# block 1

==> block_1/logic_types.png <==
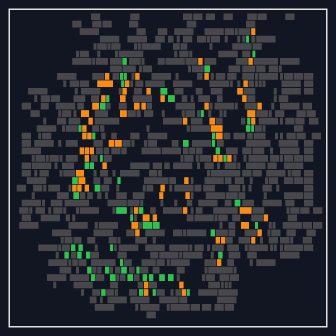

`config.mk`:
```
export PLATFORM = sky130hd
export DESIGN_NAME = edge_rate_meter
export DESIGN_NICKNAME = d
export VERILOG_FILES = /design/src/rtl/edge_rate_meter_pkg.sv /design/src/rtl/edge_rate_meter_gate_timer.sv /design/src/rtl/edge_rate_meter.sv
export SDC_FILE = /design/constraint.sdc
export NUM_CORES = 1
export LEC_CHECK = 0
export CAP_MARGIN = 20
export CORE_MARGIN = 1
export CORE_UTILIZATION = 40
export CTS_CLUSTER_SIZE = 8
export DETAILED_ROUTE_END_ITERATION = 16
export GPL_ROUTABILITY_DRIVEN = 0
export SLEW_MARGIN = 20
export SYNTH_ARGS = -nofsm -noshare
export SYNTH_HDL_FRONTEND = slang
export SYNTH_SLANG_ARGS = --single-unit
```
`constraint.sdc`:
```
create_clock -name clk -period 3.2 [get_ports clk]
set_input_delay 0.48 -clock clk [delete_from_list [all_inputs] [get_ports clk]]
set_output_delay 0.48 -clock clk [all_outputs]
set_load 0.02 [all_outputs]
```
`src/rtl/edge_rate_meter_pkg.sv`:
```
// Shared definitions for the edge rate meter.
// State encodings and the window-timer compare width.
package edge_rate_meter_pkg;

    typedef enum logic [1:0] {
        IDLE  = 2'd0,
        PRIME = 2'd1,
        RUN   = 2'd2
    } erm_state_t;

    function automatic int gate_width(input int gate_cycles);
        return (gate_cycles < 2) ? 1 : $clog2(gate_cycles);
    endfunction

endpackage

```
`src/rtl/edge_rate_meter_gate_timer.sv`:
```
// Measurement window timer.
// window_end pulses on the last cycle of every GATE_CYCLES window.
module gate_timer
    import edge_rate_meter_pkg::*;
#(
    parameter int GATE_CYCLES = 1000000
) (
    input  logic clk,
    input  logic rst,
    input  logic start,
    output logic window_end
);

    localparam int TW = gate_width(GATE_CYCLES);
    localparam logic [TW-1:0] LAST = TW'(GATE_CYCLES - 1);

    logic [TW-1:0] timer;

    assign window_end = (timer == LAST);

    always_ff @(posedge clk) begin
        if (rst || start) begin
            timer <= '0;
        end else if (window_end) begin
            timer <= '0;
        end else begin
            timer <= timer + 1'b1;
        end
    end

endmodule

```
`src/rtl/edge_rate_meter.sv`:
```
// Edge rate meter: differences a running edge count over fixed
// windows and tracks min/max/stall statistics of the resulting rates.
module edge_rate_meter
    import edge_rate_meter_pkg::*;
#(
    parameter int COUNTER_WIDTH = 16,
    parameter int GATE_CYCLES   = 1000000,
    parameter int STALL_WINDOWS = 4
) (
    input  logic                     clk,
    input  logic                     rst,
    input  logic                     enable,
    input  logic                     clear_stats,
    input  logic [COUNTER_WIDTH-1:0] counter_in,
    output logic [COUNTER_WIDTH-1:0] rate_out,
    output logic                     rate_valid,
    output logic [COUNTER_WIDTH-1:0] rate_min,
    output logic [COUNTER_WIDTH-1:0] rate_max,
    output logic                     stats_valid,
    output logic                     stall
);

    localparam int ZW = $clog2(STALL_WINDOWS + 1);
    localparam logic [ZW-1:0] ZMAX = ZW'(STALL_WINDOWS);

    erm_state_t               state;
    logic [COUNTER_WIDTH-1:0] baseline;
    logic [COUNTER_WIDTH-1:0] delta;
    logic [ZW-1:0]            zero_cnt;
    logic [ZW-1:0]            zero_nxt;
    logic                     window_end;
    logic                     timer_start;

    // Timer is held at zero in IDLE so PRIME always gets a full window
    assign timer_start = (state == IDLE);

    gate_timer #(
        .GATE_CYCLES(GATE_CYCLES)
    ) u_gate_timer (
        .clk       (clk),
        .rst       (rst),
        .start     (timer_start),
        .window_end(window_end)
    );

    // Modular subtraction handles a single wrap of counter_in
    assign delta = counter_in - baseline;

    always_comb begin
        zero_nxt = '0;
        if (rate_out == '0) begin
            zero_nxt = (zero_cnt == ZMAX) ? zero_cnt : zero_cnt + 1'b1;
        end
    end

    always_ff @(posedge clk) begin
        if (rst) begin
            state       <= IDLE;
            baseline    <= '0;
            rate_out    <= '0;
            rate_valid  <= 1'b0;
            rate_min    <= '0;
            rate_max    <= '0;
            stats_valid <= 1'b0;
            stall       <= 1'b0;
            zero_cnt    <= '0;
        end else begin
            rate_valid <= 1'b0;

            unique case (state)
                IDLE: begin
                    if (enable) begin
                        state    <= PRIME;
                        baseline <= counter_in;
                    end
                end
                PRIME: begin
                    if (!enable) begin
                        state <= IDLE;
                    end else if (window_end) begin
                        state    <= RUN;
                        baseline <= counter_in;
                    end
                end
                RUN: begin
                    if (!enable) begin
                        state <= IDLE;
                    end else if (window_end) begin
                        rate_out   <= delta;
                        rate_valid <= 1'b1;
                        baseline   <= counter_in;
                    end
                end
                default: state <= IDLE;
            endcase

            // Stats consume the sample while rate_valid is high; clear wins
            if (clear_stats) begin
                rate_min    <= '0;
                rate_max    <= '0;
                stats_valid <= 1'b0;
                stall       <= 1'b0;
                zero_cnt    <= '0;
            end else if (rate_valid) begin
                if (!stats_valid) begin
                    rate_min <= rate_out;
                    rate_max <= rate_out;
                end else begin
                    if (rate_out < rate_min) rate_min <= rate_out;
                    if (rate_out > rate_max) rate_max <= rate_out;
                end
                stats_valid <= 1'b1;
                zero_cnt    <= zero_nxt;
                stall       <= (zero_nxt >= ZMAX);
            end
        end
    end

endmodule

```
# block 2

## src/rtl/interrupt_sequencer.sv

```systemverilog
// interrupt_sequencer
// Control core of an 8259-style programmable interrupt controller:
//   - latches the IR lines into the IRR (edge or level triggered)
//   - resolves rotating, fully nested priority against the ISR and raises INT
//   - runs the two-pulse INTA acknowledge sequence and emits the vector
//   - handles specific / non-specific EOI, priority rotation and set-priority
// Optional feature: define AUTO_EOI_EN to add the auto_eoi input. When it is
// high at the second INTA pulse, the acknowledged ISR bit is cleared there.
//
// INTA handshake: inta_n is sampled on clk and every 1->0 transition is one
// acknowledge pulse. Pulses only advance the sequence while int_req is up
// (WAIT1) or between the two pulses (WAIT2); pulses seen in IDLE are ignored.
// vector_valid is a one-cycle strobe with no back-pressure; vector holds its
// last value until the next completed acknowledge.
// fsm_state exposes the sequencer state: 0 = IDLE, 1 = WAIT1, 2 = WAIT2.

module interrupt_sequencer #(
    parameter logic [2:0] RESET_LOWEST = 3'd7
) (
    input  logic       clk,
    input  logic       reset_n,
    input  logic [7:0] ir,
    input  logic [7:0] imr,
    input  logic       level_mode,
    input  logic [4:0] vector_base,
    input  logic       inta_n,
    input  logic       eoi_valid,
    input  logic       eoi_specific,
    input  logic       eoi_rotate,
    input  logic [2:0] eoi_level,
    input  logic       setpri_valid,
    input  logic [2:0] setpri_level,
`ifdef AUTO_EOI_EN
    input  logic       auto_eoi,
`endif
    output logic       int_req,
    output logic [7:0] vector,
    output logic       vector_valid,
    output logic [7:0] irr_q,
    output logic [7:0] isr_q,
    output logic [1:0] fsm_state
);

    typedef enum logic [1:0] {
        IDLE  = 2'd0,
        WAIT1 = 2'd1,
        WAIT2 = 2'd2
    } state_t;

    state_t     state;
    logic [7:0] prev_ir;
    logic       inta_prev;
    logic [2:0] lowest;
    logic [2:0] level_q;

    logic       inta_fall;
    logic [3:0] req_pick;
    logic [3:0] blk_pick;
    logic [3:0] eoi_pick;
    logic [2:0] req_rank;
    logic [2:0] blk_rank;
    logic       cand_valid;
    logic [2:0] cand_level;
    logic       ack1_take;
    logic       ack2;
    logic [7:0] ack_mask;
    logic [7:0] eoi_mask;
    logic [7:0] auto_mask;
    logic       auto_rotate;
    logic [2:0] lowest_next;

    // Returns {found, level} of the highest-priority set bit, where the level
    // just above 'low' (wrapping) has top priority.
    function automatic logic [3:0] pick_highest(input logic [7:0] bits,
                                                input logic [2:0] low);
        logic [3:0] r;
        logic [2:0] lvl;
        r = 4'd0;
        // Walk from lowest to highest priority so the last hit wins.
        for (int p = 7; p >= 0; p--) begin
            lvl = low + 3'd1 + 3'(p);
            if (bits[lvl]) begin
                r = {1'b1, lvl};
            end
        end
        return r;
    endfunction

    assign fsm_state = state;
    assign inta_fall = inta_prev & ~inta_n;

    // Priority resolution on the registered IRR/ISR/lowest view.
    always_comb begin
        // Masked ISR bits do not block lower levels (special-mask behaviour).
        req_pick   = pick_highest(irr_q & ~imr, lowest);
        blk_pick   = pick_highest(isr_q & ~imr, lowest);
        // Non-specific EOI targets the highest set ISR bit regardless of mask.
        eoi_pick   = pick_highest(isr_q, lowest);
        // Rank 0 is the highest priority position.
        req_rank   = req_pick[2:0] - lowest - 3'd1;
        blk_rank   = blk_pick[2:0] - lowest - 3'd1;
        cand_valid = req_pick[3] & (~blk_pick[3] | (req_rank < blk_rank));
        cand_level = req_pick[2:0];
    end

    // Acknowledge and EOI decode shared by the IRR, ISR and FSM registers.
    always_comb begin
        ack1_take = (state == WAIT1) && inta_fall && cand_valid;
        ack2      = (state == WAIT2) && inta_fall;
        ack_mask  = 8'd0;
        if (ack1_take) begin
            ack_mask = 8'd1 << cand_level;
        end
        eoi_mask = 8'd0;
        if (eoi_valid) begin
            if (eoi_specific) begin
                eoi_mask = 8'd1 << eoi_level;
            end else if (eoi_pick[3]) begin
                eoi_mask = 8'd1 << eoi_pick[2:0];
            end
        end
    end

`ifdef AUTO_EOI_EN
    logic ack_real;

    // Auto-EOI releases the level just vectored, unless the cycle was spurious.
    always_comb begin
        auto_mask   = 8'd0;
        auto_rotate = 1'b0;
        if (ack2 && auto_eoi && ack_real) begin
            auto_mask   = 8'd1 << level_q;
            auto_rotate = eoi_rotate;
        end
    end
`else
    // Without auto-EOI, ISR bits are released only by EOI commands.
    always_comb begin
        auto_mask   = 8'd0;
        auto_rotate = 1'b0;
    end
`endif

    // Next lowest-priority level: EOI rotation, then auto rotation, setpri last.
    always_comb begin
        lowest_next = lowest;
        if (eoi_valid && eoi_rotate) begin
            if (eoi_specific) begin
                lowest_next = eoi_level;
            end else if (eoi_pick[3]) begin
                lowest_next = eoi_pick[2:0];
            end
        end
        if (auto_rotate) begin
            lowest_next = level_q;
        end
        if (setpri_valid) begin
            lowest_next = setpri_level;
        end
    end

    // IRR capture: edge or level sampling, with the acknowledged bit cleared.
    always_ff @(posedge clk or negedge reset_n) begin
        if (!reset_n) begin
            prev_ir <= 8'd0;
            irr_q   <= 8'd0;
        end else begin
            prev_ir <= ir;
            if (level_mode) begin
                irr_q <= ir & ~ack_mask;
            end else begin
                irr_q <= (irr_q & ~ack_mask) | (ir & ~prev_ir);
            end
        end
    end

    // ISR and rotation state; an ACK1 set overrides a same-cycle EOI clear.
    always_ff @(posedge clk or negedge reset_n) begin
        if (!reset_n) begin
            isr_q  <= 8'd0;
            lowest <= RESET_LOWEST;
        end else begin
            isr_q  <= (isr_q & ~eoi_mask & ~auto_mask) | ack_mask;
            lowest <= lowest_next;
        end
    end

    // Acknowledge sequencer: INT request, two INTA pulses, vector strobe.
    always_ff @(posedge clk or negedge reset_n) begin
        if (!reset_n) begin
            state        <= IDLE;
            inta_prev    <= 1'b1;
            int_req      <= 1'b0;
            level_q      <= 3'd0;
            vector       <= 8'd0;
            vector_valid <= 1'b0;
`ifdef AUTO_EOI_EN
            ack_real     <= 1'b0;
`endif
        end else begin
            inta_prev    <= inta_n;
            vector_valid <= 1'b0;
            case (state)
                IDLE: begin
                    if (cand_valid) begin
                        int_req <= 1'b1;
                        state   <= WAIT1;
                    end
                end
                WAIT1: begin
                    // int_req stays up even if the candidate has vanished.
                    if (inta_fall) begin
                        int_req <= 1'b0;
                        state   <= WAIT2;
                        // No candidate left at ACK1: spurious, report level 7.
                        level_q <= cand_valid ? cand_level : 3'd7;
`ifdef AUTO_EOI_EN
                        ack_real <= cand_valid;
`endif
                    end
                end
                WAIT2: begin
                    if (inta_fall) begin
                        vector       <= {vector_base, level_q};
                        vector_valid <= 1'b1;
                        state        <= IDLE;
                    end
                end
                default: begin
                    state   <= IDLE;
                    int_req <= 1'b0;
                end
            endcase
        end
    end

endmodule

```

## config.mk

```make
export PLATFORM = sky130hd
export DESIGN_NAME = interrupt_sequencer
export DESIGN_NICKNAME = d
export VERILOG_FILES = /design/src/rtl/interrupt_sequencer.sv
export SDC_FILE = /design/constraint.sdc
export NUM_CORES = 1
export LEC_CHECK = 0
export CAP_MARGIN = 20
export CELL_PAD_IN_SITES_DETAIL_PLACEMENT = 1
export CELL_PAD_IN_SITES_GLOBAL_PLACEMENT = 2
export CORE_AREA = 2 2 129 131
export DETAILED_ROUTE_END_ITERATION = 12
export DIE_AREA = 0 0 131 133
export PLACE_DENSITY = 0.78
export SYNTH_ARGS = -nofsm -noshare
export SYNTH_HDL_FRONTEND = slang
export SYNTH_SLANG_ARGS = --single-unit
export TNS_END_PERCENT = 100
```

## constraint.sdc

```tcl
create_clock -name clk -period 5.3 [get_ports clk]
set_input_delay 1.59 -clock clk [delete_from_list [all_inputs] [get_ports clk]]
set_output_delay 1.59 -clock clk [all_outputs]
set_load 0.1 [all_outputs]
```

# block 3

File: src/rtl/bank2rs_fv_streamer_if.sv
// Bank2RS transmit-side bundle: request channel from the bank controller,
// feature-bank read port, and the framed beat stream into the vertex RS.
// master = the streamer, slave = the surrounding logic (controller/bank/RS).
interface bank2rs_fv_streamer_if #(
   parameter int FV_SIZE     = 16,
   parameter int MAX_FV_NUM  = 16,
   parameter int MAX_NODE_ID = 256,
   parameter int ADDR_W      = 10
);
   localparam int NID_W = $clog2(MAX_NODE_ID);
   localparam int FVN_W = $clog2(MAX_FV_NUM) + 1;

   // request channel
   logic                          req_valid;
   logic                          req_ready;
   logic [NID_W-1:0]              req_node_id;
   logic [ADDR_W-1:0]             req_base;
   logic [FVN_W-1:0]              req_fv_num;
   // RS admission
   logic                          RS_available;
   // feature bank read port
   logic                          mem_rd_en;
   logic [ADDR_W-1:0]             mem_addr;
   logic [2*FV_SIZE-1:0]          mem_rdata;
   // beat stream
   logic                          sos;
   logic                          eos;
   logic [1:0][FV_SIZE-1:0]       FV_data;
   logic [NID_W-1:0]              Node_id;
   logic                          pkt_done;

   modport master (
      input  req_valid, req_node_id, req_base, req_fv_num, RS_available, mem_rdata,
      output req_ready, mem_rd_en, mem_addr, sos, eos, FV_data, Node_id, pkt_done
   );

   modport slave (
      output req_valid, req_node_id, req_base, req_fv_num, RS_available, mem_rdata,
      input  req_ready, mem_rd_en, mem_addr, sos, eos, FV_data, Node_id, pkt_done
   );
endinterface

File: src/rtl/bank2rs_fv_streamer.sv
// bank2rs_fv_streamer: reads one node's feature vectors from the feature bank
// (two FVs per bank word) and streams them to the vertex RS as a gap-free
// sos..eos packet, one bank word per beat.
// Optional feature macro: BANK2RS_LEN_CHECK_EN -- illegal FV counts are
// accepted and dropped with a len_err pulse; without it the count is forced
// even and clamped to [4, MAX_FV_NUM].
module bank2rs_fv_streamer #(
   parameter int FV_SIZE     = 16,
   parameter int MAX_FV_NUM  = 16,
   parameter int MAX_NODE_ID = 256,
   parameter int ADDR_W      = 10
) (
   input  logic                  clk,
   input  logic                  reset,
   bank2rs_fv_streamer_if.master bus
`ifdef BANK2RS_LEN_CHECK_EN
   ,
   output logic                  len_err
`endif
);
   localparam int NID_W  = $clog2(MAX_NODE_ID);
   localparam int FVN_W  = $clog2(MAX_FV_NUM) + 1;
   localparam int BEAT_W = $clog2(MAX_FV_NUM / 2) + 1;

   typedef enum logic [1:0] {IDLE, WAIT_RS, STREAM, FLUSH} state_t;

   // Even-ise and clamp an FV count into the supported range, return beats.
   function automatic logic [BEAT_W-1:0] clamp_beats(input logic [FVN_W-1:0] fv);
      logic [FVN_W-1:0] ev;
      ev = {fv[FVN_W-1:1], 1'b0};
      if (ev < FVN_W'(4))
         ev = FVN_W'(4);
      else if (ev > FVN_W'(MAX_FV_NUM))
         ev = FVN_W'(MAX_FV_NUM);
      return BEAT_W'(ev >> 1);
   endfunction

`ifdef BANK2RS_LEN_CHECK_EN
   // An FV count is illegal when odd, below the 2-beat minimum, or too large.
   function automatic logic len_illegal(input logic [FVN_W-1:0] fv);
      return fv[0] || (fv < FVN_W'(4)) || (fv > FVN_W'(MAX_FV_NUM));
   endfunction
`endif

   state_t              state_q, state_d;
   logic                hs, accept;
   logic                rd_en, first_rd, last_rd;
   logic [ADDR_W-1:0]   addr_q;
   logic [BEAT_W-1:0]   rd_cnt_q;
   logic [BEAT_W-1:0]   beats_q;
   logic [NID_W-1:0]    node_q;
   logic                vld_p0, sos_p0, eos_p0;

   assign hs = bus.req_valid && bus.req_ready;
`ifdef BANK2RS_LEN_CHECK_EN
   assign accept = hs && !len_illegal(bus.req_fv_num);
`else
   assign accept = hs;
`endif

   assign bus.mem_rd_en = rd_en;
   assign bus.mem_addr  = rd_en ? addr_q : '0;

   // Next-state and read-issue decode; the first read is issued from WAIT_RS.
   always_comb begin
      state_d  = state_q;
      rd_en    = 1'b0;
      first_rd = 1'b0;
      last_rd  = 1'b0;
      case (state_q)
         IDLE: begin
            if (accept) state_d = WAIT_RS;
         end
         WAIT_RS: begin
            if (bus.RS_available) begin
               rd_en    = 1'b1;
               first_rd = 1'b1;
               state_d  = STREAM;
            end
         end
         STREAM: begin
            rd_en = 1'b1;
            if (rd_cnt_q + BEAT_W'(1) == beats_q) begin
               last_rd = 1'b1;
               state_d = FLUSH;
            end
         end
         FLUSH: begin
            if (bus.eos) state_d = IDLE;
         end
         default: state_d = IDLE;
      endcase
   end

   // State register; req_ready is registered so it is low while in reset.
   always_ff @(posedge clk or negedge reset) begin
      if (!reset) begin
         state_q       <= IDLE;
         bus.req_ready <= 1'b0;
      end else begin
         state_q       <= state_d;
         bus.req_ready <= (state_d == IDLE);
      end
   end

   // Read address and issued-read counter; address wraps at 2^ADDR_W.
   always_ff @(posedge clk or negedge reset) begin
      if (!reset) begin
         addr_q   <= '0;
         rd_cnt_q <= '0;
      end else if (accept) begin
         addr_q   <= bus.req_base;
         rd_cnt_q <= '0;
      end else if (rd_en) begin
         addr_q   <= addr_q + ADDR_W'(1);
         rd_cnt_q <= rd_cnt_q + BEAT_W'(1);
      end
   end

   // Request payload latch; beats stays stable for the whole packet.
   always_ff @(posedge clk) begin
      if (accept) begin
         node_q  <= bus.req_node_id;
         beats_q <= clamp_beats(bus.req_fv_num);
      end
   end

   // ---- stage p0: read in flight, bank data arrives this cycle ----
   // Framing flags travel alongside the outstanding read.
   always_ff @(posedge clk or negedge reset) begin
      if (!reset) begin
         vld_p0 <= 1'b0;
         sos_p0 <= 1'b0;
         eos_p0 <= 1'b0;
      end else begin
         vld_p0 <= rd_en;
         sos_p0 <= first_rd;
         eos_p0 <= last_rd;
      end
   end

   // ---- stage p1: output beat registers, zero outside a packet ----
   // Capture bank data into the beat; all outputs clear asynchronously.
   always_ff @(posedge clk or negedge reset) begin
      if (!reset) begin
         bus.sos      <= 1'b0;
         bus.eos      <= 1'b0;
         bus.pkt_done <= 1'b0;
         bus.FV_data  <= '0;
         bus.Node_id  <= '0;
      end else begin
         bus.sos      <= vld_p0 && sos_p0;
         bus.eos      <= vld_p0 && eos_p0;
         bus.pkt_done <= vld_p0 && eos_p0;
         bus.FV_data  <= vld_p0 ? bus.mem_rdata : '0;
         bus.Node_id  <= vld_p0 ? node_q : '0;
      end
   end

`ifdef BANK2RS_LEN_CHECK_EN
   // One-cycle error pulse after a dropped illegal request.
   always_ff @(posedge clk or negedge reset) begin
      if (!reset) len_err <= 1'b0;
      else        len_err <= hs && len_illegal(bus.req_fv_num);
   end
`endif

endmodule

File: src/flat_wrapper.sv
// flat-port wrapper written by rule: the top's interface ports become plain ports
module bank2rs_fv_streamer_flat 
#(
   parameter int FV_SIZE     = 16,
   parameter int MAX_FV_NUM  = 16,
   parameter int MAX_NODE_ID = 256,
   parameter int ADDR_W      = 10
)
  (clk, reset, bus_req_valid, bus_req_node_id, bus_req_base, bus_req_fv_num, bus_RS_available, bus_mem_rdata, bus_req_ready, bus_mem_rd_en, bus_mem_addr, bus_sos, bus_eos, bus_FV_data, bus_Node_id, bus_pkt_done);
  bank2rs_fv_streamer_if #(.FV_SIZE(FV_SIZE), .MAX_FV_NUM(MAX_FV_NUM), .MAX_NODE_ID(MAX_NODE_ID), .ADDR_W(ADDR_W)) bus_i ();
  input  logic clk;
  input  logic reset;
  input wire logic [$bits(bus_i.req_valid)-1:0] bus_req_valid;
  input wire logic [$bits(bus_i.req_node_id)-1:0] bus_req_node_id;
  input wire logic [$bits(bus_i.req_base)-1:0] bus_req_base;
  input wire logic [$bits(bus_i.req_fv_num)-1:0] bus_req_fv_num;
  input wire logic [$bits(bus_i.RS_available)-1:0] bus_RS_available;
  input wire logic [$bits(bus_i.mem_rdata)-1:0] bus_mem_rdata;
  output wire logic [$bits(bus_i.req_ready)-1:0] bus_req_ready;
  output wire logic [$bits(bus_i.mem_rd_en)-1:0] bus_mem_rd_en;
  output wire logic [$bits(bus_i.mem_addr)-1:0] bus_mem_addr;
  output wire logic [$bits(bus_i.sos)-1:0] bus_sos;
  output wire logic [$bits(bus_i.eos)-1:0] bus_eos;
  output wire logic [$bits(bus_i.FV_data)-1:0] bus_FV_data;
  output wire logic [$bits(bus_i.Node_id)-1:0] bus_Node_id;
  output wire logic [$bits(bus_i.pkt_done)-1:0] bus_pkt_done;
  assign bus_i.req_valid = bus_req_valid;
  assign bus_i.req_node_id = bus_req_node_id;
  assign bus_i.req_base = bus_req_base;
  assign bus_i.req_fv_num = bus_req_fv_num;
  assign bus_i.RS_available = bus_RS_available;
  assign bus_i.mem_rdata = bus_mem_rdata;
  assign bus_req_ready = bus_i.req_ready;
  assign bus_mem_rd_en = bus_i.mem_rd_en;
  assign bus_mem_addr = bus_i.mem_addr;
  assign bus_sos = bus_i.sos;
  assign bus_eos = bus_i.eos;
  assign bus_FV_data = bus_i.FV_data;
  assign bus_Node_id = bus_i.Node_id;
  assign bus_pkt_done = bus_i.pkt_done;
  bank2rs_fv_streamer #(.FV_SIZE(FV_SIZE), .MAX_FV_NUM(MAX_FV_NUM), .MAX_NODE_ID(MAX_NODE_ID), .ADDR_W(ADDR_W)) u_core (.clk(clk), .reset(reset), .bus(bus_i));
endmodule
File: config.mk
export PLATFORM = sky130hd
export DESIGN_NAME = bank2rs_fv_streamer_flat
export DESIGN_NICKNAME = d
export VERILOG_FILES = /design/src/rtl/bank2rs_fv_streamer_if.sv /design/src/rtl/bank2rs_fv_streamer.sv /design/src/flat_wrapper.sv
export SDC_FILE = /design/constraint.sdc
export NUM_CORES = 1
export LEC_CHECK = 0
export CAP_MARGIN = 25
export CORE_MARGIN = 3
export CORE_UTILIZATION = 39
export DETAILED_ROUTE_END_ITERATION = 6
export PLACE_DENSITY = 0.75
export SLEW_MARGIN = 10
export SYNTH_ARGS = -nofsm -noshare
export SYNTH_HDL_FRONTEND = slang
export SYNTH_SLANG_ARGS = --single-unit
export TNS_END_PERCENT = 50
File: constraint.sdc
create_clock -name clk -period 1.5 [get_ports clk]
set_input_delay 0.15 -clock clk [delete_from_list [all_inputs] [get_ports clk]]
set_output_delay 0.15 -clock clk [all_outputs]
set_load 0.01 [all_outputs]
# block 4

File: src/rtl/serdes_pkg.sv
// rtl/serdes_pkg.sv - shared serializer state encoding and parity helper
package serdes_pkg;

  typedef enum logic [1:0] {
    IDLE   = 2'd0,
    DATA   = 2'd1,
    PARITY = 2'd2
  } piso_state_t;

  localparam int PAR_MAX_W = 64;

  // Even parity over a zero-extended word; words wider than PAR_MAX_W are not supported.
  function automatic logic even_parity(input logic [PAR_MAX_W-1:0] d);
    return ^d;
  endfunction

endpackage

File: src/rtl/piso_serializer_if.sv
// rtl/piso_serializer_if.sv - parallel word input and serial bit output bundle
interface piso_serializer_if #(
  parameter int DATA_W = 10
);

  logic [DATA_W-1:0] par_in;
  logic              in_valid;
  logic              in_ready;
  logic              ser_out;
  logic              ser_valid;
  logic              word_start;
  logic              busy;

  modport master (
    output par_in, in_valid,
    input  in_ready, ser_out, ser_valid, word_start, busy
  );

  modport slave (
    input  par_in, in_valid,
    output in_ready, ser_out, ser_valid, word_start, busy
  );

endinterface

File: src/rtl/piso_hold_buf.sv
// rtl/piso_hold_buf.sv - single-entry holding buffer that owns hold_full and in_ready
module piso_hold_buf #(
  parameter int DATA_W = 10
) (
  input  logic              clk,
  input  logic              rst_n,
  input  logic              i_wr,
  input  logic              i_rd,
  input  logic [DATA_W-1:0] i_wdata,
  output logic [DATA_W-1:0] o_rdata,
  output logic              o_full,
  output logic              o_full_nxt,
  output logic              o_in_ready
);

  logic              r_full;
  logic [DATA_W-1:0] r_data;

  always_ff @(posedge clk or negedge rst_n) begin
    if (!rst_n) begin
      r_full <= 1'b0;
      r_data <= '0;
    end else begin
      if (i_wr) begin
        r_data <= i_wdata;
      end
      r_full <= o_full_nxt;
    end
  end

  assign o_full_nxt = i_wr | (r_full & ~i_rd);
  assign o_full     = r_full;
  assign o_rdata    = r_data;
  // Gated by rst_n so no word is taken while reset is asserted.
  assign o_in_ready = rst_n & ~r_full;

endmodule

File: src/rtl/piso_serializer.sv
// rtl/piso_serializer.sv - parallel-in/serial-out serializer, optional parity via PISO_PARITY_EN
module piso_serializer
  import serdes_pkg::*;
#(
  parameter int   DATA_W    = 10,
  parameter bit   MSB_FIRST = 1'b0,
  parameter logic IDLE_LVL  = 1'b0
) (
  input  logic               clk,
  input  logic               rst_n,
  piso_serializer_if.slave   bus
);

  localparam int CNT_W = $clog2(DATA_W + 1);

  piso_state_t       r_state, w_state_nxt;
  logic [CNT_W-1:0]  r_cnt, w_cnt_nxt;
  logic [DATA_W-1:0] r_shift, w_shift_nxt;
  logic              r_ser_out, w_ser_nxt;
  logic              r_ser_valid, w_valid_nxt;
  logic              r_word_start, w_ws_nxt;
  logic              r_busy;

  logic              w_in_ready, w_hold_full, w_hold_full_nxt;
  logic [DATA_W-1:0] w_hold_data, w_load_word, w_load_rest, w_shift_rest;
  logic              w_load_first, w_shift_first;
  logic              w_accept, w_last, w_needs, w_rd, w_bypass, w_wr, w_load;

  assign w_accept = bus.in_valid & w_in_ready;
  assign w_last   = (r_state == DATA) && (r_cnt == CNT_W'(DATA_W - 1));
`ifdef PISO_PARITY_EN
  logic r_par, w_par_nxt;
  assign w_needs = (r_state == IDLE) || (r_state == PARITY);
`else
  assign w_needs = (r_state == IDLE) || w_last;
`endif
  assign w_rd     = w_needs & w_hold_full;
  assign w_bypass = w_needs & ~w_hold_full & w_accept;
  assign w_wr     = w_accept & ~w_bypass;
  assign w_load   = w_rd | w_bypass;

  assign w_load_word   = w_hold_full ? w_hold_data : bus.par_in;
  assign w_load_first  = MSB_FIRST ? w_load_word[DATA_W-1] : w_load_word[0];
  assign w_load_rest   = MSB_FIRST ? {w_load_word[DATA_W-2:0], 1'b0} : {1'b0, w_load_word[DATA_W-1:1]};
  assign w_shift_first = MSB_FIRST ? r_shift[DATA_W-1] : r_shift[0];
  assign w_shift_rest  = MSB_FIRST ? {r_shift[DATA_W-2:0], 1'b0} : {1'b0, r_shift[DATA_W-1:1]};

  piso_hold_buf #(.DATA_W(DATA_W)) u_hold (
    .clk        (clk),
    .rst_n      (rst_n),
    .i_wr       (w_wr),
    .i_rd       (w_rd),
    .i_wdata    (bus.par_in),
    .o_rdata    (w_hold_data),
    .o_full     (w_hold_full),
    .o_full_nxt (w_hold_full_nxt),
    .o_in_ready (w_in_ready)
  );

  always_comb begin
    w_state_nxt = r_state;
    w_cnt_nxt   = r_cnt;
    w_shift_nxt = r_shift;
    w_ser_nxt   = r_ser_out;
    w_valid_nxt = r_ser_valid;
    w_ws_nxt    = 1'b0;
`ifdef PISO_PARITY_EN
    w_par_nxt   = r_par;
`endif
    if (w_load) begin
      w_state_nxt = DATA;
      w_cnt_nxt   = '0;
      w_ser_nxt   = w_load_first;
      w_shift_nxt = w_load_rest;
      w_valid_nxt = 1'b1;
      w_ws_nxt    = 1'b1;
`ifdef PISO_PARITY_EN
      w_par_nxt   = even_parity(PAR_MAX_W'(w_load_word));
`endif
    end else if (w_needs) begin
      w_state_nxt = IDLE;
      w_ser_nxt   = IDLE_LVL;
      w_valid_nxt = 1'b0;
`ifdef PISO_PARITY_EN
    end else if (w_last) begin
      w_state_nxt = PARITY;
      w_ser_nxt   = r_par;
`endif
    end else begin
      w_cnt_nxt   = r_cnt + CNT_W'(1);
      w_ser_nxt   = w_shift_first;
      w_shift_nxt = w_shift_rest;
    end
  end

  always_ff @(posedge clk or negedge rst_n) begin
    if (!rst_n) begin
      r_state      <= IDLE;
      r_cnt        <= '0;
      r_shift      <= '0;
      r_ser_out    <= IDLE_LVL;
      r_ser_valid  <= 1'b0;
      r_word_start <= 1'b0;
      r_busy       <= 1'b0;
`ifdef PISO_PARITY_EN
      r_par        <= 1'b0;
`endif
    end else begin
      r_state      <= w_state_nxt;
      r_cnt        <= w_cnt_nxt;
      r_shift      <= w_shift_nxt;
      r_ser_out    <= w_ser_nxt;
      r_ser_valid  <= w_valid_nxt;
      r_word_start <= w_ws_nxt;
      r_busy       <= (w_state_nxt != IDLE) | w_hold_full_nxt;
`ifdef PISO_PARITY_EN
      r_par        <= w_par_nxt;
`endif
    end
  end

  assign bus.in_ready   = w_in_ready;
  assign bus.ser_out    = r_ser_out;
  assign bus.ser_valid  = r_ser_valid;
  assign bus.word_start = r_word_start;
  assign bus.busy       = r_busy;

endmodule

File: src/flat_wrapper.sv
// flat-port wrapper written by rule: the top's interface ports become plain ports
module piso_serializer_flat import serdes_pkg::*;
#(
  parameter int   DATA_W    = 10,
  parameter bit   MSB_FIRST = 1'b0,
  parameter logic IDLE_LVL  = 1'b0
)
  (clk, rst_n, bus_par_in, bus_in_valid, bus_in_ready, bus_ser_out, bus_ser_valid, bus_word_start, bus_busy);
  piso_serializer_if #(.DATA_W(DATA_W)) bus_i ();
  input  logic clk;
  input  logic rst_n;
  input wire logic [$bits(bus_i.par_in)-1:0] bus_par_in;
  input wire logic [$bits(bus_i.in_valid)-1:0] bus_in_valid;
  output wire logic [$bits(bus_i.in_ready)-1:0] bus_in_ready;
  output wire logic [$bits(bus_i.ser_out)-1:0] bus_ser_out;
  output wire logic [$bits(bus_i.ser_valid)-1:0] bus_ser_valid;
  output wire logic [$bits(bus_i.word_start)-1:0] bus_word_start;
  output wire logic [$bits(bus_i.busy)-1:0] bus_busy;
  assign bus_i.par_in = bus_par_in;
  assign bus_i.in_valid = bus_in_valid;
  assign bus_in_ready = bus_i.in_ready;
  assign bus_ser_out = bus_i.ser_out;
  assign bus_ser_valid = bus_i.ser_valid;
  assign bus_word_start = bus_i.word_start;
  assign bus_busy = bus_i.busy;
  piso_serializer #(.DATA_W(DATA_W), .MSB_FIRST(MSB_FIRST), .IDLE_LVL(IDLE_LVL)) u_core (.clk(clk), .rst_n(rst_n), .bus(bus_i));
endmodule
File: config.mk
export PLATFORM = sky130hd
export DESIGN_NAME = piso_serializer_flat
export DESIGN_NICKNAME = d
export VERILOG_FILES = /design/src/rtl/serdes_pkg.sv /design/src/rtl/piso_serializer_if.sv /design/src/rtl/piso_hold_buf.sv /design/src/rtl/piso_serializer.sv /design/src/flat_wrapper.sv
export SDC_FILE = /design/constraint.sdc
export NUM_CORES = 1
export LEC_CHECK = 0
export ABC_AREA = 1
export CAP_MARGIN = 20
export CORE_ASPECT_RATIO = 0.6
export CORE_MARGIN = 4
export CORE_UTILIZATION = 58
export DETAILED_ROUTE_END_ITERATION = 8
export GPL_TIMING_DRIVEN = 1
export HOLD_SLACK_MARGIN = 0.05
export PLACE_DENSITY_LB_ADDON = 0.25
export SLEW_MARGIN = 10
export SYNTH_ARGS = -nofsm -noshare
export SYNTH_HDL_FRONTEND = slang
export SYNTH_SLANG_ARGS = --single-unit
File: constraint.sdc
create_clock -name clk -period 3.8 [get_ports clk]
set_input_delay 0.57 -clock clk [delete_from_list [all_inputs] [get_ports clk]]
set_output_delay 0.57 -clock clk [all_outputs]
set_load 0.05 [all_outputs]

==> notes/layouts.md <==
Pictures saved along the way, in no particular order.

Placement by cell class.
shot_01.png
The bar under the picture is 20 um long.
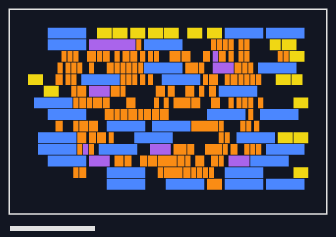
shot_02.png
The bar under the picture is 50 um long.
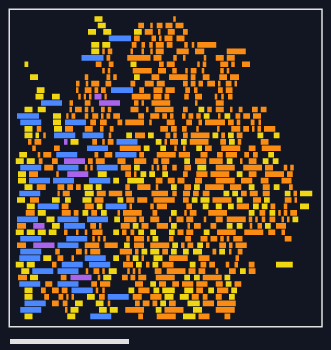
shot_03.png
The bar under the picture is 20 um long.
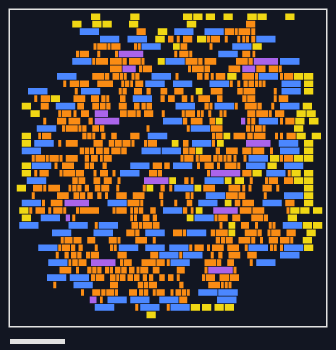
shot_04.png
The bar under the picture is 20 um long.
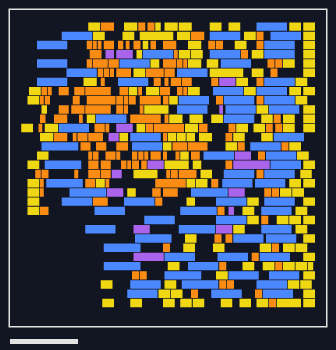
shot_04.png comes from block 3.
shot_01.png comes from block 4.
shot_02.png comes from block 2.
shot_03.png comes from block 1.

==> block_1/placement.png <==
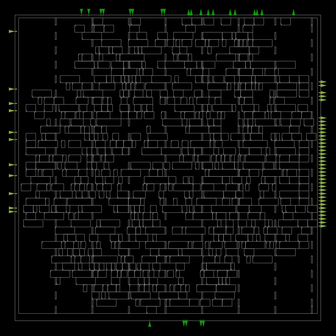
Flops: 91
Site Rows: 41
Seq area share: 28.6%
tap cells: 172

==> block_1/layer_met2.png <==
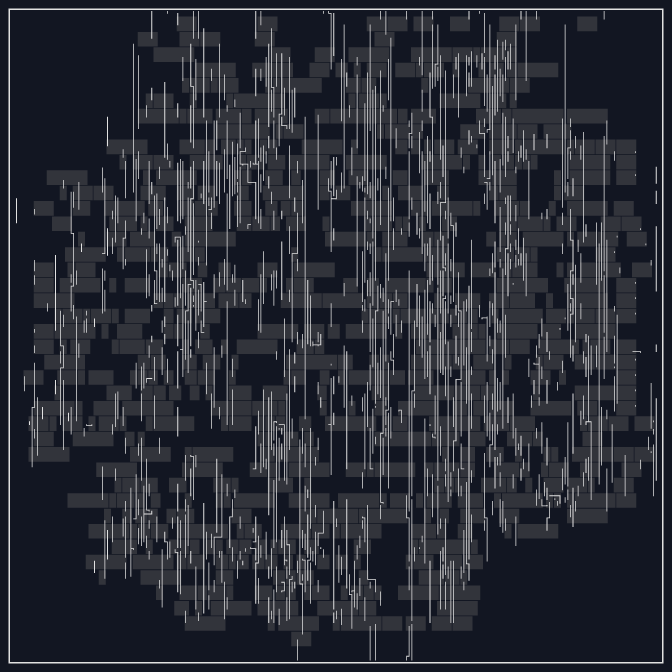
longest straight run = 53.4 um
main direction = vertical
nets with wire on the layer = 583

About block_1/logic_types.png:
aoi and oai cells -> orange  # cells 70
nand cells -> green  # cells 60

==> run notes, block 1 <==
run results: share of power burned in registers=45.1%, core outline area=0.0126 mm^2, Post-synth EDFFs=0, async set-reset flop share out of synthesis=0%, All-Layer GR Usage=18.9%, most instantiated logic cell after routing=nor2_1, crit path time final=2.65 ns, CP endpoint=rate_min[4]$_SDFFE_PP0P_, status=completed, Reg area=0.00182 mm^2, count of input and output buffers=70, Worst slew margin=36.1%, hold wc startpoint=u_gate_timer.timer[0]$_SDFF_PP0_, Clock Path Buffers=2, htree depth=3, Synth Net Count=665, Dominant comb cell=simple AND/OR/NAND/NOR gates, critical path fanouts, max=16, Final #Nets=744, Final ANT Viol Nets=0, Die Y=115 um, simple share=19.2%, Synth Seq Share=35.5%, clock share of power=43.6%
-- block 1: layer usage --
| layer | global-route usage [%] | routed length, um | vias to the layer above | part of all wire (%) |
|---|---|---|---|---|
| li1 | - | - | 2192 | - |
| met1 | 25.5 | 6100 | 1940 | 51 |
| met5 | 0 | 0 | - | 0 |
| met3 | 3.11 | 398 | 22 | 3.3 |
| met2 | 29.0 | 5140 | 75 | 43 |
| met4 | 9.35 | 311 | 0 | 2.6 |
-- block 1: synthesized netlist by cell type (8+ instances only) --
cell	n	area share, %
clkbuf_1	13	0.95
o21ai_0	8	0.78
nor3_1	9	0.88
inv_1	58	4.2
ha_1	52	13
nand3_1	20	1.9
dfxtp_1	91	35
xnor2_1	15	2.6
a21oi_1	36	3.5
xor2_1	10	1.7
nor2_1	98	7.2
nand2_1	23	1.7
mux2i_1	52	10
-- block 1: through the flow --
stage	setup slack, ns	std cells	utilization [%]	hold WS, ns	power, mW
6_report	0.551	848	50.8	0.479	2.57
5_1_grt	0.323	848	50.8	0.519	2.68
4_1_cts	0.558	848	50.8	0.480	2.60
3_5_place_dp	0.302	832	48.3	0.465	1.47
3_3_place_gp	0.368	832	48.3	0.458	1.47
2_1_floorplan	0.979	592	-	0.437	1.40
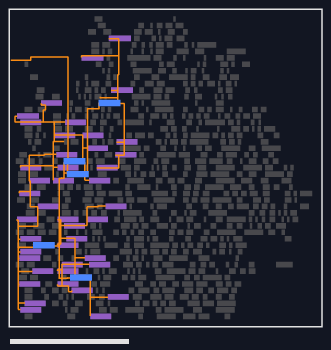
(block_2/clk_routes.png)
The bar under the picture is 50 um long.
flip-flops -> purple  # count 43
clock wires -> orange  # length 652 um
clock drivers -> blue  # count 5
routed clock nets = 6

==> block_2/placement.png <==
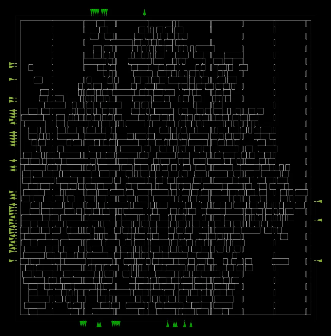
Flops: 43
Seq area share: 15.2%
fin util: 43.8%

==> run notes, block 2 <==
run results: CLK BUF=6, diode count=0, Filler cells=1,827, Die X=131 um, dominant class by area=combinational gates, Synth Net Count=596, setup ws final=-0.112 ns, CTS resizes=93, Netlist cell types=86, WP data required=5.47 ns, Num Clock Sinks=43, Final Max Tran Viols=0, Non-clk invs=17, status=complete, but fails checks, CTS root buf=clkbuf_16, Post-synth EDFFs=0, Crit. Startpoint=imr[7], 1st-pass router iterations=5, floorplan utilization=31.1%, final setup fails=7, hold path endpoint=vector[6]$_DFFE_PN0P_, failing checks=setup timing, wire length on met2=9930 um, vias per cell=5.86, initial antenna violation count=0, dpl cell area=0.00645 mm^2, vias in the first global route=5,722, Worst slew margin=30.3%, xor+xnor area frac=1.94%, Clock Path Buffers=2, clk cell area share=2.15%, Routability Congestion=0.916
block 2: placed cells by master (no fill, tap or decap), types with 13 or more instances in the layout:
cell type,n
buf_6,14
a21oi_1,24
mux2_2,14
nand2b_1,15
mux2i_1,27
dfrtp_1,39
clkdlybuf4s50_1,53
mux4_2,31
nand3_1,13
nor2_1,31
o21ai_0,13
o22ai_1,13
buf_4,90
nand2_1,48
block 2: critical path: stages:
cell and delay (ns):
buf_8 0.10, buf_6 0.11, or3b_1 0.40, and3_1 0.20
a21oi_1 0.25, a211oi_2 0.08, a21oi_1 0.21, a211oi_2 0.07
mux2_4 0.22, inv_2 0.06, ha_4 0.16, fa_2 0.35
xor2_2 0.17, xnor2_2 0.16, ha_1 0.33, a21oi_2 0.05
a22o_2 0.30, nand3b_1 0.23, nor2_4 0.08, buf_6 0.13
a221o_1 0.32
block 2: through the flow:
stage	hold slack, ns	std cells	power (mW)	setup WS [ns]
6_report	0.511	910	4.68	-0.112
5_1_grt	0.531	910	4.96	-0.259
4_1_cts	0.517	905	4.42	0.000463
3_5_place_dp	0.497	891	3.94	-0.935
3_3_place_gp	0.491	891	3.87	-0.874
2_1_floorplan	0.459	553	2.85	0.00653
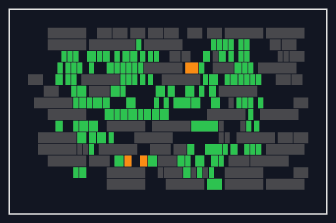
(block_4/logic_types.png)
nand cells -> green  # cells 120
aoi and oai cells -> orange  # cells 3

==> run notes, block 4 <==
run results: Post-Place Cells=219, first-pass GRT wire length=5280 um, GRT met3 Usage=8.18%, Log Warnings=27, critical path fanouts, max=9, vias per cell=5.59, status=completed, CP endpoint=bus_in_ready, Area Overhead vs Synth=15.3%, Syn Inst Count=181, Num Clock Sinks=30, hold wc startpoint=u_core.r_state[1]$_DFF_PN0_, worst r2r dst=u_core.u_hold.o_rdata[3]$_DFFE_PN0P_, Routability Congestion=0.759, Chip Area=0.00352 mm^2, NetSw=0.520 mW, worst hold path cell count=0, Site Rows=14, Top cell area share=49.6%, maximum number of pins on one net before global-route repair=27, max reg flops=10, DP HPWL=2180 um, Post-synth top flop=dfrtp_1, Yosys Chip Area=0.00151 mm^2, Buf/Inv on CP=3
[block 4: cells by family after synthesis]
kind of cell             Yosys count  share of synthesized area (%)
flip-flops                        30                           49.6
AND-OR/OR-AND                      4                           1.74
adder cells (fa/ha/maj)            2                           1.65
AND/OR/NAND/NOR                  123                           38.3
buffers and inverters             21                           8.18
XOR/XNOR                           1                          0.579
[block 4: through the flow]
step           power, mW  cell area (um^2)
2_1_floorplan      0.923              1510
3_3_place_gp       0.993              1640
3_5_place_dp        1.01              1640
4_1_cts             1.32              1750
5_1_grt             1.41              1750
6_report            1.32              1750
[block 4: power by group through the flow]
stage / clock [mW] / sequential [mW] / combinational (mW)
detailed placement: 0 / 0.544 / 0.469
floorplan: 0 / 0.583 / 0.340
global placement: 0 / 0.541 / 0.452
CTS: 0.314 / 0.540 / 0.469
finish: 0.313 / 0.541 / 0.467
global route: 0.334 / 0.555 / 0.522
==> block_3/layer_met2.png <==
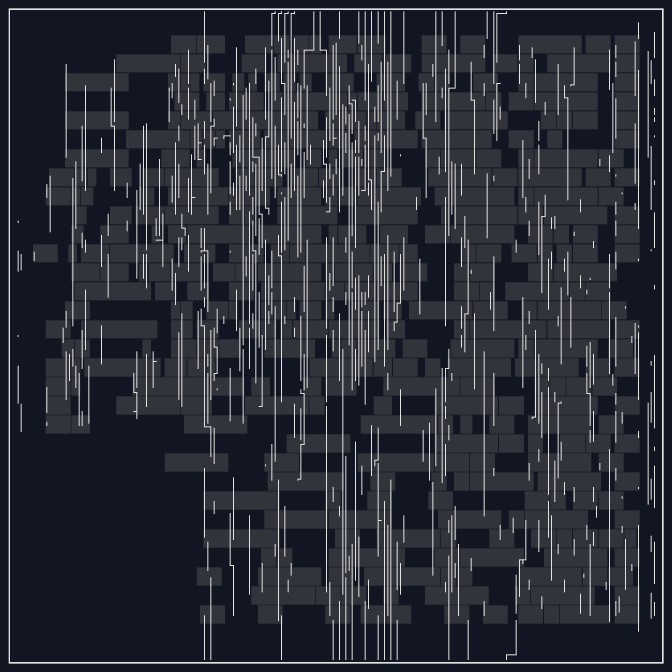
wire length on this layer = 3,310 um
share of all routed wire = 47%
longest straight run = 35.7 um
main direction = vertical

==> block_3/placement.png <==
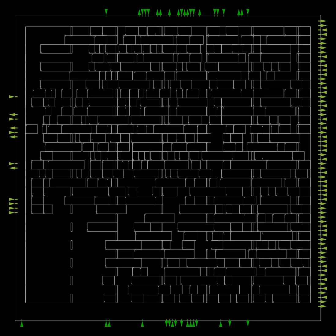
Final Instance Count excl. Fillers: 485
Site Rows: 31
Seq area share: 39.5%
Flops: 74
fin util: 66.0%

==> run notes, block 3 <==
run results: status=complete, but fails checks, failing checks=setup timing, area leader, netlist=dfrtp_1, final setup fails=26, Post-synth top flop=dfrtp_1, async set-reset flop share out of synthesis=83.8%, Syn Inst Count=238, Most flops, register=u_core.bus.FV_data, # Cells Yosys=238, clock latency (worst-skew pair)=0.35 ns, Non-clk invs=4, Final #Nets=446, P_clk=1.62 mW, diode count=0, most instantiated cells after synthesis=dfrtp_1 (62), and2_1 (44), nand2_1 (15), nor2_1 (13), f_max=0.573 GHz, dpl cell area=0.00434 mm^2, Yosys Chip Area=0.00297 mm^2, postcts setup bufs=9, TritonCTS clock tree=built, 1st-pass router iterations=4, Synth Net Count=303, Reg area=0.00191 mm^2, ys flops=74, vias in the first global route=2,277, initial antenna violation count=0, Plain + repair buffers=142, Hold WS=0.331 ns, setup ws final=-0.246 ns, crit path time final=1.75 ns, Setup WS pre-CTS=-0.274 ns, Num Clock Sinks=74, Power Internal=5.33 mW, Syn. warnings=0, most instantiated logic cell after routing=clkdlybuf4s50_1, Post-Place Cells=453, CLK BUF=11, clock share of power=20.5%, final WL=7060 um, Worst Skew=0.00901 ns, Worst slew margin=78.4%, Worst-Margin Slew=0.324 ns, Mean Syn Cell Area=12.5 um^2, VDD IR max=0.817 mV, Cell area leaders=dfrtp_1 (52%), edfxtp_1 (12%), and2_1 (9.3%), xnor2_1 (3.5%), ha_1 (2.5%)
block 3: kinds of logic after synthesis:
group | Yosys count | synth area share, %
adder cells (fa/ha/maj) | 6 | 2.53
XOR/XNOR | 17 | 5.01
multiplexers | 2 | 0.673
buffers and inverters | 15 | 2.19
AND-OR/OR-AND | 18 | 3.83
AND/OR/NAND/NOR | 106 | 21.5
flip-flops | 74 | 64.3
block 3: final timing paths:
check	to	cells after the start	slack, ns	from
min reg2reg	u_core.bus.Node_id[1]$_DFF_PN0_	1	0.46	u_core.node_q[1]$_DFFE_PP_
min	u_core.addr_q[4]$_DFFE_PN0P_	3	0.33	bus_req_base[4]
max reg2reg	u_core.addr_q[5]$_DFFE_PN0P_	9	-0.20	u_core.state_q[0]$_DFF_PN0_
max	bus_mem_addr[3]	6	-0.25	u_core.state_q[1]$_DFF_PN0_
min in group asynchronous	u_core.bus.FV_data[8]$_DFF_PN0_	3	0.35	reset
max in group asynchronous	u_core.bus.FV_data[14]$_DFF_PN0_	3	0.88	reset
block 3: worst max-delay path: stages, from the launching register on:
cell	delay [ns]
dfrtp_1	0.37
inv_2	0.06
buf_6	0.11
ha_4	0.17
a21o_4	0.24
and3_4	0.19
buf_6	0.11

# block 5

==> block_5/layer_met2.png <==
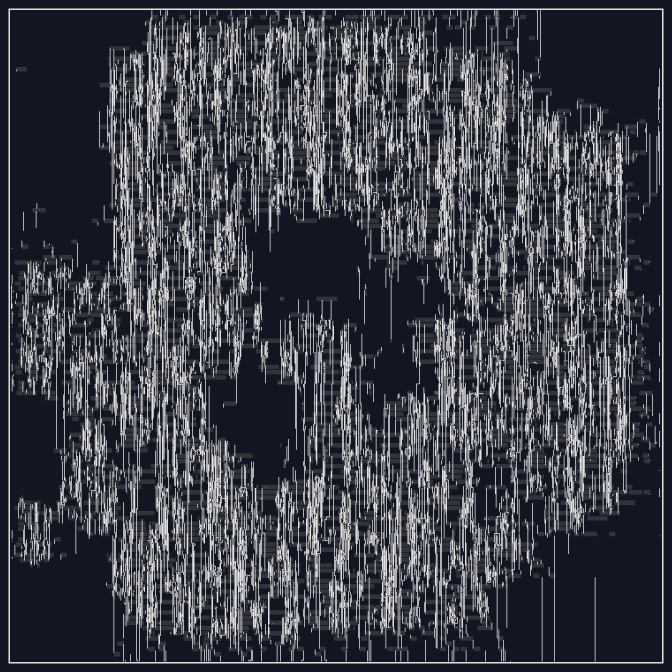

==> config.mk <==
export PLATFORM = sky130hd
export DESIGN_NAME = uart_command_assembler_flat
export DESIGN_NICKNAME = d
export VERILOG_FILES = /design/src/rtl/uart_command_assembler_if.sv /design/src/rtl/uart_command_assembler.sv /design/src/flat_wrapper.sv
export SDC_FILE = /design/constraint.sdc
export NUM_CORES = 2
export LEC_CHECK = 0
export CAP_MARGIN = 20
export CORE_MARGIN = 2
export CORE_UTILIZATION = 40
export CTS_BUF_LIST = sky130_fd_sc_hd__clkbuf_2
export DETAILED_ROUTE_END_ITERATION = 12
export PLACE_DENSITY = 0.65
export REMOVE_ABC_BUFFERS = 1
export SLEW_MARGIN = 15
export SYNTH_ARGS = -nofsm -noshare
export SYNTH_HDL_FRONTEND = slang
export SYNTH_SLANG_ARGS = --single-unit
==> constraint.sdc <==
create_clock -name clk -period 9.4 [get_ports clk]
set_clock_uncertainty 0.05 [all_clocks]
set_input_delay 2.82 -clock clk [delete_from_list [all_inputs] [get_ports clk]]
set_output_delay 2.82 -clock clk [all_outputs]
set_load 0.1 [all_outputs]
==> src/rtl/uart_command_assembler_if.sv <==
// Byte-in / command-out bundle between the UART receiver, the framer and command_resolve.
interface uart_command_assembler_if #(
    parameter int PAYLOAD_BYTES = 20,
    parameter int FIFO_AW       = 2
);
    logic [7:0]                 rx_byte;
    logic                       rx_valid;
    logic [8*PAYLOAD_BYTES-1:0] command;
    logic                       command_fifo_empty;
    logic                       command_fifo_rd_en;
    logic [FIFO_AW:0]           fifo_count;
    logic                       frame_ok;

    modport master (
        output rx_byte, rx_valid, command_fifo_rd_en,
        input  command, command_fifo_empty, fifo_count, frame_ok
    );

    modport slave (
        input  rx_byte, rx_valid, command_fifo_rd_en,
        output command, command_fifo_empty, fifo_count, frame_ok
    );
endinterface

==> src/rtl/uart_command_assembler.sv <==
// Frames UART bytes (sync, payload, XOR checksum) into 160-bit commands and
// queues them in a small show-ahead FIFO for command_resolve.
module uart_command_assembler #(
    parameter logic [7:0] SYNC_BYTE      = 8'hAA,
    parameter int         PAYLOAD_BYTES  = 20,
    parameter int         FIFO_AW        = 2,
    parameter int         TIMEOUT_CYCLES = 400000
) (
    input  logic                     clk,
    input  logic                     rst,
    uart_command_assembler_if.slave  bus,
    output logic [7:0]               cksum_err_cnt,
    output logic [7:0]               timeout_cnt,
    output logic [7:0]               overflow_cnt
);

    localparam int CMD_W = 8 * PAYLOAD_BYTES;
    localparam int DEPTH = 1 << FIFO_AW;
    localparam int IDX_W = (PAYLOAD_BYTES > 1) ? $clog2(PAYLOAD_BYTES) : 1;
    localparam int TMO_W = $clog2(TIMEOUT_CYCLES + 1);

    localparam logic [IDX_W-1:0]   LAST_IDX   = IDX_W'(PAYLOAD_BYTES - 1);
    localparam logic [TMO_W-1:0]   TMO_LAST   = TMO_W'(TIMEOUT_CYCLES - 1);
    localparam logic [FIFO_AW:0]   FULL_COUNT = (FIFO_AW + 1)'(DEPTH);

    typedef enum logic [1:0] {IDLE, PAYLOAD, CKSUM, PUSH} state_t;

    state_t             state_q, state_d;
    logic [IDX_W-1:0]   idx_q, idx_d;
    logic [7:0]         xor_q, xor_d;
    logic [CMD_W-1:0]   shift_q, shift_d;
    logic [TMO_W-1:0]   tmo_q, tmo_d;
    logic [7:0]         cksum_err_q, cksum_err_d;
    logic [7:0]         timeout_q, timeout_d;
    logic [7:0]         overflow_q, overflow_d;

    logic [CMD_W-1:0]   mem_q [DEPTH];
    logic [FIFO_AW-1:0] wr_ptr_q, wr_ptr_d;
    logic [FIFO_AW-1:0] rd_ptr_q, rd_ptr_d;
    logic [FIFO_AW:0]   count_q, count_d;
    logic [CMD_W-1:0]   command_q, command_d;

    logic full;
    logic wr_en;
    logic rd_en;
    logic sync_seen;

    assign full      = (count_q == FULL_COUNT);
    assign rd_en     = bus.command_fifo_rd_en && (count_q != '0);
    assign wr_en     = (state_q == PUSH) && (!full || bus.command_fifo_rd_en);
    assign sync_seen = bus.rx_valid && (bus.rx_byte == SYNC_BYTE);

    always_comb begin
        state_d     = state_q;
        idx_d       = idx_q;
        xor_d       = xor_q;
        shift_d     = shift_q;
        tmo_d       = '0;
        cksum_err_d = cksum_err_q;
        timeout_d   = timeout_q;
        overflow_d  = overflow_q;

        case (state_q)
            IDLE, PUSH: begin
                if (state_q == PUSH) begin
                    state_d = IDLE;
                    if (!wr_en && overflow_q != 8'hFF) begin
                        overflow_d = overflow_q + 8'd1;
                    end
                end
                // The cycle after a push already listens for the next sync byte.
                if (sync_seen) begin
                    idx_d   = '0;
                    xor_d   = '0;
                    state_d = PAYLOAD;
                end
            end
            PAYLOAD, CKSUM: begin
                if (bus.rx_valid) begin
                    if (state_q == PAYLOAD) begin
                        shift_d = {shift_q[CMD_W-9:0], bus.rx_byte};
                        xor_d   = xor_q ^ bus.rx_byte;
                        if (idx_q == LAST_IDX) begin
                            state_d = CKSUM;
                        end else begin
                            idx_d = idx_q + IDX_W'(1);
                        end
                    end else if (bus.rx_byte == xor_q) begin
                        state_d = PUSH;
                    end else begin
                        state_d = IDLE;
                        if (cksum_err_q != 8'hFF) begin
                            cksum_err_d = cksum_err_q + 8'd1;
                        end
                    end
                end else if (tmo_q == TMO_LAST) begin
                    state_d = IDLE;
                    if (timeout_q != 8'hFF) begin
                        timeout_d = timeout_q + 8'd1;
                    end
                end else begin
                    tmo_d = tmo_q + TMO_W'(1);
                end
            end
            default: state_d = IDLE;
        endcase
    end

    always_comb begin
        wr_ptr_d  = wr_ptr_q;
        rd_ptr_d  = rd_ptr_q;
        count_d   = count_q;
        command_d = command_q;

        if (wr_en) begin
            wr_ptr_d = wr_ptr_q + FIFO_AW'(1);
        end
        if (rd_en) begin
            rd_ptr_d = rd_ptr_q + FIFO_AW'(1);
        end
        if (wr_en && !rd_en) begin
            count_d = count_q + (FIFO_AW + 1)'(1);
        end else if (!wr_en && rd_en) begin
            count_d = count_q - (FIFO_AW + 1)'(1);
        end

        // Register the next head, bypassing the entry being written this cycle.
        if (count_d != '0) begin
            if (wr_en && (wr_ptr_q == rd_ptr_d)) begin
                command_d = shift_q;
            end else begin
                command_d = mem_q[rd_ptr_d];
            end
        end
    end

    always_ff @(posedge clk) begin
        if (rst) begin
            state_q     <= IDLE;
            idx_q       <= '0;
            xor_q       <= '0;
            shift_q     <= '0;
            tmo_q       <= '0;
            cksum_err_q <= '0;
            timeout_q   <= '0;
            overflow_q  <= '0;
            wr_ptr_q    <= '0;
            rd_ptr_q    <= '0;
            count_q     <= '0;
            command_q   <= '0;
        end else begin
            state_q     <= state_d;
            idx_q       <= idx_d;
            xor_q       <= xor_d;
            shift_q     <= shift_d;
            tmo_q       <= tmo_d;
            cksum_err_q <= cksum_err_d;
            timeout_q   <= timeout_d;
            overflow_q  <= overflow_d;
            wr_ptr_q    <= wr_ptr_d;
            rd_ptr_q    <= rd_ptr_d;
            count_q     <= count_d;
            command_q   <= command_d;
        end
    end

    always_ff @(posedge clk) begin
        if (wr_en && !rst) begin
            mem_q[wr_ptr_q] <= shift_q;
        end
    end

    assign bus.command            = command_q;
    assign bus.command_fifo_empty = (count_q == '0);
    assign bus.fifo_count         = count_q;
    assign bus.frame_ok           = wr_en;
    assign cksum_err_cnt          = cksum_err_q;
    assign timeout_cnt            = timeout_q;
    assign overflow_cnt           = overflow_q;

endmodule

==> src/flat_wrapper.sv <==
// flat-port wrapper written by rule: the top's interface ports become plain ports
module uart_command_assembler_flat 
#(
    parameter logic [7:0] SYNC_BYTE      = 8'hAA,
    parameter int         PAYLOAD_BYTES  = 20,
    parameter int         FIFO_AW        = 2,
    parameter int         TIMEOUT_CYCLES = 400000
)
  (clk, rst, cksum_err_cnt, timeout_cnt, overflow_cnt, bus_rx_byte, bus_rx_valid, bus_command_fifo_rd_en, bus_command, bus_command_fifo_empty, bus_fifo_count, bus_frame_ok);
  uart_command_assembler_if #(.PAYLOAD_BYTES(PAYLOAD_BYTES), .FIFO_AW(FIFO_AW)) bus_i ();
  input  logic clk;
  input  logic rst;
  output logic [7:0] cksum_err_cnt;
  output logic [7:0] timeout_cnt;
  output logic [7:0] overflow_cnt;
  input wire logic [$bits(bus_i.rx_byte)-1:0] bus_rx_byte;
  input wire logic [$bits(bus_i.rx_valid)-1:0] bus_rx_valid;
  input wire logic [$bits(bus_i.command_fifo_rd_en)-1:0] bus_command_fifo_rd_en;
  output wire logic [$bits(bus_i.command)-1:0] bus_command;
  output wire logic [$bits(bus_i.command_fifo_empty)-1:0] bus_command_fifo_empty;
  output wire logic [$bits(bus_i.fifo_count)-1:0] bus_fifo_count;
  output wire logic [$bits(bus_i.frame_ok)-1:0] bus_frame_ok;
  assign bus_i.rx_byte = bus_rx_byte;
  assign bus_i.rx_valid = bus_rx_valid;
  assign bus_i.command_fifo_rd_en = bus_command_fifo_rd_en;
  assign bus_command = bus_i.command;
  assign bus_command_fifo_empty = bus_i.command_fifo_empty;
  assign bus_fifo_count = bus_i.fifo_count;
  assign bus_frame_ok = bus_i.frame_ok;
  uart_command_assembler #(.SYNC_BYTE(SYNC_BYTE), .PAYLOAD_BYTES(PAYLOAD_BYTES), .FIFO_AW(FIFO_AW), .TIMEOUT_CYCLES(TIMEOUT_CYCLES)) u_core (.clk(clk), .rst(rst), .bus(bus_i), .cksum_err_cnt(cksum_err_cnt), .timeout_cnt(timeout_cnt), .overflow_cnt(overflow_cnt));
endmodule
# block 6

$ cat src/rtl/control_decoder_if.sv
// Handshake bundle between the control bus and the control_decoder.
// The master drives control words in and takes results; the slave is the decoder.
interface control_decoder_if;
   logic [7:0] control;
   logic       in_valid;
   logic       in_ready;
   logic [5:0] Mm;
   logic [3:0] ones;
   logic       err;
   logic       out_valid;
   logic       out_ready;

   modport master (
      output control, in_valid, out_ready,
      input  in_ready, Mm, ones, err, out_valid
   );

   modport slave (
      input  control, in_valid, out_ready,
      output in_ready, Mm, ones, err, out_valid
   );
endinterface

$ cat src/rtl/control_decoder.sv
// Bit-serial decoder: recovers highest/lowest set-bit positions (Mm), popcount
// and a contiguity error flag from an 8-bit one-hot-range control word.
module control_decoder (
   input logic         clk,
   input logic         reset,
   control_decoder_if.slave bus
);

   typedef enum logic [1:0] {IDLE, SCAN, DONE} state_t;

   state_t     state_q;
   logic [7:0] word_q;
   logic [2:0] idx_q;
   logic [2:0] hi_q, hi_d;
   logic [2:0] lo_q, lo_d;
   logic [3:0] cnt_q, cnt_d;
   logic       seen_one_q, seen_one_d;
   logic       seen_gap_q, seen_gap_d;
   logic       noncontig_q, noncontig_d;
   logic [5:0] mm_q;
   logic [3:0] ones_q;
   logic       err_q;
   logic       out_valid_q;
   logic       bit_cur;

   // Effect of the bit under examination, so the last bit lands in the result.
   always_comb begin
      bit_cur     = word_q[idx_q];
      hi_d        = hi_q;
      lo_d        = lo_q;
      cnt_d       = cnt_q;
      seen_one_d  = seen_one_q;
      seen_gap_d  = seen_gap_q;
      noncontig_d = noncontig_q;
      if (bit_cur) begin
         if (!seen_one_q) begin
            lo_d = idx_q;
         end
         seen_one_d = 1'b1;
         hi_d       = idx_q;
         cnt_d      = cnt_q + 4'd1;
         if (seen_gap_q) begin
            noncontig_d = 1'b1;
         end
      end else if (seen_one_q) begin
         seen_gap_d = 1'b1;
      end
   end

   always_ff @(posedge clk) begin
      if (reset) begin
         state_q     <= IDLE;
         word_q      <= '0;
         idx_q       <= '0;
         hi_q        <= '0;
         lo_q        <= '0;
         cnt_q       <= '0;
         seen_one_q  <= 1'b0;
         seen_gap_q  <= 1'b0;
         noncontig_q <= 1'b0;
         mm_q        <= '0;
         ones_q      <= '0;
         err_q       <= 1'b0;
         out_valid_q <= 1'b0;
      end else begin
         case (state_q)
            IDLE: begin
               if (bus.in_valid) begin
                  word_q      <= bus.control;
                  idx_q       <= '0;
                  hi_q        <= '0;
                  lo_q        <= '0;
                  cnt_q       <= '0;
                  seen_one_q  <= 1'b0;
                  seen_gap_q  <= 1'b0;
                  noncontig_q <= 1'b0;
                  state_q     <= SCAN;
               end
            end
            SCAN: begin
               hi_q        <= hi_d;
               lo_q        <= lo_d;
               cnt_q       <= cnt_d;
               seen_one_q  <= seen_one_d;
               seen_gap_q  <= seen_gap_d;
               noncontig_q <= noncontig_d;
               if (idx_q == 3'd7) begin
                  mm_q        <= {hi_d, lo_d};
                  ones_q      <= cnt_d;
                  err_q       <= !seen_one_d || noncontig_d;
                  out_valid_q <= 1'b1;
                  state_q     <= DONE;
               end else begin
                  idx_q <= idx_q + 3'd1;
               end
            end
            DONE: begin
               if (bus.out_ready) begin
                  out_valid_q <= 1'b0;
                  state_q     <= IDLE;
               end
            end
            default: begin
               state_q <= IDLE;
            end
         endcase
      end
   end

   assign bus.in_ready  = (state_q == IDLE) && !reset;
   assign bus.out_valid = out_valid_q;
   assign bus.Mm        = mm_q;
   assign bus.ones      = ones_q;
   assign bus.err       = err_q;

endmodule

$ cat src/flat_wrapper.sv
// flat-port wrapper written by rule: the top's interface ports become plain ports
module control_decoder_flat 
  (clk, reset, bus_control, bus_in_valid, bus_out_ready, bus_in_ready, bus_Mm, bus_ones, bus_err, bus_out_valid);
  control_decoder_if bus_i ();
  input logic clk;
  input logic reset;
  input wire logic [$bits(bus_i.control)-1:0] bus_control;
  input wire logic [$bits(bus_i.in_valid)-1:0] bus_in_valid;
  input wire logic [$bits(bus_i.out_ready)-1:0] bus_out_ready;
  output wire logic [$bits(bus_i.in_ready)-1:0] bus_in_ready;
  output wire logic [$bits(bus_i.Mm)-1:0] bus_Mm;
  output wire logic [$bits(bus_i.ones)-1:0] bus_ones;
  output wire logic [$bits(bus_i.err)-1:0] bus_err;
  output wire logic [$bits(bus_i.out_valid)-1:0] bus_out_valid;
  assign bus_i.control = bus_control;
  assign bus_i.in_valid = bus_in_valid;
  assign bus_i.out_ready = bus_out_ready;
  assign bus_in_ready = bus_i.in_ready;
  assign bus_Mm = bus_i.Mm;
  assign bus_ones = bus_i.ones;
  assign bus_err = bus_i.err;
  assign bus_out_valid = bus_i.out_valid;
  control_decoder u_core (.clk(clk), .reset(reset), .bus(bus_i));
endmodule
$ cat config.mk
export PLATFORM = sky130hd
export DESIGN_NAME = control_decoder_flat
export DESIGN_NICKNAME = d
export VERILOG_FILES = /design/src/rtl/control_decoder_if.sv /design/src/rtl/control_decoder.sv /design/src/flat_wrapper.sv
export SDC_FILE = /design/constraint.sdc
export NUM_CORES = 1
export LEC_CHECK = 0
export ABC_AREA = 0
export CAP_MARGIN = 25
export CELL_PAD_IN_SITES_DETAIL_PLACEMENT = 0
export CELL_PAD_IN_SITES_GLOBAL_PLACEMENT = 1
export CORE_MARGIN = 4
export CORE_UTILIZATION = 27
export CTS_CLUSTER_DIAMETER = 60
export CTS_CLUSTER_SIZE = 30
export DETAILED_ROUTE_END_ITERATION = 7
export HOLD_SLACK_MARGIN = 0.15
export PLACE_DENSITY_LB_ADDON = 0.1
export SYNTH_ARGS = -nofsm -noshare
export SYNTH_HDL_FRONTEND = slang
export SYNTH_SLANG_ARGS = --single-unit
$ cat constraint.sdc
create_clock -name clk -period 2.5 [get_ports clk]
set_clock_uncertainty 0.1 [all_clocks]
set_input_delay 0.625 -clock clk [delete_from_list [all_inputs] [get_ports clk]]
set_output_delay 0.625 -clock clk [all_outputs]
set_load 0.1 [all_outputs]
# block 7

`src/rtl/alu_exec_if.sv`:
```
// Handshake/operand bundle between the register-read stage and the ALU execute unit.
interface alu_exec_if #(
    parameter int WIDTH = 32
);
    logic             start;
    logic [3:0]       alu_sel;
    logic             alu_src;
    logic [WIDTH-1:0] rs_val;
    logic [WIDTH-1:0] rt_val;
    logic [WIDTH-1:0] imm;
    logic             busy;
    logic             done;
    logic [WIDTH-1:0] result;
    logic             carry;
    logic             zero;
    logic             sign;
    logic             illegal;

    modport master (
        output start, alu_sel, alu_src, rs_val, rt_val, imm,
        input  busy, done, result, carry, zero, sign, illegal
    );

    modport slave (
        input  start, alu_sel, alu_src, rs_val, rt_val, imm,
        output busy, done, result, carry, zero, sign, illegal
    );
endinterface

```
`src/rtl/alu_exec_unit.sv`:
```
// Multi-cycle ALU execute stage: single-cycle arithmetic/logic, iterative shifts and DIFF scan.
// Optional macro BARREL_SHIFT_EN makes all shifts complete in one cycle.
module alu_exec_unit #(
    parameter int WIDTH   = 32,
    parameter int SHAMT_W = 5
) (
    input  logic       clk,
    input  logic       rst_n,
    alu_exec_if.slave  bus
);
    typedef enum logic [1:0] {S_IDLE, S_SHIFT, S_SCAN, S_DONE} state_t;

    localparam logic [3:0] OP_ADD  = 4'b0000;
    localparam logic [3:0] OP_COMP = 4'b0001;
    localparam logic [3:0] OP_AND  = 4'b0010;
    localparam logic [3:0] OP_XOR  = 4'b0011;
    localparam logic [3:0] OP_SLL  = 4'b0100;
    localparam logic [3:0] OP_SRL  = 4'b0101;
    localparam logic [3:0] OP_SRA  = 4'b0110;
    localparam logic [3:0] OP_PASS = 4'b1000;
    localparam logic [3:0] OP_DIFF = 4'b1001;

    state_t               state_q, state_d;
    logic [WIDTH-1:0]     acc_q, acc_d;
    logic [WIDTH-1:0]     x_q, x_d;
    logic [3:0]           op_q, op_d;
    logic [SHAMT_W-1:0]   cnt_q, cnt_d;
    logic                 sc_q, sc_d;
    logic [WIDTH-1:0]     result_q;
    logic                 carry_q, zero_q, sign_q, illegal_q, done_q, busy_q;

    logic [WIDTH-1:0]     b_s, diff_s, fin_res_s;
    logic [SHAMT_W-1:0]   shamt_s;
    logic                 fin_s, fin_c_s, fin_ill_s;

`ifdef BARREL_SHIFT_EN
    // Returns {carry, result}; the extra bit catches the last bit shifted out.
    function automatic logic [WIDTH:0] barrel(input logic [3:0] op, input logic [WIDTH-1:0] a,
                                              input logic [SHAMT_W-1:0] s);
        logic [WIDTH:0] t;
        case (op)
            OP_SLL:  begin t = {1'b0, a} << s;                       barrel = t; end
            OP_SRL:  begin t = {a, 1'b0} >> s;                       barrel = {t[0], t[WIDTH:1]}; end
            OP_SRA:  begin t = (WIDTH+1)'($signed({a, 1'b0}) >>> s); barrel = {t[0], t[WIDTH:1]}; end
            default: begin t = '0;                                   barrel = t; end
        endcase
    endfunction
`endif

    // Next-state, working-register and completion-value logic.
    always_comb begin
        state_d   = state_q;
        acc_d     = acc_q;
        x_d       = x_q;
        op_d      = op_q;
        cnt_d     = cnt_q;
        sc_d      = sc_q;
        fin_s     = 1'b0;
        fin_res_s = '0;
        fin_c_s   = 1'b0;
        fin_ill_s = 1'b0;
        b_s       = bus.alu_src ? bus.imm : bus.rt_val;
        shamt_s   = b_s[SHAMT_W-1:0];
        diff_s    = bus.rs_val ^ b_s;
        case (state_q)
            S_IDLE: begin
                if (bus.start) begin
                    op_d = bus.alu_sel;
                    case (bus.alu_sel)
                        OP_ADD:  begin {fin_c_s, fin_res_s} = {1'b0, bus.rs_val} + {1'b0, b_s}; fin_s = 1'b1; end
                        OP_COMP: begin fin_res_s = (~b_s) + {{(WIDTH-1){1'b0}}, 1'b1}; fin_s = 1'b1; end
                        OP_AND:  begin fin_res_s = bus.rs_val & b_s; fin_s = 1'b1; end
                        OP_XOR:  begin fin_res_s = bus.rs_val ^ b_s; fin_s = 1'b1; end
                        OP_PASS: begin fin_res_s = bus.rs_val; fin_s = 1'b1; end
                        OP_SLL, OP_SRL, OP_SRA: begin
`ifdef BARREL_SHIFT_EN
                            {fin_c_s, fin_res_s} = barrel(bus.alu_sel, bus.rs_val, shamt_s);
                            fin_s = 1'b1;
`else
                            if (shamt_s == {SHAMT_W{1'b0}}) begin
                                fin_res_s = bus.rs_val;
                                fin_s     = 1'b1;
                            end else begin
                                acc_d   = bus.rs_val;
                                cnt_d   = shamt_s;
                                sc_d    = 1'b0;
                                state_d = S_SHIFT;
                            end
`endif
                        end
                        OP_DIFF: begin
                            // Bit 0 is tested on the accept edge so latency is index+1.
                            if (diff_s[0]) begin
                                fin_res_s = '0;
                                fin_s     = 1'b1;
                            end else begin
                                x_d     = diff_s;
                                cnt_d   = SHAMT_W'(1);
                                state_d = S_SCAN;
                            end
                        end
                        default: begin fin_ill_s = 1'b1; fin_s = 1'b1; end
                    endcase
                end else begin
                    state_d = S_IDLE;
                end
            end
            S_SHIFT: begin
                case (op_q)
                    OP_SLL:  begin sc_d = acc_q[WIDTH-1]; acc_d = {acc_q[WIDTH-2:0], 1'b0}; end
                    OP_SRL:  begin sc_d = acc_q[0];       acc_d = {1'b0, acc_q[WIDTH-1:1]}; end
                    OP_SRA:  begin sc_d = acc_q[0];       acc_d = {acc_q[WIDTH-1], acc_q[WIDTH-1:1]}; end
                    default: begin sc_d = 1'b0;           acc_d = acc_q; end
                endcase
                cnt_d = cnt_q - SHAMT_W'(1);
                if (cnt_q == SHAMT_W'(1)) begin
                    fin_res_s = acc_d;
                    fin_c_s   = sc_d;
                    fin_s     = 1'b1;
                end else begin
                    fin_s     = 1'b0;
                end
            end
            S_SCAN: begin
                if (x_q[cnt_q]) begin
                    fin_res_s = WIDTH'(cnt_q);
                    fin_s     = 1'b1;
                end else if (cnt_q == SHAMT_W'(WIDTH-1)) begin
                    fin_res_s = WIDTH'(WIDTH);
                    fin_s     = 1'b1;
                end else begin
                    cnt_d = cnt_q + SHAMT_W'(1);
                end
            end
            S_DONE:  state_d = S_IDLE;
            default: state_d = S_IDLE;
        endcase
        if (fin_s) begin
            state_d = S_DONE;
        end else begin
            state_d = state_d;
        end
    end

    // State, working registers and registered outputs; result/flags only change on completion.
    always_ff @(posedge clk or negedge rst_n) begin
        if (!rst_n) begin
            state_q   <= S_IDLE;
            acc_q     <= '0;
            x_q       <= '0;
            op_q      <= 4'b0000;
            cnt_q     <= '0;
            sc_q      <= 1'b0;
            result_q  <= '0;
            carry_q   <= 1'b0;
            zero_q    <= 1'b0;
            sign_q    <= 1'b0;
            illegal_q <= 1'b0;
            done_q    <= 1'b0;
            busy_q    <= 1'b0;
        end else begin
            state_q   <= state_d;
            acc_q     <= acc_d;
            x_q       <= x_d;
            op_q      <= op_d;
            cnt_q     <= cnt_d;
            sc_q      <= sc_d;
            done_q    <= fin_s;
            illegal_q <= fin_s & fin_ill_s;
            busy_q    <= (state_d == S_SHIFT) || (state_d == S_SCAN);
            if (fin_s) begin
                result_q <= fin_res_s;
                carry_q  <= fin_c_s;
                zero_q   <= (fin_res_s == '0);
                sign_q   <= fin_res_s[WIDTH-1];
            end else begin
                result_q <= result_q;
                carry_q  <= carry_q;
                zero_q   <= zero_q;
                sign_q   <= sign_q;
            end
        end
    end

    assign bus.busy    = busy_q;
    assign bus.done    = done_q;
    assign bus.result  = result_q;
    assign bus.carry   = carry_q;
    assign bus.zero    = zero_q;
    assign bus.sign    = sign_q;
    assign bus.illegal = illegal_q;
endmodule
```
`src/flat_wrapper.sv`:
```
// flat-port wrapper written by rule: the top's interface ports become plain ports
module alu_exec_unit_flat 
#(
    parameter int WIDTH   = 32,
    parameter int SHAMT_W = 5
)
  (clk, rst_n, bus_start, bus_alu_sel, bus_alu_src, bus_rs_val, bus_rt_val, bus_imm, bus_busy, bus_done, bus_result, bus_carry, bus_zero, bus_sign, bus_illegal);
  alu_exec_if #(.WIDTH(WIDTH)) bus_i ();
  input  logic clk;
  input  logic rst_n;
  input wire logic [$bits(bus_i.start)-1:0] bus_start;
  input wire logic [$bits(bus_i.alu_sel)-1:0] bus_alu_sel;
  input wire logic [$bits(bus_i.alu_src)-1:0] bus_alu_src;
  input wire logic [$bits(bus_i.rs_val)-1:0] bus_rs_val;
  input wire logic [$bits(bus_i.rt_val)-1:0] bus_rt_val;
  input wire logic [$bits(bus_i.imm)-1:0] bus_imm;
  output wire logic [$bits(bus_i.busy)-1:0] bus_busy;
  output wire logic [$bits(bus_i.done)-1:0] bus_done;
  output wire logic [$bits(bus_i.result)-1:0] bus_result;
  output wire logic [$bits(bus_i.carry)-1:0] bus_carry;
  output wire logic [$bits(bus_i.zero)-1:0] bus_zero;
  output wire logic [$bits(bus_i.sign)-1:0] bus_sign;
  output wire logic [$bits(bus_i.illegal)-1:0] bus_illegal;
  assign bus_i.start = bus_start;
  assign bus_i.alu_sel = bus_alu_sel;
  assign bus_i.alu_src = bus_alu_src;
  assign bus_i.rs_val = bus_rs_val;
  assign bus_i.rt_val = bus_rt_val;
  assign bus_i.imm = bus_imm;
  assign bus_busy = bus_i.busy;
  assign bus_done = bus_i.done;
  assign bus_result = bus_i.result;
  assign bus_carry = bus_i.carry;
  assign bus_zero = bus_i.zero;
  assign bus_sign = bus_i.sign;
  assign bus_illegal = bus_i.illegal;
  alu_exec_unit #(.WIDTH(WIDTH), .SHAMT_W(SHAMT_W)) u_core (.clk(clk), .rst_n(rst_n), .bus(bus_i));
endmodule
```
`config.mk`:
```
export PLATFORM = sky130hd
export DESIGN_NAME = alu_exec_unit_flat
export DESIGN_NICKNAME = d
export VERILOG_FILES = /design/src/rtl/alu_exec_if.sv /design/src/rtl/alu_exec_unit.sv /design/src/flat_wrapper.sv
export SDC_FILE = /design/constraint.sdc
export NUM_CORES = 1
export LEC_CHECK = 0
export ABC_AREA = 0
export CAP_MARGIN = 10
export CORE_ASPECT_RATIO = 0.9
export CORE_UTILIZATION = 47
export CTS_BUF_LIST = sky130_fd_sc_hd__clkbuf_8
export DETAILED_ROUTE_END_ITERATION = 16
export DONT_BUFFER_PORTS = 1
export MAX_ROUTING_LAYER = met4
export PLACE_DENSITY = 0.6
export SYNTH_ARGS = -nofsm -noshare
export SYNTH_HDL_FRONTEND = slang
export SYNTH_SLANG_ARGS = --single-unit
```
`constraint.sdc`:
```
create_clock -name clk -period 8.4 [get_ports clk]
set_input_delay 0.84 -clock clk [delete_from_list [all_inputs] [get_ports clk]]
set_output_delay 0.84 -clock clk [all_outputs]
set_load 0.1 [all_outputs]
```

## Gallery

Cell placement.
image #1
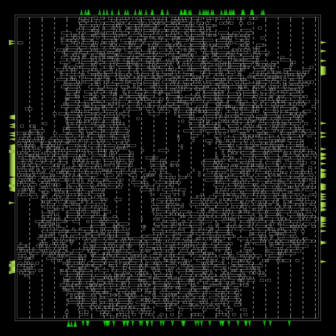
image #2
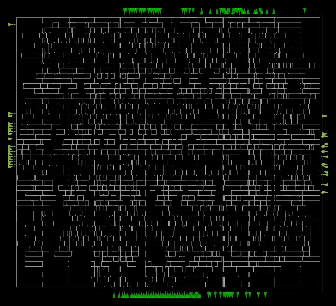
image #3
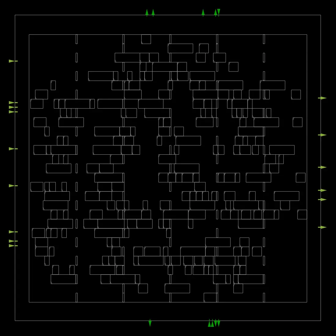
- block 5 = image #1
- block 7 = image #2
- block 6 = image #3
The one with the most cells is image #1.
The one with the fewest sequential cells is image #3.

==> block_7/clk_routes.png <==
The bar under the picture is 50 um long.
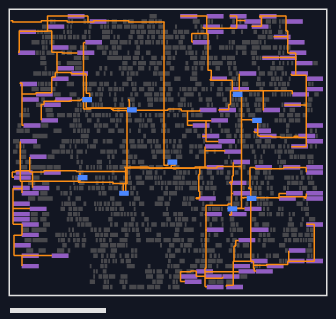
clock wires -> orange  # length 1,860 um
clock drivers -> blue  # count 9
flip-flops -> purple  # count 111
routed clock nets = 10

==> run notes, block 7 <==
run results: async set-reset flop share out of synthesis=100%, critical path fanouts, max=52, Die X=165 um, Dominant comb cell=AND-OR/OR-AND gates, hold buffer count at cts=0, crit path kind=register to register, Buf/Inv on CP=2, met1 Use GR=55.1%, CP endpoint=u_core.bus.zero$_DFFE_PN0P_, 1st-pass router iterations=6, Final Max Tran Viols=0, Power Internal=1.59 mW, aoi share=26.7%, busiest layer in global routing=met1, area leader, netlist=dfrtp_1, synthesized cell area=0.0113 mm^2, total congestion overflow=0, worst path cell trace=buf_4, clkinv_1, and3_1, a221oi_1, or4b_1, a221o_1, nor4_1, nand4_1, nor4_1, nand4_1, o22ai_2, initial antenna violation count=2, Post-synth EDFFs=0, status=completed, Iter 0 DRT Violations=1,619, wire length on met2=17,300 um, Hold Crit Class=input port to async pin, Post-synth top flop=dfrtp_1, clock share of power=8.9%, Mean Syn Cell Area=7.96 um^2, crit path time final=4.19 ns
==> block 7: final cells by class <==
cell class	instances	area (um^2)	share of cell area, %
antenna	1	2.50	0.0217
clock buffer	9	124	1.07
clock inverter	7	57.6	0.499
inverter	34	128	1.11
multi-input combinational	1150	7930	68.7
sequential	111	2780	24.1
tap	302	378	3.28
timing repair buffer	18	135	1.17
==> block 7: power by group through the flow <==
stage | Clock, mW | Combinational (mW) | Sequential [mW]
after global routing | 0.364 | 2.02 | 1.64
after floorplan | 0 | 1.44 | 1.48
after detailed placement | 0 | 1.81 | 1.61
final | 0.338 | 1.86 | 1.61
after global placement | 0 | 1.80 | 1.61
after CTS | 0.344 | 1.82 | 1.60
==> block 7: registers in the layout, summed over array words and instances, names as in the netlist <==
register,flops
u_core.bus.zero,1
u_core.acc_q,32
u_core.bus.carry,1
u_core.cnt_q,5
u_core.bus.result,32
u_core.bus.illegal,1
u_core.bus.busy,1
u_core.state_q,2
u_core.x_q,31
u_core.bus.done,1
u_core.op_q,4
==> block 7: metrics by stage <==
step	instances	setup WS, ns
finish	1632	4.21
global route	1632	3.98
CTS	1631	4.22
detailed placement	1615	4.01
global placement	1615	4.02
floorplan	1413	3.42
==> block_5/placement_by_type.png <==
The bar under the picture is 100 um long.
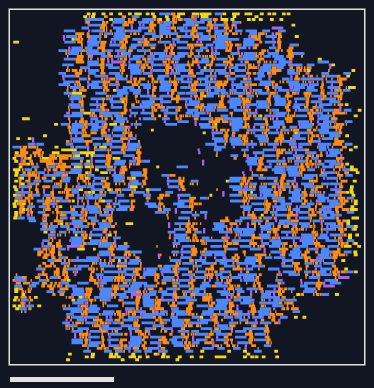
clock drivers and dummy loads -> purple  # cells 504, share of their area 5.3%
sequential cells -> blue  # cells 1,025, share of their area 55%
remaining buffers and delay cells -> yellow  # cells 244, share of their area 5.2%
combinational and other logic -> orange  # cells 2,715, share of their area 34%

Notes on block_5/layer_met2.png above:
share of all routed wire = 47%
longest straight run = 114 um
main direction = vertical
nets with wire on the layer = 3,477

==> run notes, block 5 <==
run results: sequential power=5.11 mW, Top cell area share=42.7%, post-route cell area=0.0507 mm^2, clock slew at reported path FFs=0.10 ns, Syn Inst Count=4,102, most frequent CP cell=clkdlybuf4s50_1, Hold Crit Class=register to register, Pleak=15.3 nW, Yosys top cell by instances=nand2_1, Max-Cap Viols=0, Plain + repair buffers=244, post-layout total power=13.1 mW, setup ws final=1.36 ns, Final #Nets=4,304, share of post-route cells with drive strength above 1=14.8%, Fin. Hold Viols=0, Iter 0 DRT Violations=2,323, total congestion overflow=0, hold path endpoint=u_core.mem_q[3][79]$_DFFE_PP_, comb. cell area=0.0161 mm^2, hold wc startpoint=u_core.shift_q[79]$_SDFFE_PP0P_, Non-clk invs=174, most instantiated cells after synthesis=nand2_1 (660), edfxtp_1 (640), dfxtp_1 (385), o211ai_1 (318), clkbuf_1 (260), # Cells Yosys=4,102, vias in the first global route=33.0k, clock share of power=24.3%, RSZ-0062 raised after global routing=false, Die X=340 um, Combinational Power Share=36.7%, WP data required=6.53 ns, max reg flops=640, CP Launch Type=input port, num ports=201, cell family with most CP delay=buffers and inverters, CTS resizes=0, Post-synth top flop=edfxtp_1, worst r2r dst=u_core.bus.command[136]$_SDFFE_PP0P_, clock latency (worst-skew pair)=1.49 ns, clk cell area share=5.11%, sw frac=42.0%, Flops=1,025, Reg2Reg Launch Point=u_core.rd_ptr_q[0]$_SDFF_PP0_, 1st-pass router iterations=6, first-pass GRT wire length=181,000 um, Final ANT Viol Nets=0, f_max=0.124 GHz, status=completed, Hold WS=0.355 ns, TritonCTS Buffers=290, Routability Congestion=0.733, crit path kind=input port to output pin
block 5: logic make-up (layout without fill, tap and decap cells):
kind of cell | Yosys count | after routing | synth area share, %
adder cells (fa/ha/maj) | 16 | 16 | 0.444
flip-flops | 1025 | 1025 | 59.8
XOR/XNOR | 47 | 47 | 0.914
buffers and inverters | 536 | 922 | 4.72
AND/OR/NAND/NOR | 1137 | 1137 | 10.6
multiplexers | 326 | 326 | 7.69
AND-OR/OR-AND | 1015 | 1015 | 15.9
other | 0 | 2 | 0
block 5: cells in the final DEF (no fill, tap or decap), drive strengths merged, types with 13 or more instances in the layout:
cell type and count:
o311ai 159, mux2i 166, a21oi 183, o211ai 318, clkinv 76, edfxtp 640, mux2 160, nand2 660
a311oi 161, nor2 219, clkdlybuf4s50 197, nand3 177, ha 16, o21ai 175, dfxtp 385, xor2 38
nand4 13, inv 179, buf 47, clkbuf 416
block 5: layer usage:
layer / track usage [%] / up-vias / routed length, um
li1: - / 15751 / -
met1: 25.1 / 16371 / 50400
met2: 32.3 / 939 / 55200
met3: 5.21 / 182 / 8210
met4: 7.68 / 0 / 2710
met5: 0 / - / 0
==> block_6/clk_routes.png <==
The bar under the picture is 20 um long.
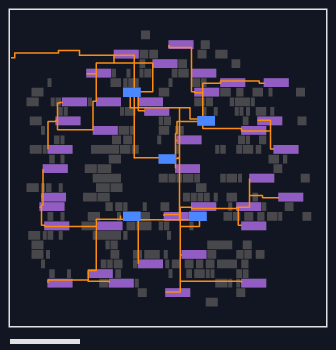
clock wires -> orange  # length 566 um
flip-flops -> purple  # count 38
clock drivers -> blue  # count 5
routed clock nets = 6

==> block_6/logic_types.png <==
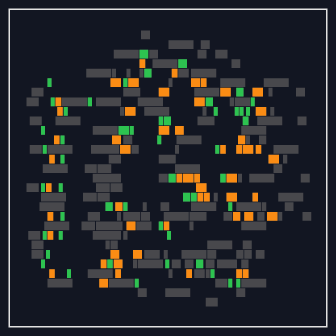
nand cells -> green  # cells 50
aoi and oai cells -> orange  # cells 54

==> run notes, block 6 <==
run results: post-DR wirelength/cell=15.2 um, status=completed, async set-reset flop share out of synthesis=0%, Die Y=90.1 um, DR vias=1,587, Power Internal=0.877 mW, setup ws final=0.264 ns, 1st-pass router iterations=4, most instantiated logic cell after routing=dfxtp_1, core outline area=0.00646 mm^2, wl on met1=2200 um, Final Max Tran Viols=0, Plain + repair buffers=32, Log Warnings=26, Yosys Chip Area=0.00182 mm^2, Die X=90.1 um, met1 Use GR=14.6%, Seq area share=34.7%, Power Dens Cells=544 mW/mm^2, first-pass GRT wire length=7780 um, Synth Seq Share=41.8%, Num Clock Sinks=38, DP HPWL=3260 um, Max-Cap Viols=0, Most flops, register=u_core.word_q, Post-synth EDFFs=0, most instantiated cells after synthesis=dfxtp_1 (38), nand2_1 (35), nor2_1 (18), a21oi_1 (17), clkbuf_1 (13), WP data required=1.77 ns, Setup crit end kind=output pin, Dominant comb cell=simple AND/OR/NAND/NOR gates, tap cells=77, htree depth=2, busiest layer in global routing=met2, share of power burned in registers=53.0%, All-Layer GR Usage=12.0%
==> block 6: worst min-delay path by stage <==
stage,from,end,slack (ns),cells past startpoint
2_1_floorplan,u_core.word_q[2]$_SDFFE_PP0P_,u_core.word_q[2]$_SDFFE_PP0P_,0.35,2
3_3_place_gp,u_core.bus.Mm[5]$_SDFFE_PP0P_,u_core.bus.Mm[5]$_SDFFE_PP0P_,0.35,2
3_5_place_dp,u_core.bus.Mm[5]$_SDFFE_PP0P_,u_core.bus.Mm[5]$_SDFFE_PP0P_,0.36,2
4_1_cts,u_core.bus.Mm[5]$_SDFFE_PP0P_,u_core.bus.Mm[5]$_SDFFE_PP0P_,0.37,2
5_1_grt,u_core.bus.Mm[5]$_SDFFE_PP0P_,u_core.bus.Mm[5]$_SDFFE_PP0P_,0.40,2
6_report,u_core.bus.Mm[5]$_SDFFE_PP0P_,u_core.bus.Mm[5]$_SDFFE_PP0P_,0.36,2
==> block 6: worst max-delay path, stage by stage <==
cell	delay, ns
clkdlybuf4s50_1	0.49
nor3_4	0.19
buf_12	0.20
==> block 6: repair_timing <==
action                                  CTS  global route
endpoints found under the hold margin     0             0
resized                                   0             1
endpoints found under the setup margin    0             1

# block 8

==> block_8/clk_routes.png <==
The bar under the picture is 50 um long.
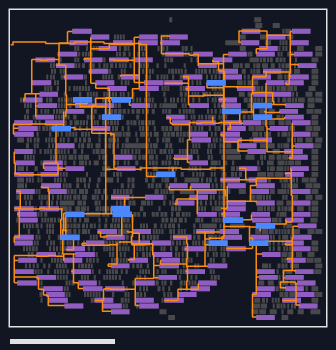

==> src/rtl/branch_dir_predictor_pkg.sv <==
// Shared definitions for the branch-direction predictor.
//   cnt_t            2-bit saturating counter value
//   CNT_SNT..CNT_ST  strongly/weakly not-taken, weakly/strongly taken
//   BDP_PC_IDX       table index from a word-aligned PC (bits [w+1:2])
`ifndef BRANCH_DIR_PREDICTOR_PKG_SV
`define BRANCH_DIR_PREDICTOR_PKG_SV

`define BDP_PC_IDX(pc, w) pc[(w)+1:2]

package branch_dir_predictor_pkg;

  typedef logic [1:0] cnt_t;

  localparam cnt_t CNT_SNT = 2'b00;
  localparam cnt_t CNT_WNT = 2'b01;
  localparam cnt_t CNT_WT  = 2'b10;
  localparam cnt_t CNT_ST  = 2'b11;

endpackage

`endif

==> src/rtl/branch_dir_predictor_if.sv <==
// Pipeline-side bundle of the branch-direction predictor.
//   master : pipeline (drives PC, IF/ID control, ID branch outcome)
//   slave  : predictor (returns prediction, mispredict, statistics)
interface branch_dir_predictor_if #(
  parameter int STAT_W = 32
);
  logic [31:0]       if_pc;
  logic              if_pred_taken;
  logic              if_id_en;
  logic              if_id_flush;
  logic              id_is_branch;
  logic              id_cond_true;
  logic              id_stall;
  logic              id_pred_taken;
  logic              mispredict;
  logic              actual_taken;
  logic [STAT_W-1:0] br_count;
  logic [STAT_W-1:0] mp_count;

  modport master (
    output if_pc, if_id_en, if_id_flush, id_is_branch, id_cond_true, id_stall,
    input  if_pred_taken, id_pred_taken, mispredict, actual_taken, br_count, mp_count
  );

  modport slave (
    input  if_pc, if_id_en, if_id_flush, id_is_branch, id_cond_true, id_stall,
    output if_pred_taken, id_pred_taken, mispredict, actual_taken, br_count, mp_count
  );
endinterface

==> src/rtl/branch_dir_predictor_sat_counter2.sv <==
// 2-bit saturating up/down counter next-state function.
//   cnt      current counter value
//   taken    1: count up (saturate at CNT_ST), 0: count down (saturate at CNT_SNT)
//   cnt_nxt  trained value
module sat_counter2
  import branch_dir_predictor_pkg::*;
(
  input  cnt_t cnt,
  input  logic taken,
  output cnt_t cnt_nxt
);

  always_comb begin
    cnt_nxt = cnt;
    if (taken) begin
      if (cnt != CNT_ST) cnt_nxt = cnt + 2'b01;
    end else begin
      if (cnt != CNT_SNT) cnt_nxt = cnt - 2'b01;
    end
  end

endmodule

==> src/rtl/branch_dir_predictor.sv <==
// Branch-direction predictor: table of 2-bit saturating counters indexed by PC.
//   clk, rst_n  system clock, asynchronous active-low reset
//   bus         slave side of branch_dir_predictor_if
//     IF side : if_pc -> if_pred_taken (combinational table read)
//     ID side : id_is_branch/id_cond_true/id_stall -> mispredict, actual_taken,
//               id_pred_taken (prediction carried with the ID instruction)
//     stats   : br_count (resolved branches), mp_count (mispredicts)
module branch_dir_predictor
  import branch_dir_predictor_pkg::*;
#(
  parameter int   IDX_W   = 6,
  parameter cnt_t CNT_RST = CNT_WNT,
  parameter int   STAT_W  = 32
) (
  input logic clk,
  input logic rst_n,
  branch_dir_predictor_if.slave bus
);

  localparam int DEPTH = 1 << IDX_W;

  cnt_t              tbl_q [DEPTH];
  logic [IDX_W-1:0]  idx_if;
  logic              id_valid_q;
  logic              id_pred_q;
  logic [IDX_W-1:0]  id_idx_q;
  logic              resolve;
  logic              mispredict;
  cnt_t              cnt_upd;
  logic [STAT_W-1:0] br_cnt_q;
  logic [STAT_W-1:0] mp_cnt_q;
  logic              unused_pc_bits;

  assign idx_if         = `BDP_PC_IDX(bus.if_pc, IDX_W);
  assign unused_pc_bits = ^{bus.if_pc[31:IDX_W+2], bus.if_pc[1:0]};

  // Read returns the pre-update entry when ID trains the same index this cycle.
  assign bus.if_pred_taken = tbl_q[idx_if][1];

  assign resolve    = id_valid_q & bus.id_is_branch & ~bus.id_stall;
  assign mispredict = resolve & (bus.id_cond_true != id_pred_q);

  assign bus.mispredict    = mispredict;
  assign bus.actual_taken  = mispredict & bus.id_cond_true;
  assign bus.id_pred_taken = id_pred_q;
  assign bus.br_count      = br_cnt_q;
  assign bus.mp_count      = mp_cnt_q;

  sat_counter2 u_sat (
    .cnt     (tbl_q[id_idx_q]),
    .taken   (bus.id_cond_true),
    .cnt_nxt (cnt_upd)
  );

  always_ff @(posedge clk or negedge rst_n) begin
    if (!rst_n) begin
      for (int i = 0; i < DEPTH; i++) tbl_q[i] <= CNT_RST;
    end else if (resolve) begin
      tbl_q[id_idx_q] <= cnt_upd;
    end
  end

  // A flush still lets a resolving branch train and count on this edge; the
  // record only turns into a bubble afterwards. idx is kept across a flush.
  always_ff @(posedge clk or negedge rst_n) begin
    if (!rst_n) begin
      id_valid_q <= 1'b0;
      id_pred_q  <= 1'b0;
      id_idx_q   <= '0;
    end else if (bus.if_id_flush) begin
      id_valid_q <= 1'b0;
      id_pred_q  <= 1'b0;
    end else if (bus.if_id_en) begin
      id_valid_q <= 1'b1;
      id_pred_q  <= bus.if_pred_taken;
      id_idx_q   <= idx_if;
    end
  end

  always_ff @(posedge clk or negedge rst_n) begin
    if (!rst_n) begin
      br_cnt_q <= '0;
      mp_cnt_q <= '0;
    end else begin
      br_cnt_q <= br_cnt_q + {{(STAT_W-1){1'b0}}, resolve};
      mp_cnt_q <= mp_cnt_q + {{(STAT_W-1){1'b0}}, mispredict};
    end
  end

endmodule
==> src/flat_wrapper.sv <==
// flat-port wrapper written by rule: the top's interface ports become plain ports
module branch_dir_predictor_flat import branch_dir_predictor_pkg::*;
#(
  parameter int   IDX_W   = 6,
  parameter cnt_t CNT_RST = CNT_WNT,
  parameter int   STAT_W  = 32
)
  (clk, rst_n, bus_if_pc, bus_if_id_en, bus_if_id_flush, bus_id_is_branch, bus_id_cond_true, bus_id_stall, bus_if_pred_taken, bus_id_pred_taken, bus_mispredict, bus_actual_taken, bus_br_count, bus_mp_count);
  branch_dir_predictor_if #(.STAT_W(STAT_W)) bus_i ();
  input logic clk;
  input logic rst_n;
  input wire logic [$bits(bus_i.if_pc)-1:0] bus_if_pc;
  input wire logic [$bits(bus_i.if_id_en)-1:0] bus_if_id_en;
  input wire logic [$bits(bus_i.if_id_flush)-1:0] bus_if_id_flush;
  input wire logic [$bits(bus_i.id_is_branch)-1:0] bus_id_is_branch;
  input wire logic [$bits(bus_i.id_cond_true)-1:0] bus_id_cond_true;
  input wire logic [$bits(bus_i.id_stall)-1:0] bus_id_stall;
  output wire logic [$bits(bus_i.if_pred_taken)-1:0] bus_if_pred_taken;
  output wire logic [$bits(bus_i.id_pred_taken)-1:0] bus_id_pred_taken;
  output wire logic [$bits(bus_i.mispredict)-1:0] bus_mispredict;
  output wire logic [$bits(bus_i.actual_taken)-1:0] bus_actual_taken;
  output wire logic [$bits(bus_i.br_count)-1:0] bus_br_count;
  output wire logic [$bits(bus_i.mp_count)-1:0] bus_mp_count;
  assign bus_i.if_pc = bus_if_pc;
  assign bus_i.if_id_en = bus_if_id_en;
  assign bus_i.if_id_flush = bus_if_id_flush;
  assign bus_i.id_is_branch = bus_id_is_branch;
  assign bus_i.id_cond_true = bus_id_cond_true;
  assign bus_i.id_stall = bus_id_stall;
  assign bus_if_pred_taken = bus_i.if_pred_taken;
  assign bus_id_pred_taken = bus_i.id_pred_taken;
  assign bus_mispredict = bus_i.mispredict;
  assign bus_actual_taken = bus_i.actual_taken;
  assign bus_br_count = bus_i.br_count;
  assign bus_mp_count = bus_i.mp_count;
  branch_dir_predictor #(.IDX_W(IDX_W), .CNT_RST(CNT_RST), .STAT_W(STAT_W)) u_core (.clk(clk), .rst_n(rst_n), .bus(bus_i));
endmodule
==> config.mk <==
export PLATFORM = sky130hd
export DESIGN_NAME = branch_dir_predictor_flat
export DESIGN_NICKNAME = d
export VERILOG_FILES = /design/src/rtl/branch_dir_predictor_pkg.sv /design/src/rtl/branch_dir_predictor_if.sv /design/src/rtl/branch_dir_predictor_sat_counter2.sv /design/src/rtl/branch_dir_predictor.sv /design/src/flat_wrapper.sv
export SDC_FILE = /design/constraint.sdc
export NUM_CORES = 1
export LEC_CHECK = 0
export ABC_AREA = 1
export ABC_CLOCK_PERIOD_IN_PS = 3400
export CORE_MARGIN = 1.5
export CORE_UTILIZATION = 50
export DETAILED_ROUTE_END_ITERATION = 12
export PLACE_DENSITY = 0.77
export SLEW_MARGIN = 20
export SYNTH_ARGS = -nofsm -noshare
export SYNTH_HDL_FRONTEND = slang
export SYNTH_SLANG_ARGS = --single-unit
==> constraint.sdc <==
create_clock -name clk -period 3.4 [get_ports clk]
set_input_delay 0.68 -clock clk [delete_from_list [all_inputs] [get_ports clk]]
set_output_delay 0.68 -clock clk [all_outputs]
set_load 0.01 [all_outputs]
# block 9

==> src/rtl/pc_fetch_if.sv <==
// pc_fetch_if: bundles the PC-source select, retire, instruction-memory
// handshake and program-counter signals between the fetch sequencer and
// the control unit / datapath / instruction memory.
//   master : the fetch sequencer (drives imem_req, PC, PCPlus4, PCPlus8,
//            fetch_valid, redirect_cnt, align_err)
//   slave  : the environment (drives PCS, Result, instr_done, imem_ready)
interface pc_fetch_if #(
  parameter int unsigned CNT_W = 16
);
  logic              PCS;
  logic [31:0]       Result;
  logic              instr_done;
  logic              imem_ready;
  logic              imem_req;
  logic [31:0]       PC;
  logic [31:0]       PCPlus4;
  logic [31:0]       PCPlus8;
  logic              fetch_valid;
  logic [CNT_W-1:0]  redirect_cnt;
  logic              align_err;

  modport master (
    input  PCS, Result, instr_done, imem_ready,
    output imem_req, PC, PCPlus4, PCPlus8, fetch_valid, redirect_cnt, align_err
  );

  modport slave (
    output PCS, Result, instr_done, imem_ready,
    input  imem_req, PC, PCPlus4, PCPlus8, fetch_valid, redirect_cnt, align_err
  );
endinterface

==> src/rtl/pc_fetch_sequencer.sv <==
// pc_fetch_sequencer: holds the architectural PC, fetches through a
// req/ready handshake, presents the instruction to the datapath and commits
// the next PC (Result or PC+4) when the datapath retires it.
// Ports:
//   clk, rst_n : rising-edge clock, asynchronous active-low reset
//   bus        : pc_fetch_if.master (PCS, Result, instr_done, imem_ready in;
//                imem_req, PC, PCPlus4, PCPlus8, fetch_valid, redirect_cnt,
//                align_err out)
// Optional feature: define PC_ALIGN_CHECK_EN to get a sticky align_err on
// redirects to a misaligned target; otherwise align_err is tied to 0.
module pc_fetch_sequencer #(
  parameter logic [31:0] RESET_PC = 32'h0000_0000,
  parameter int unsigned CNT_W    = 16
) (
  input  logic       clk,
  input  logic       rst_n,
  pc_fetch_if.master bus
);

  typedef enum logic [1:0] {
    S_HOLD = 2'd0,
    S_REQ  = 2'd1,
    S_EXEC = 2'd2
  } state_e;

  state_e           state_q;
  logic [31:0]      pc_q, pc_d;
  logic [CNT_W-1:0] cnt_q, cnt_d;
  logic             req_q;
  logic             valid_q;
  logic             align_q, align_d;

  // Commit values for a retire edge; only used when in EXEC with instr_done.
  always_comb begin
    pc_d    = bus.PCS ? {bus.Result[31:2], 2'b00} : pc_q + 32'd4;
    cnt_d   = cnt_q;
    align_d = align_q;
    if (bus.PCS) begin
      if (cnt_q != {CNT_W{1'b1}}) cnt_d = cnt_q + CNT_W'(1);
`ifdef PC_ALIGN_CHECK_EN
      if (bus.Result[1:0] != 2'b00) align_d = 1'b1;
`endif
    end
  end

  // State, PC and registered handshake outputs.
  always_ff @(posedge clk or negedge rst_n) begin
    if (!rst_n) begin
      state_q <= S_HOLD;
      pc_q    <= RESET_PC;
      cnt_q   <= '0;
      req_q   <= 1'b0;
      valid_q <= 1'b0;
      align_q <= 1'b0;
    end else begin
      case (state_q)
        S_HOLD: begin
          state_q <= S_REQ;
          req_q   <= 1'b1;
        end
        S_REQ: begin
          if (bus.imem_ready) begin
            state_q <= S_EXEC;
            req_q   <= 1'b0;
            valid_q <= 1'b1;
          end
        end
        S_EXEC: begin
          if (bus.instr_done) begin
            state_q <= S_REQ;
            req_q   <= 1'b1;
            valid_q <= 1'b0;
            pc_q    <= pc_d;
            cnt_q   <= cnt_d;
            align_q <= align_d;
          end
        end
        default: begin
          state_q <= S_HOLD;
          req_q   <= 1'b0;
          valid_q <= 1'b0;
        end
      endcase
    end
  end

  assign bus.imem_req     = req_q;
  assign bus.fetch_valid  = valid_q;
  assign bus.PC           = pc_q;
  assign bus.PCPlus4      = pc_q + 32'd4;
  assign bus.PCPlus8      = pc_q + 32'd8;
  assign bus.redirect_cnt = cnt_q;

`ifdef PC_ALIGN_CHECK_EN
  assign bus.align_err = align_q;
`else
  // Target low bits are simply dropped when the check is disabled.
  logic unused_align;
  assign unused_align  = align_q ^ align_d ^ (^bus.Result[1:0]);
  assign bus.align_err = 1'b0;
`endif

endmodule

==> src/flat_wrapper.sv <==
// flat-port wrapper written by rule: the top's interface ports become plain ports
module pc_fetch_sequencer_flat 
#(
  parameter logic [31:0] RESET_PC = 32'h0000_0000,
  parameter int unsigned CNT_W    = 16
)
  (clk, rst_n, bus_PCS, bus_Result, bus_instr_done, bus_imem_ready, bus_imem_req, bus_PC, bus_PCPlus4, bus_PCPlus8, bus_fetch_valid, bus_redirect_cnt, bus_align_err);
  pc_fetch_if #(.CNT_W(CNT_W)) bus_i ();
  input  logic clk;
  input  logic rst_n;
  input wire logic [$bits(bus_i.PCS)-1:0] bus_PCS;
  input wire logic [$bits(bus_i.Result)-1:0] bus_Result;
  input wire logic [$bits(bus_i.instr_done)-1:0] bus_instr_done;
  input wire logic [$bits(bus_i.imem_ready)-1:0] bus_imem_ready;
  output wire logic [$bits(bus_i.imem_req)-1:0] bus_imem_req;
  output wire logic [$bits(bus_i.PC)-1:0] bus_PC;
  output wire logic [$bits(bus_i.PCPlus4)-1:0] bus_PCPlus4;
  output wire logic [$bits(bus_i.PCPlus8)-1:0] bus_PCPlus8;
  output wire logic [$bits(bus_i.fetch_valid)-1:0] bus_fetch_valid;
  output wire logic [$bits(bus_i.redirect_cnt)-1:0] bus_redirect_cnt;
  output wire logic [$bits(bus_i.align_err)-1:0] bus_align_err;
  assign bus_i.PCS = bus_PCS;
  assign bus_i.Result = bus_Result;
  assign bus_i.instr_done = bus_instr_done;
  assign bus_i.imem_ready = bus_imem_ready;
  assign bus_imem_req = bus_i.imem_req;
  assign bus_PC = bus_i.PC;
  assign bus_PCPlus4 = bus_i.PCPlus4;
  assign bus_PCPlus8 = bus_i.PCPlus8;
  assign bus_fetch_valid = bus_i.fetch_valid;
  assign bus_redirect_cnt = bus_i.redirect_cnt;
  assign bus_align_err = bus_i.align_err;
  pc_fetch_sequencer #(.RESET_PC(RESET_PC), .CNT_W(CNT_W)) u_core (.clk(clk), .rst_n(rst_n), .bus(bus_i));
endmodule
==> config.mk <==
export PLATFORM = sky130hd
export DESIGN_NAME = pc_fetch_sequencer_flat
export DESIGN_NICKNAME = d
export VERILOG_FILES = /design/src/rtl/pc_fetch_if.sv /design/src/rtl/pc_fetch_sequencer.sv /design/src/flat_wrapper.sv
export SDC_FILE = /design/constraint.sdc
export NUM_CORES = 1
export LEC_CHECK = 0
export CORE_MARGIN = 1.5
export CORE_UTILIZATION = 42
export CTS_CLUSTER_SIZE = 25
export DETAILED_ROUTE_END_ITERATION = 7
export GPL_ROUTABILITY_DRIVEN = 1
export GPL_TIMING_DRIVEN = 0
export PLACE_DENSITY = 0.77
export SLEW_MARGIN = 0
export SYNTH_ARGS = -nofsm -noshare
export SYNTH_HDL_FRONTEND = slang
export SYNTH_SLANG_ARGS = --single-unit
==> constraint.sdc <==
create_clock -name clk -period 3.85 [get_ports clk]
set_clock_uncertainty 0.15 [all_clocks]
set_input_delay 0.385 -clock clk [delete_from_list [all_inputs] [get_ports clk]]
set_output_delay 0.385 -clock clk [all_outputs]
set_load 0.02 [all_outputs]
# block 10

### src/rtl/music_pkg.sv
// Shared pitch constants for the tone generator.
// Half-period table for octave 0 (C2..B2) in 100 MHz clock cycles.
package music_pkg;

   localparam int NOTES_PER_OCT = 12;
   localparam int OCT_MAX = 5;
   localparam int CNT_W = 20;

   typedef enum logic {
      IDLE = 1'b0,
      PLAY = 1'b1
   } state_t;

   // round(50e6 / f_n), with A2 = 110 Hz
   localparam logic [19:0] BASE_HP [NOTES_PER_OCT] = '{
      20'd764451, 20'd721546, 20'd681049, 20'd642824,
      20'd606745, 20'd572691, 20'd540549, 20'd510210,
      20'd481574, 20'd454545, 20'd429034, 20'd404954
   };

endpackage

### src/rtl/tone_gen_if.sv
// Note request handshake between the note divider and the tone generator.
interface tone_gen_if;

   logic       note_valid;
   logic [2:0] octave;
   logic [3:0] note;
   logic       note_ready;

   modport master (
      output note_valid,
      output octave,
      output note,
      input  note_ready
   );

   modport slave (
      input  note_valid,
      input  octave,
      input  note,
      output note_ready
   );

endinterface

### src/rtl/note_period_lut.sv
// Maps {octave, note} to a half-period count, or flags a rest.
module note_period_lut #(
   parameter int CNT_W = 20,
   parameter int OCT_MAX = 5
) (
   input  logic [2:0]       octave,
   input  logic [3:0]       note,
   output logic [CNT_W-1:0] hp,
   output logic             rest
);

   import music_pkg::*;

   logic [19:0] base;

   always_comb begin
      base = '0;
      if (note < 4'(NOTES_PER_OCT)) base = BASE_HP[note];
   end

   assign rest = (note >= 4'(NOTES_PER_OCT)) || (32'(octave) > OCT_MAX);
   assign hp = CNT_W'(base >> octave);

endmodule

### src/rtl/tone_gen.sv
// Square-wave tone generator with a one-entry pending note slot.
// Pitch changes take effect only on a full-period boundary.
module tone_gen #(
   parameter int CNT_W = 20,
   parameter int OCT_MAX = 5
) (
   input  logic clk,
   input  logic rst_n,
   tone_gen_if.slave req,
   output logic spk_out,
   output logic active
);

   import music_pkg::*;

   state_t           state;
   logic [CNT_W-1:0] cnt;
   logic [CNT_W-1:0] hp;
   logic             pend_valid;
   logic [2:0]       pend_oct;
   logic [3:0]       pend_note;
   logic [CNT_W-1:0] hp_new;
   logic             rest;
   logic             accept;

   assign req.note_ready = !pend_valid;
   assign accept = req.note_valid && !pend_valid;

   // The pending note is decoded when consumed, not when accepted
   note_period_lut #(
      .CNT_W(CNT_W),
      .OCT_MAX(OCT_MAX)
   ) u_lut (
      .octave(pend_oct),
      .note(pend_note),
      .hp(hp_new),
      .rest(rest)
   );

   always_ff @(posedge clk or negedge rst_n) begin
      if (!rst_n) begin
         state      <= IDLE;
         cnt        <= '0;
         hp         <= '0;
         pend_valid <= 1'b0;
         pend_oct   <= '0;
         pend_note  <= '0;
         spk_out    <= 1'b0;
         active     <= 1'b0;
      end else begin
         if (accept) begin
            pend_valid <= 1'b1;
            pend_oct   <= req.octave;
            pend_note  <= req.note;
         end
         unique case (state)
            IDLE: begin
               if (pend_valid) begin
                  pend_valid <= 1'b0;
                  if (!rest) begin
                     hp      <= hp_new;
                     cnt     <= '0;
                     spk_out <= 1'b1;
                     active  <= 1'b1;
                     state   <= PLAY;
                  end
               end
            end
            PLAY: begin
               if (cnt == hp - 1'b1) begin
                  cnt <= '0;
                  if (spk_out) begin
                     spk_out <= 1'b0;
                  end else if (!pend_valid) begin
                     spk_out <= 1'b1;
                  end else begin
                     pend_valid <= 1'b0;
                     if (rest) begin
                        active <= 1'b0;
                        state  <= IDLE;
                     end else begin
                        hp      <= hp_new;
                        spk_out <= 1'b1;
                     end
                  end
               end else begin
                  cnt <= cnt + 1'b1;
               end
            end
            default: state <= IDLE;
         endcase
      end
   end

endmodule
### src/flat_wrapper.sv
// flat-port wrapper written by rule: the top's interface ports become plain ports
module tone_gen_flat import music_pkg::*;
#(
   parameter int CNT_W = 20,
   parameter int OCT_MAX = 5
)
  (clk, rst_n, spk_out, active, req_note_valid, req_octave, req_note, req_note_ready);
  tone_gen_if req_i ();
  input  logic clk;
  input  logic rst_n;
  output logic spk_out;
  output logic active;
  input wire logic [$bits(req_i.note_valid)-1:0] req_note_valid;
  input wire logic [$bits(req_i.octave)-1:0] req_octave;
  input wire logic [$bits(req_i.note)-1:0] req_note;
  output wire logic [$bits(req_i.note_ready)-1:0] req_note_ready;
  assign req_i.note_valid = req_note_valid;
  assign req_i.octave = req_octave;
  assign req_i.note = req_note;
  assign req_note_ready = req_i.note_ready;
  tone_gen #(.CNT_W(CNT_W), .OCT_MAX(OCT_MAX)) u_core (.clk(clk), .rst_n(rst_n), .req(req_i), .spk_out(spk_out), .active(active));
endmodule
### config.mk
export PLATFORM = sky130hd
export DESIGN_NAME = tone_gen_flat
export DESIGN_NICKNAME = d
export VERILOG_FILES = /design/src/rtl/music_pkg.sv /design/src/rtl/tone_gen_if.sv /design/src/rtl/note_period_lut.sv /design/src/rtl/tone_gen.sv /design/src/flat_wrapper.sv
export SDC_FILE = /design/constraint.sdc
export NUM_CORES = 1
export LEC_CHECK = 0
export ABC_AREA = 1
export CAP_MARGIN = 20
export CORE_MARGIN = 2
export CORE_UTILIZATION = 30
export DETAILED_ROUTE_END_ITERATION = 6
export SYNTH_ARGS = -nofsm -noshare
export SYNTH_HDL_FRONTEND = slang
export SYNTH_SLANG_ARGS = --single-unit
### constraint.sdc
create_clock -name clk -period 6.4 [get_ports clk]
set_input_delay 1.28 -clock clk [delete_from_list [all_inputs] [get_ports clk]]
set_output_delay 1.28 -clock clk [all_outputs]
set_load 0.01 [all_outputs]
==> block_8/placement.png <==
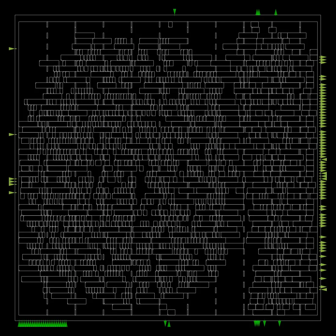
Flops: 200
core outline area: 0.0212 mm^2
tap cells: 275

==> block_8/placement_by_type.png <==
The bar under the picture is 50 um long.
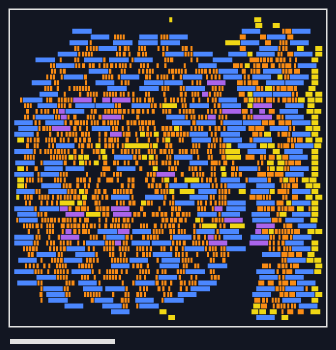
combinational and other logic -> orange  # cells 1,263, share of their area 44%
remaining buffers and delay cells -> yellow  # cells 129, share of their area 11%
clock drivers and dummy loads -> purple  # cells 32, share of their area 4.6%
sequential cells -> blue  # cells 200, share of their area 41%

Notes on block_8/clk_routes.png above:
clock wires -> orange  # length 2,420 um
flip-flops -> purple  # count 200
clock drivers -> blue  # count 17
routed clock nets = 18

==> run notes, block 8 <==
run results: status=completed, Num Clock Sinks=200, Filler cells=1,863, DP HPWL=20,100 um, TritonCTS clock tree=built, Iter 0 DRT Violations=942, Top Metal Used=met4, wl on met1=12,900 um, most frequent CP cell=nand3_1, Chip Area=0.0226 mm^2, area leader, netlist=dfrtp_1, Worst Reg-to-Reg Cells=13, Worst slew margin=52.0%, share of power burned in registers=46.6%, M2 GR Usage=45.6%, hold buffer count at cts=0, Plain + repair buffers=129, sequential power=2.68 mW, non-clk buf share=10.2%, # Cells Yosys=1,512, most instantiated cells after synthesis=nand2_1 (653), inv_1 (160), nand3_1 (139), dfrtp_1 (136), nor2_1 (112), crit path time final=3.20 ns, largest power group=registers, Crit. Startpoint=bus_if_pc[4], Die Y=150 um, sw frac=32.2%, CTS root buf=clkbuf_16, postcts setup bufs=0, RSZ-0062 raised after global routing=false, reg2reg setup slack=0.64 ns, drc violations=0, Final Max Tran Viols=0, Site Rows=53, clk cell area share=4.50%, Routability Congestion=0.972, vias per cell=5.41, Setup crit end kind=output pin
[block 8: logic make-up (layout without fill, tap and decap cells)]
kind of cell	Yosys count	in the layout	share of synthesized area [%]
buffers and inverters	215	327	8.11
AOI/OAI and AO/OA	77	77	3.72
and+or+nand+nor	957	957	36.0
DFF	200	200	46.9
xor gates and xnor gates	59	59	4.77
adders and majority gates	4	4	0.462
[block 8: cells in the final DEF (no fill, tap or decap), drive strengths merged]
cell type,n
bufbuf,1
or2,6
nand3,139
o211ai,7
clkinv,7
nand4,11
and3,1
o21ai,42
ha,4
dfrtp,136
nand2b,1
nor3,23
buf,48
clkbuf,21
nor4,2
xnor2,21
nand2,655
a21oi,28
xor2,38
nor3b,1
clkdlybuf4s50,77
nor2,118
inv,173
dfstp,64
[block 8: state kept, by name, indices dropped and copies added (netlist names)]
signal                    flops
u_core.bus.br_count          32
u_core.bus.mp_count          32
u_core.id_idx_q               6
u_core.tbl_q                128
u_core.id_valid_q             1
u_core.bus.id_pred_taken      1
[block 8: what timing repair did]
| action | in CTS | in global routing |
|---|---|---|
| setup endpoints to repair | 1 | 1 |
| gates cloned | 1 | 0 |
| gates resized | 4 | 4 |
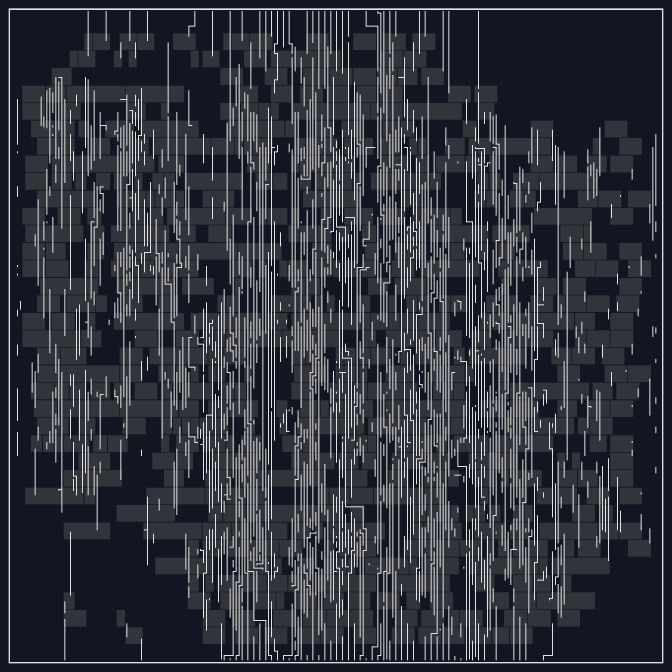
(block_9/layer_met2.png)
nets with wire on the layer = 600
main direction = vertical
share of all routed wire = 48%
wire length on this layer = 6,760 um

==> run notes, block 9 <==
run results: Dominant comb cell=simple AND/OR/NAND/NOR gates, TritonCTS Buffers=5, xor+xnor area frac=14.8%, Top Metal Used=met4, worst hold path cell count=1, Final Max Tran Viols=0, # Cells Yosys=482, Top cell area share=30.7%, Area Overhead vs Synth=43.1%, htree depth=2, Num Clock Sinks=50, WP data required=3.31 ns, Site Rows=35, post-layout total power=3.62 mW, critical path fanouts, max=7, clock latency (worst-skew pair)=0.31 ns, Die X=101 um, fin crit share=95.6%, CTS resizes=0, total negative slack=0 ns, DP HPWL=10,400 um, fin util=62.5%, reg2reg setup slack=1.34 ns, Final #Nets=682, CP Launch Type=register, Syn Inst Count=482, Pleak=2.31 nW, 1st-pass router iterations=5, maximum number of pins on one net before global-route repair=30, Post-Place Cells=760, postcts setup bufs=0, final WL=14,000 um, initial antenna violation count=0, busiest layer in global routing=met2, Synth Seq Share=30.7%, Iter 0 DRT Violations=441, worst r2r dst=u_core.bus.PC[17]$_DFFE_PN0P_, met1 Use GR=34.2%, Worst-Margin Slew=0.715 ns, CP arrival=3.14 ns, Adder Share, Synth=0.922%, Mean Syn Cell Area=8.45 um^2, Fin. Hold Viols=0, Syn. warnings=0, vias per cell=5.80, crit path time final=3.68 ns, Worst Reg-to-Reg Cells=5, Post-synth EDFFs=0, status=completed, first-pass GRT wire length=21,800 um, wire length on met2=6760 um, setup ws final=0.170 ns, max reg flops=30, diode count=0, total congestion overflow=0, aoi share=12.7%, Setup WS pre-CTS=0.414 ns, CP endpoint=bus_PCPlus4[31]
## block 9: power by group
| part | leakage (nW) | switching, mW | internal (mW) |
|---|---|---|---|
| combinational | 1.67 | 1.38 | 1.06 |
| clock | 0.0478 | 0.204 | 0.149 |
| sequential | 0.588 | 0.158 | 0.668 |
## block 9: placed cells by master, fill, tap and decap left out, types with 15 or more instances in the layout
master,instances
nand4_1,24
clkdlybuf4s50_1,141
nor3_1,22
nand3_1,32
dfrtp_1,50
xor2_1,29
nand2_1,41
nor2_1,30
xnor2_1,40
buf_2,15
## block 9: worst max-delay path, stage by stage, from the launching register on
cell             delay (ns)
dfrtp_1                0.51
ha_1                   0.34
nand4_1                0.37
nor4_1                 0.61
nand3_1                0.22
xnor2_1                0.17
clkdlybuf4s50_1        0.62
## block 9: cell type report
class / instances / area, um^2
plain buffers: 50 / 265
clock buffers: 6 / 82.6
clock inverters: 2 / 16.3
fillers: 826 / 3500
inverters: 13 / 48.8
multi-input cells: 375 / 2530
flip-flops and latches: 50 / 1250
well taps: 129 / 161
repair buffers: 147 / 1470
==> block_10/clk_routes.png <==
The bar under the picture is 20 um long.
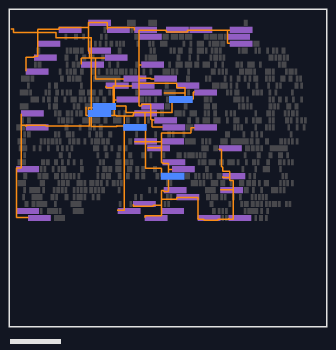
flip-flops -> purple  # count 51
clock drivers -> blue  # count 5
clock wires -> orange  # length 749 um
routed clock nets = 6

==> run notes, block 10 <==
run results: status=completed, Hold WS=0.476 ns, worst r2r dst=u_core.cnt[19]$_DFFE_PN0P_, Adder Share, Synth=2.64%, DP HPWL=8380 um, hold path endpoint=u_core.active$_DFFE_PN0P_, CTS resizes=0, Chip Area=0.0152 mm^2, Synth Net Count=685, Clock Path Buffers=2, most instantiated logic cell after routing=nand2_1, maximum number of pins on one net before global-route repair=52, dpl cell area=0.00449 mm^2, Fin. Hold Viols=0, Final #Nets=679, CP arrival=3.32 ns, Final ANT Viol Nets=0, Buf/Inv on CP=3, Worst Reg-to-Reg Cells=10, reg2reg setup slack=3.29 ns, most instantiated cells after synthesis=nand2_1 (206), inv_1 (69), nand3_1 (64), nor2_1 (61), dfrtp_1 (51), Area Overhead vs Synth=9.29%, Worst Skew=0.00852 ns, 1st-pass router iterations=5, DR vias=4,087, vias per cell=4.86, Routability Congestion=0.843, clock slew at reported path FFs=0.07 ns, fin util=33.6%, Levels on crit path=10, post-DR wirelength/cell=12.8 um, Filler cells=1,555, Worst slew margin=49.2%, hold wc startpoint=u_core.active$_DFFE_PN0P_, drc violations=0, Worst-Margin Slew=0.760 ns, f_max=0.321 GHz, Pleak=2.35 nW, htree depth=2, xor+xnor area frac=6.36%, CP endpoint=u_core.cnt[19]$_DFFE_PN0P_, core outline area=0.0139 mm^2, initial antenna violation count=0, Power Dens Cells=538 mW/mm^2, crit path time final=3.11 ns, fin crit share=48.7%, hold buffer count at cts=0, CP peak stage delay=0.57 ns, VDD IR max=0.243 mV, slowest CP cell=dfrtp_1, critical path fanouts, max=24, floorplan utilization=30.8%, CP Launch Type=register, mux share=0.703%, Post-synth top flop=dfrtp_1, total negative slack=0 ns, Die Y=123 um
## block 10: power by group
part,switching (mW),total (mW),internal [mW]
logic,1.02,1.57,0.549
clock network,0.128,0.325,0.197
registers,0.201,0.618,0.417
## block 10: layer usage
metal / wire [um] / GRT usage (%) / vias to the layer above
met5: 0 / 0 / -
li1: - / - / 2138
met1: 5530 / 22.3 / 1882
met2: 4790 / 24.1 / 59
met4: 102 / 2.77 / 0
met3: 368 / 1.71 / 8
## block 10: layout make-up
| type | instances | area [um^2] | share of cell area [%] |
|---|---|---|---|
| repair buffers | 14 | 130 | 2.79 |
| flip-flops and latches | 51 | 1280 | 27.3 |
| clock inverters | 2 | 38.8 | 0.831 |
| multi-input cells | 515 | 2580 | 55.4 |
| clock buffers | 6 | 139 | 2.98 |
| well taps | 180 | 225 | 4.82 |
| inverters | 73 | 274 | 5.87 |
## block 10: per-stage QoR
| step | power, mW | worst slack, ns |
|---|---|---|
| 6_report | 2.51 | 3.29 |
| 5_1_grt | 2.81 | 2.97 |
| 4_1_cts | 2.51 | 3.32 |
| 3_5_place_dp | 2.18 | 3.33 |
| 3_3_place_gp | 2.18 | 3.33 |
| 2_1_floorplan | 1.82 | 4.35 |


## Gallery

Metal 2.
picture 1
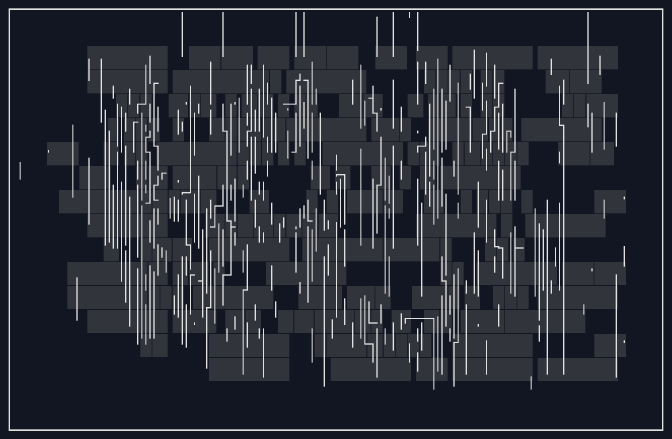
picture 2
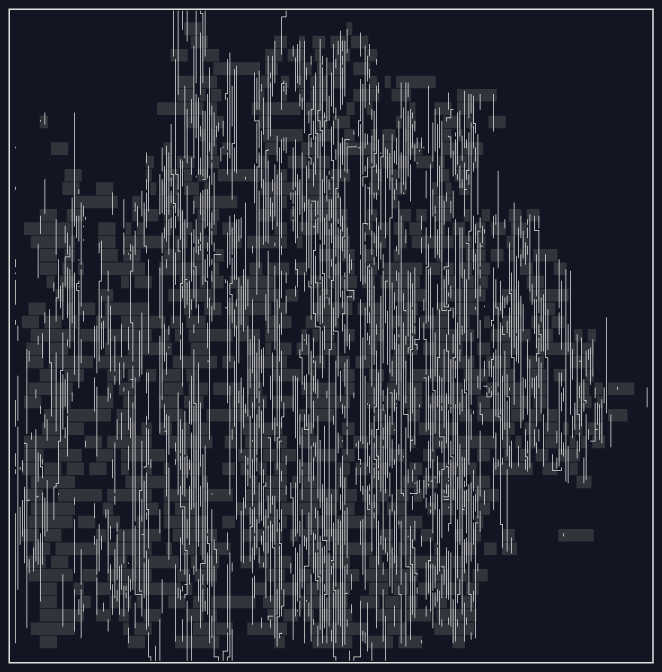
picture 3
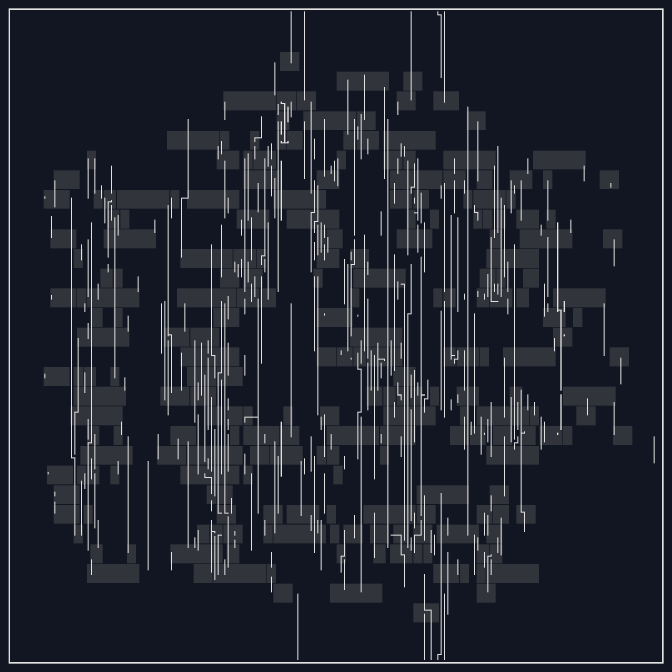
picture 4
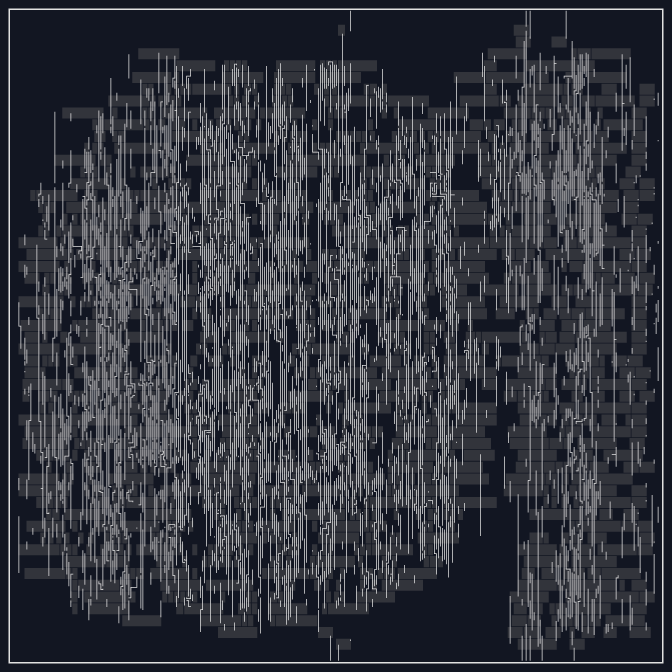
picture 5
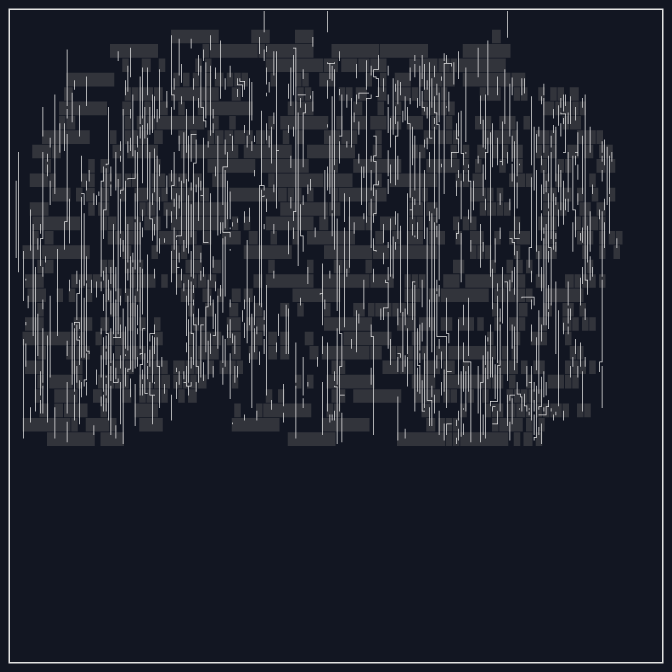
picture 6
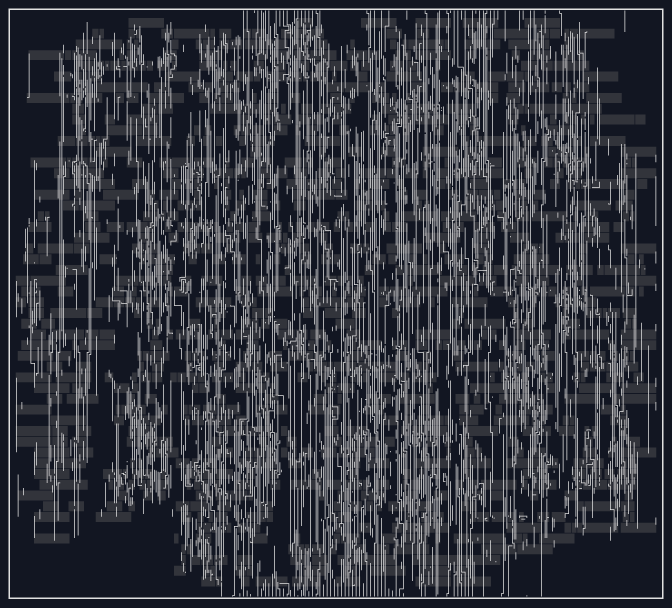
picture 6 -> block 7
picture 5 -> block 10
picture 2 -> block 2
picture 1 -> block 4
picture 3 -> block 6
picture 4 -> block 8


==> layout pictures side by side <==
Gate-type map.
(a)
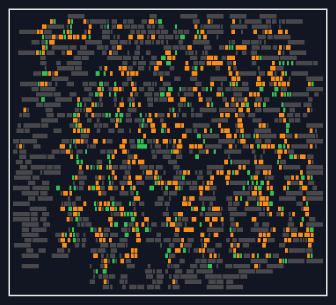
(b)
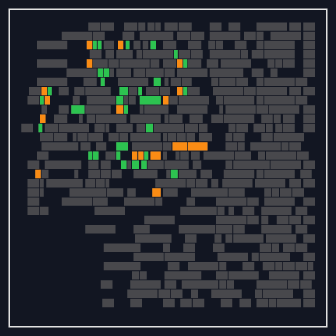
(c)
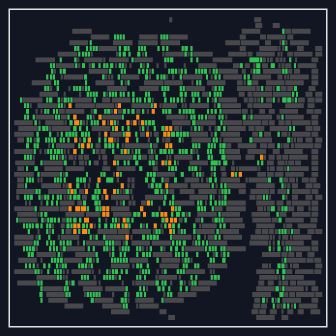
(d)
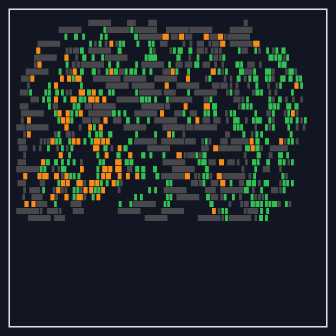
(e)
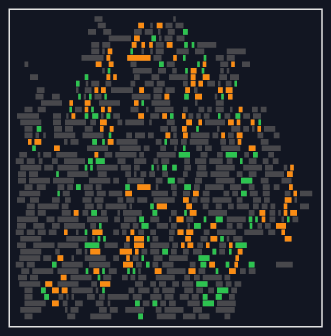
(f)
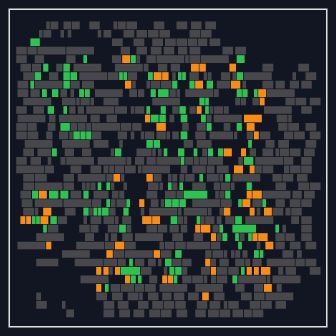
(a) comes from block 7.
(c) comes from block 8.
(b) comes from block 3.
(e) comes from block 2.
(d) comes from block 10.
(f) comes from block 9.
Of these, most cells: (c)
Of these, fewest cells: (b)

No activity file was given, so power comes from the tool's default toggle rates.
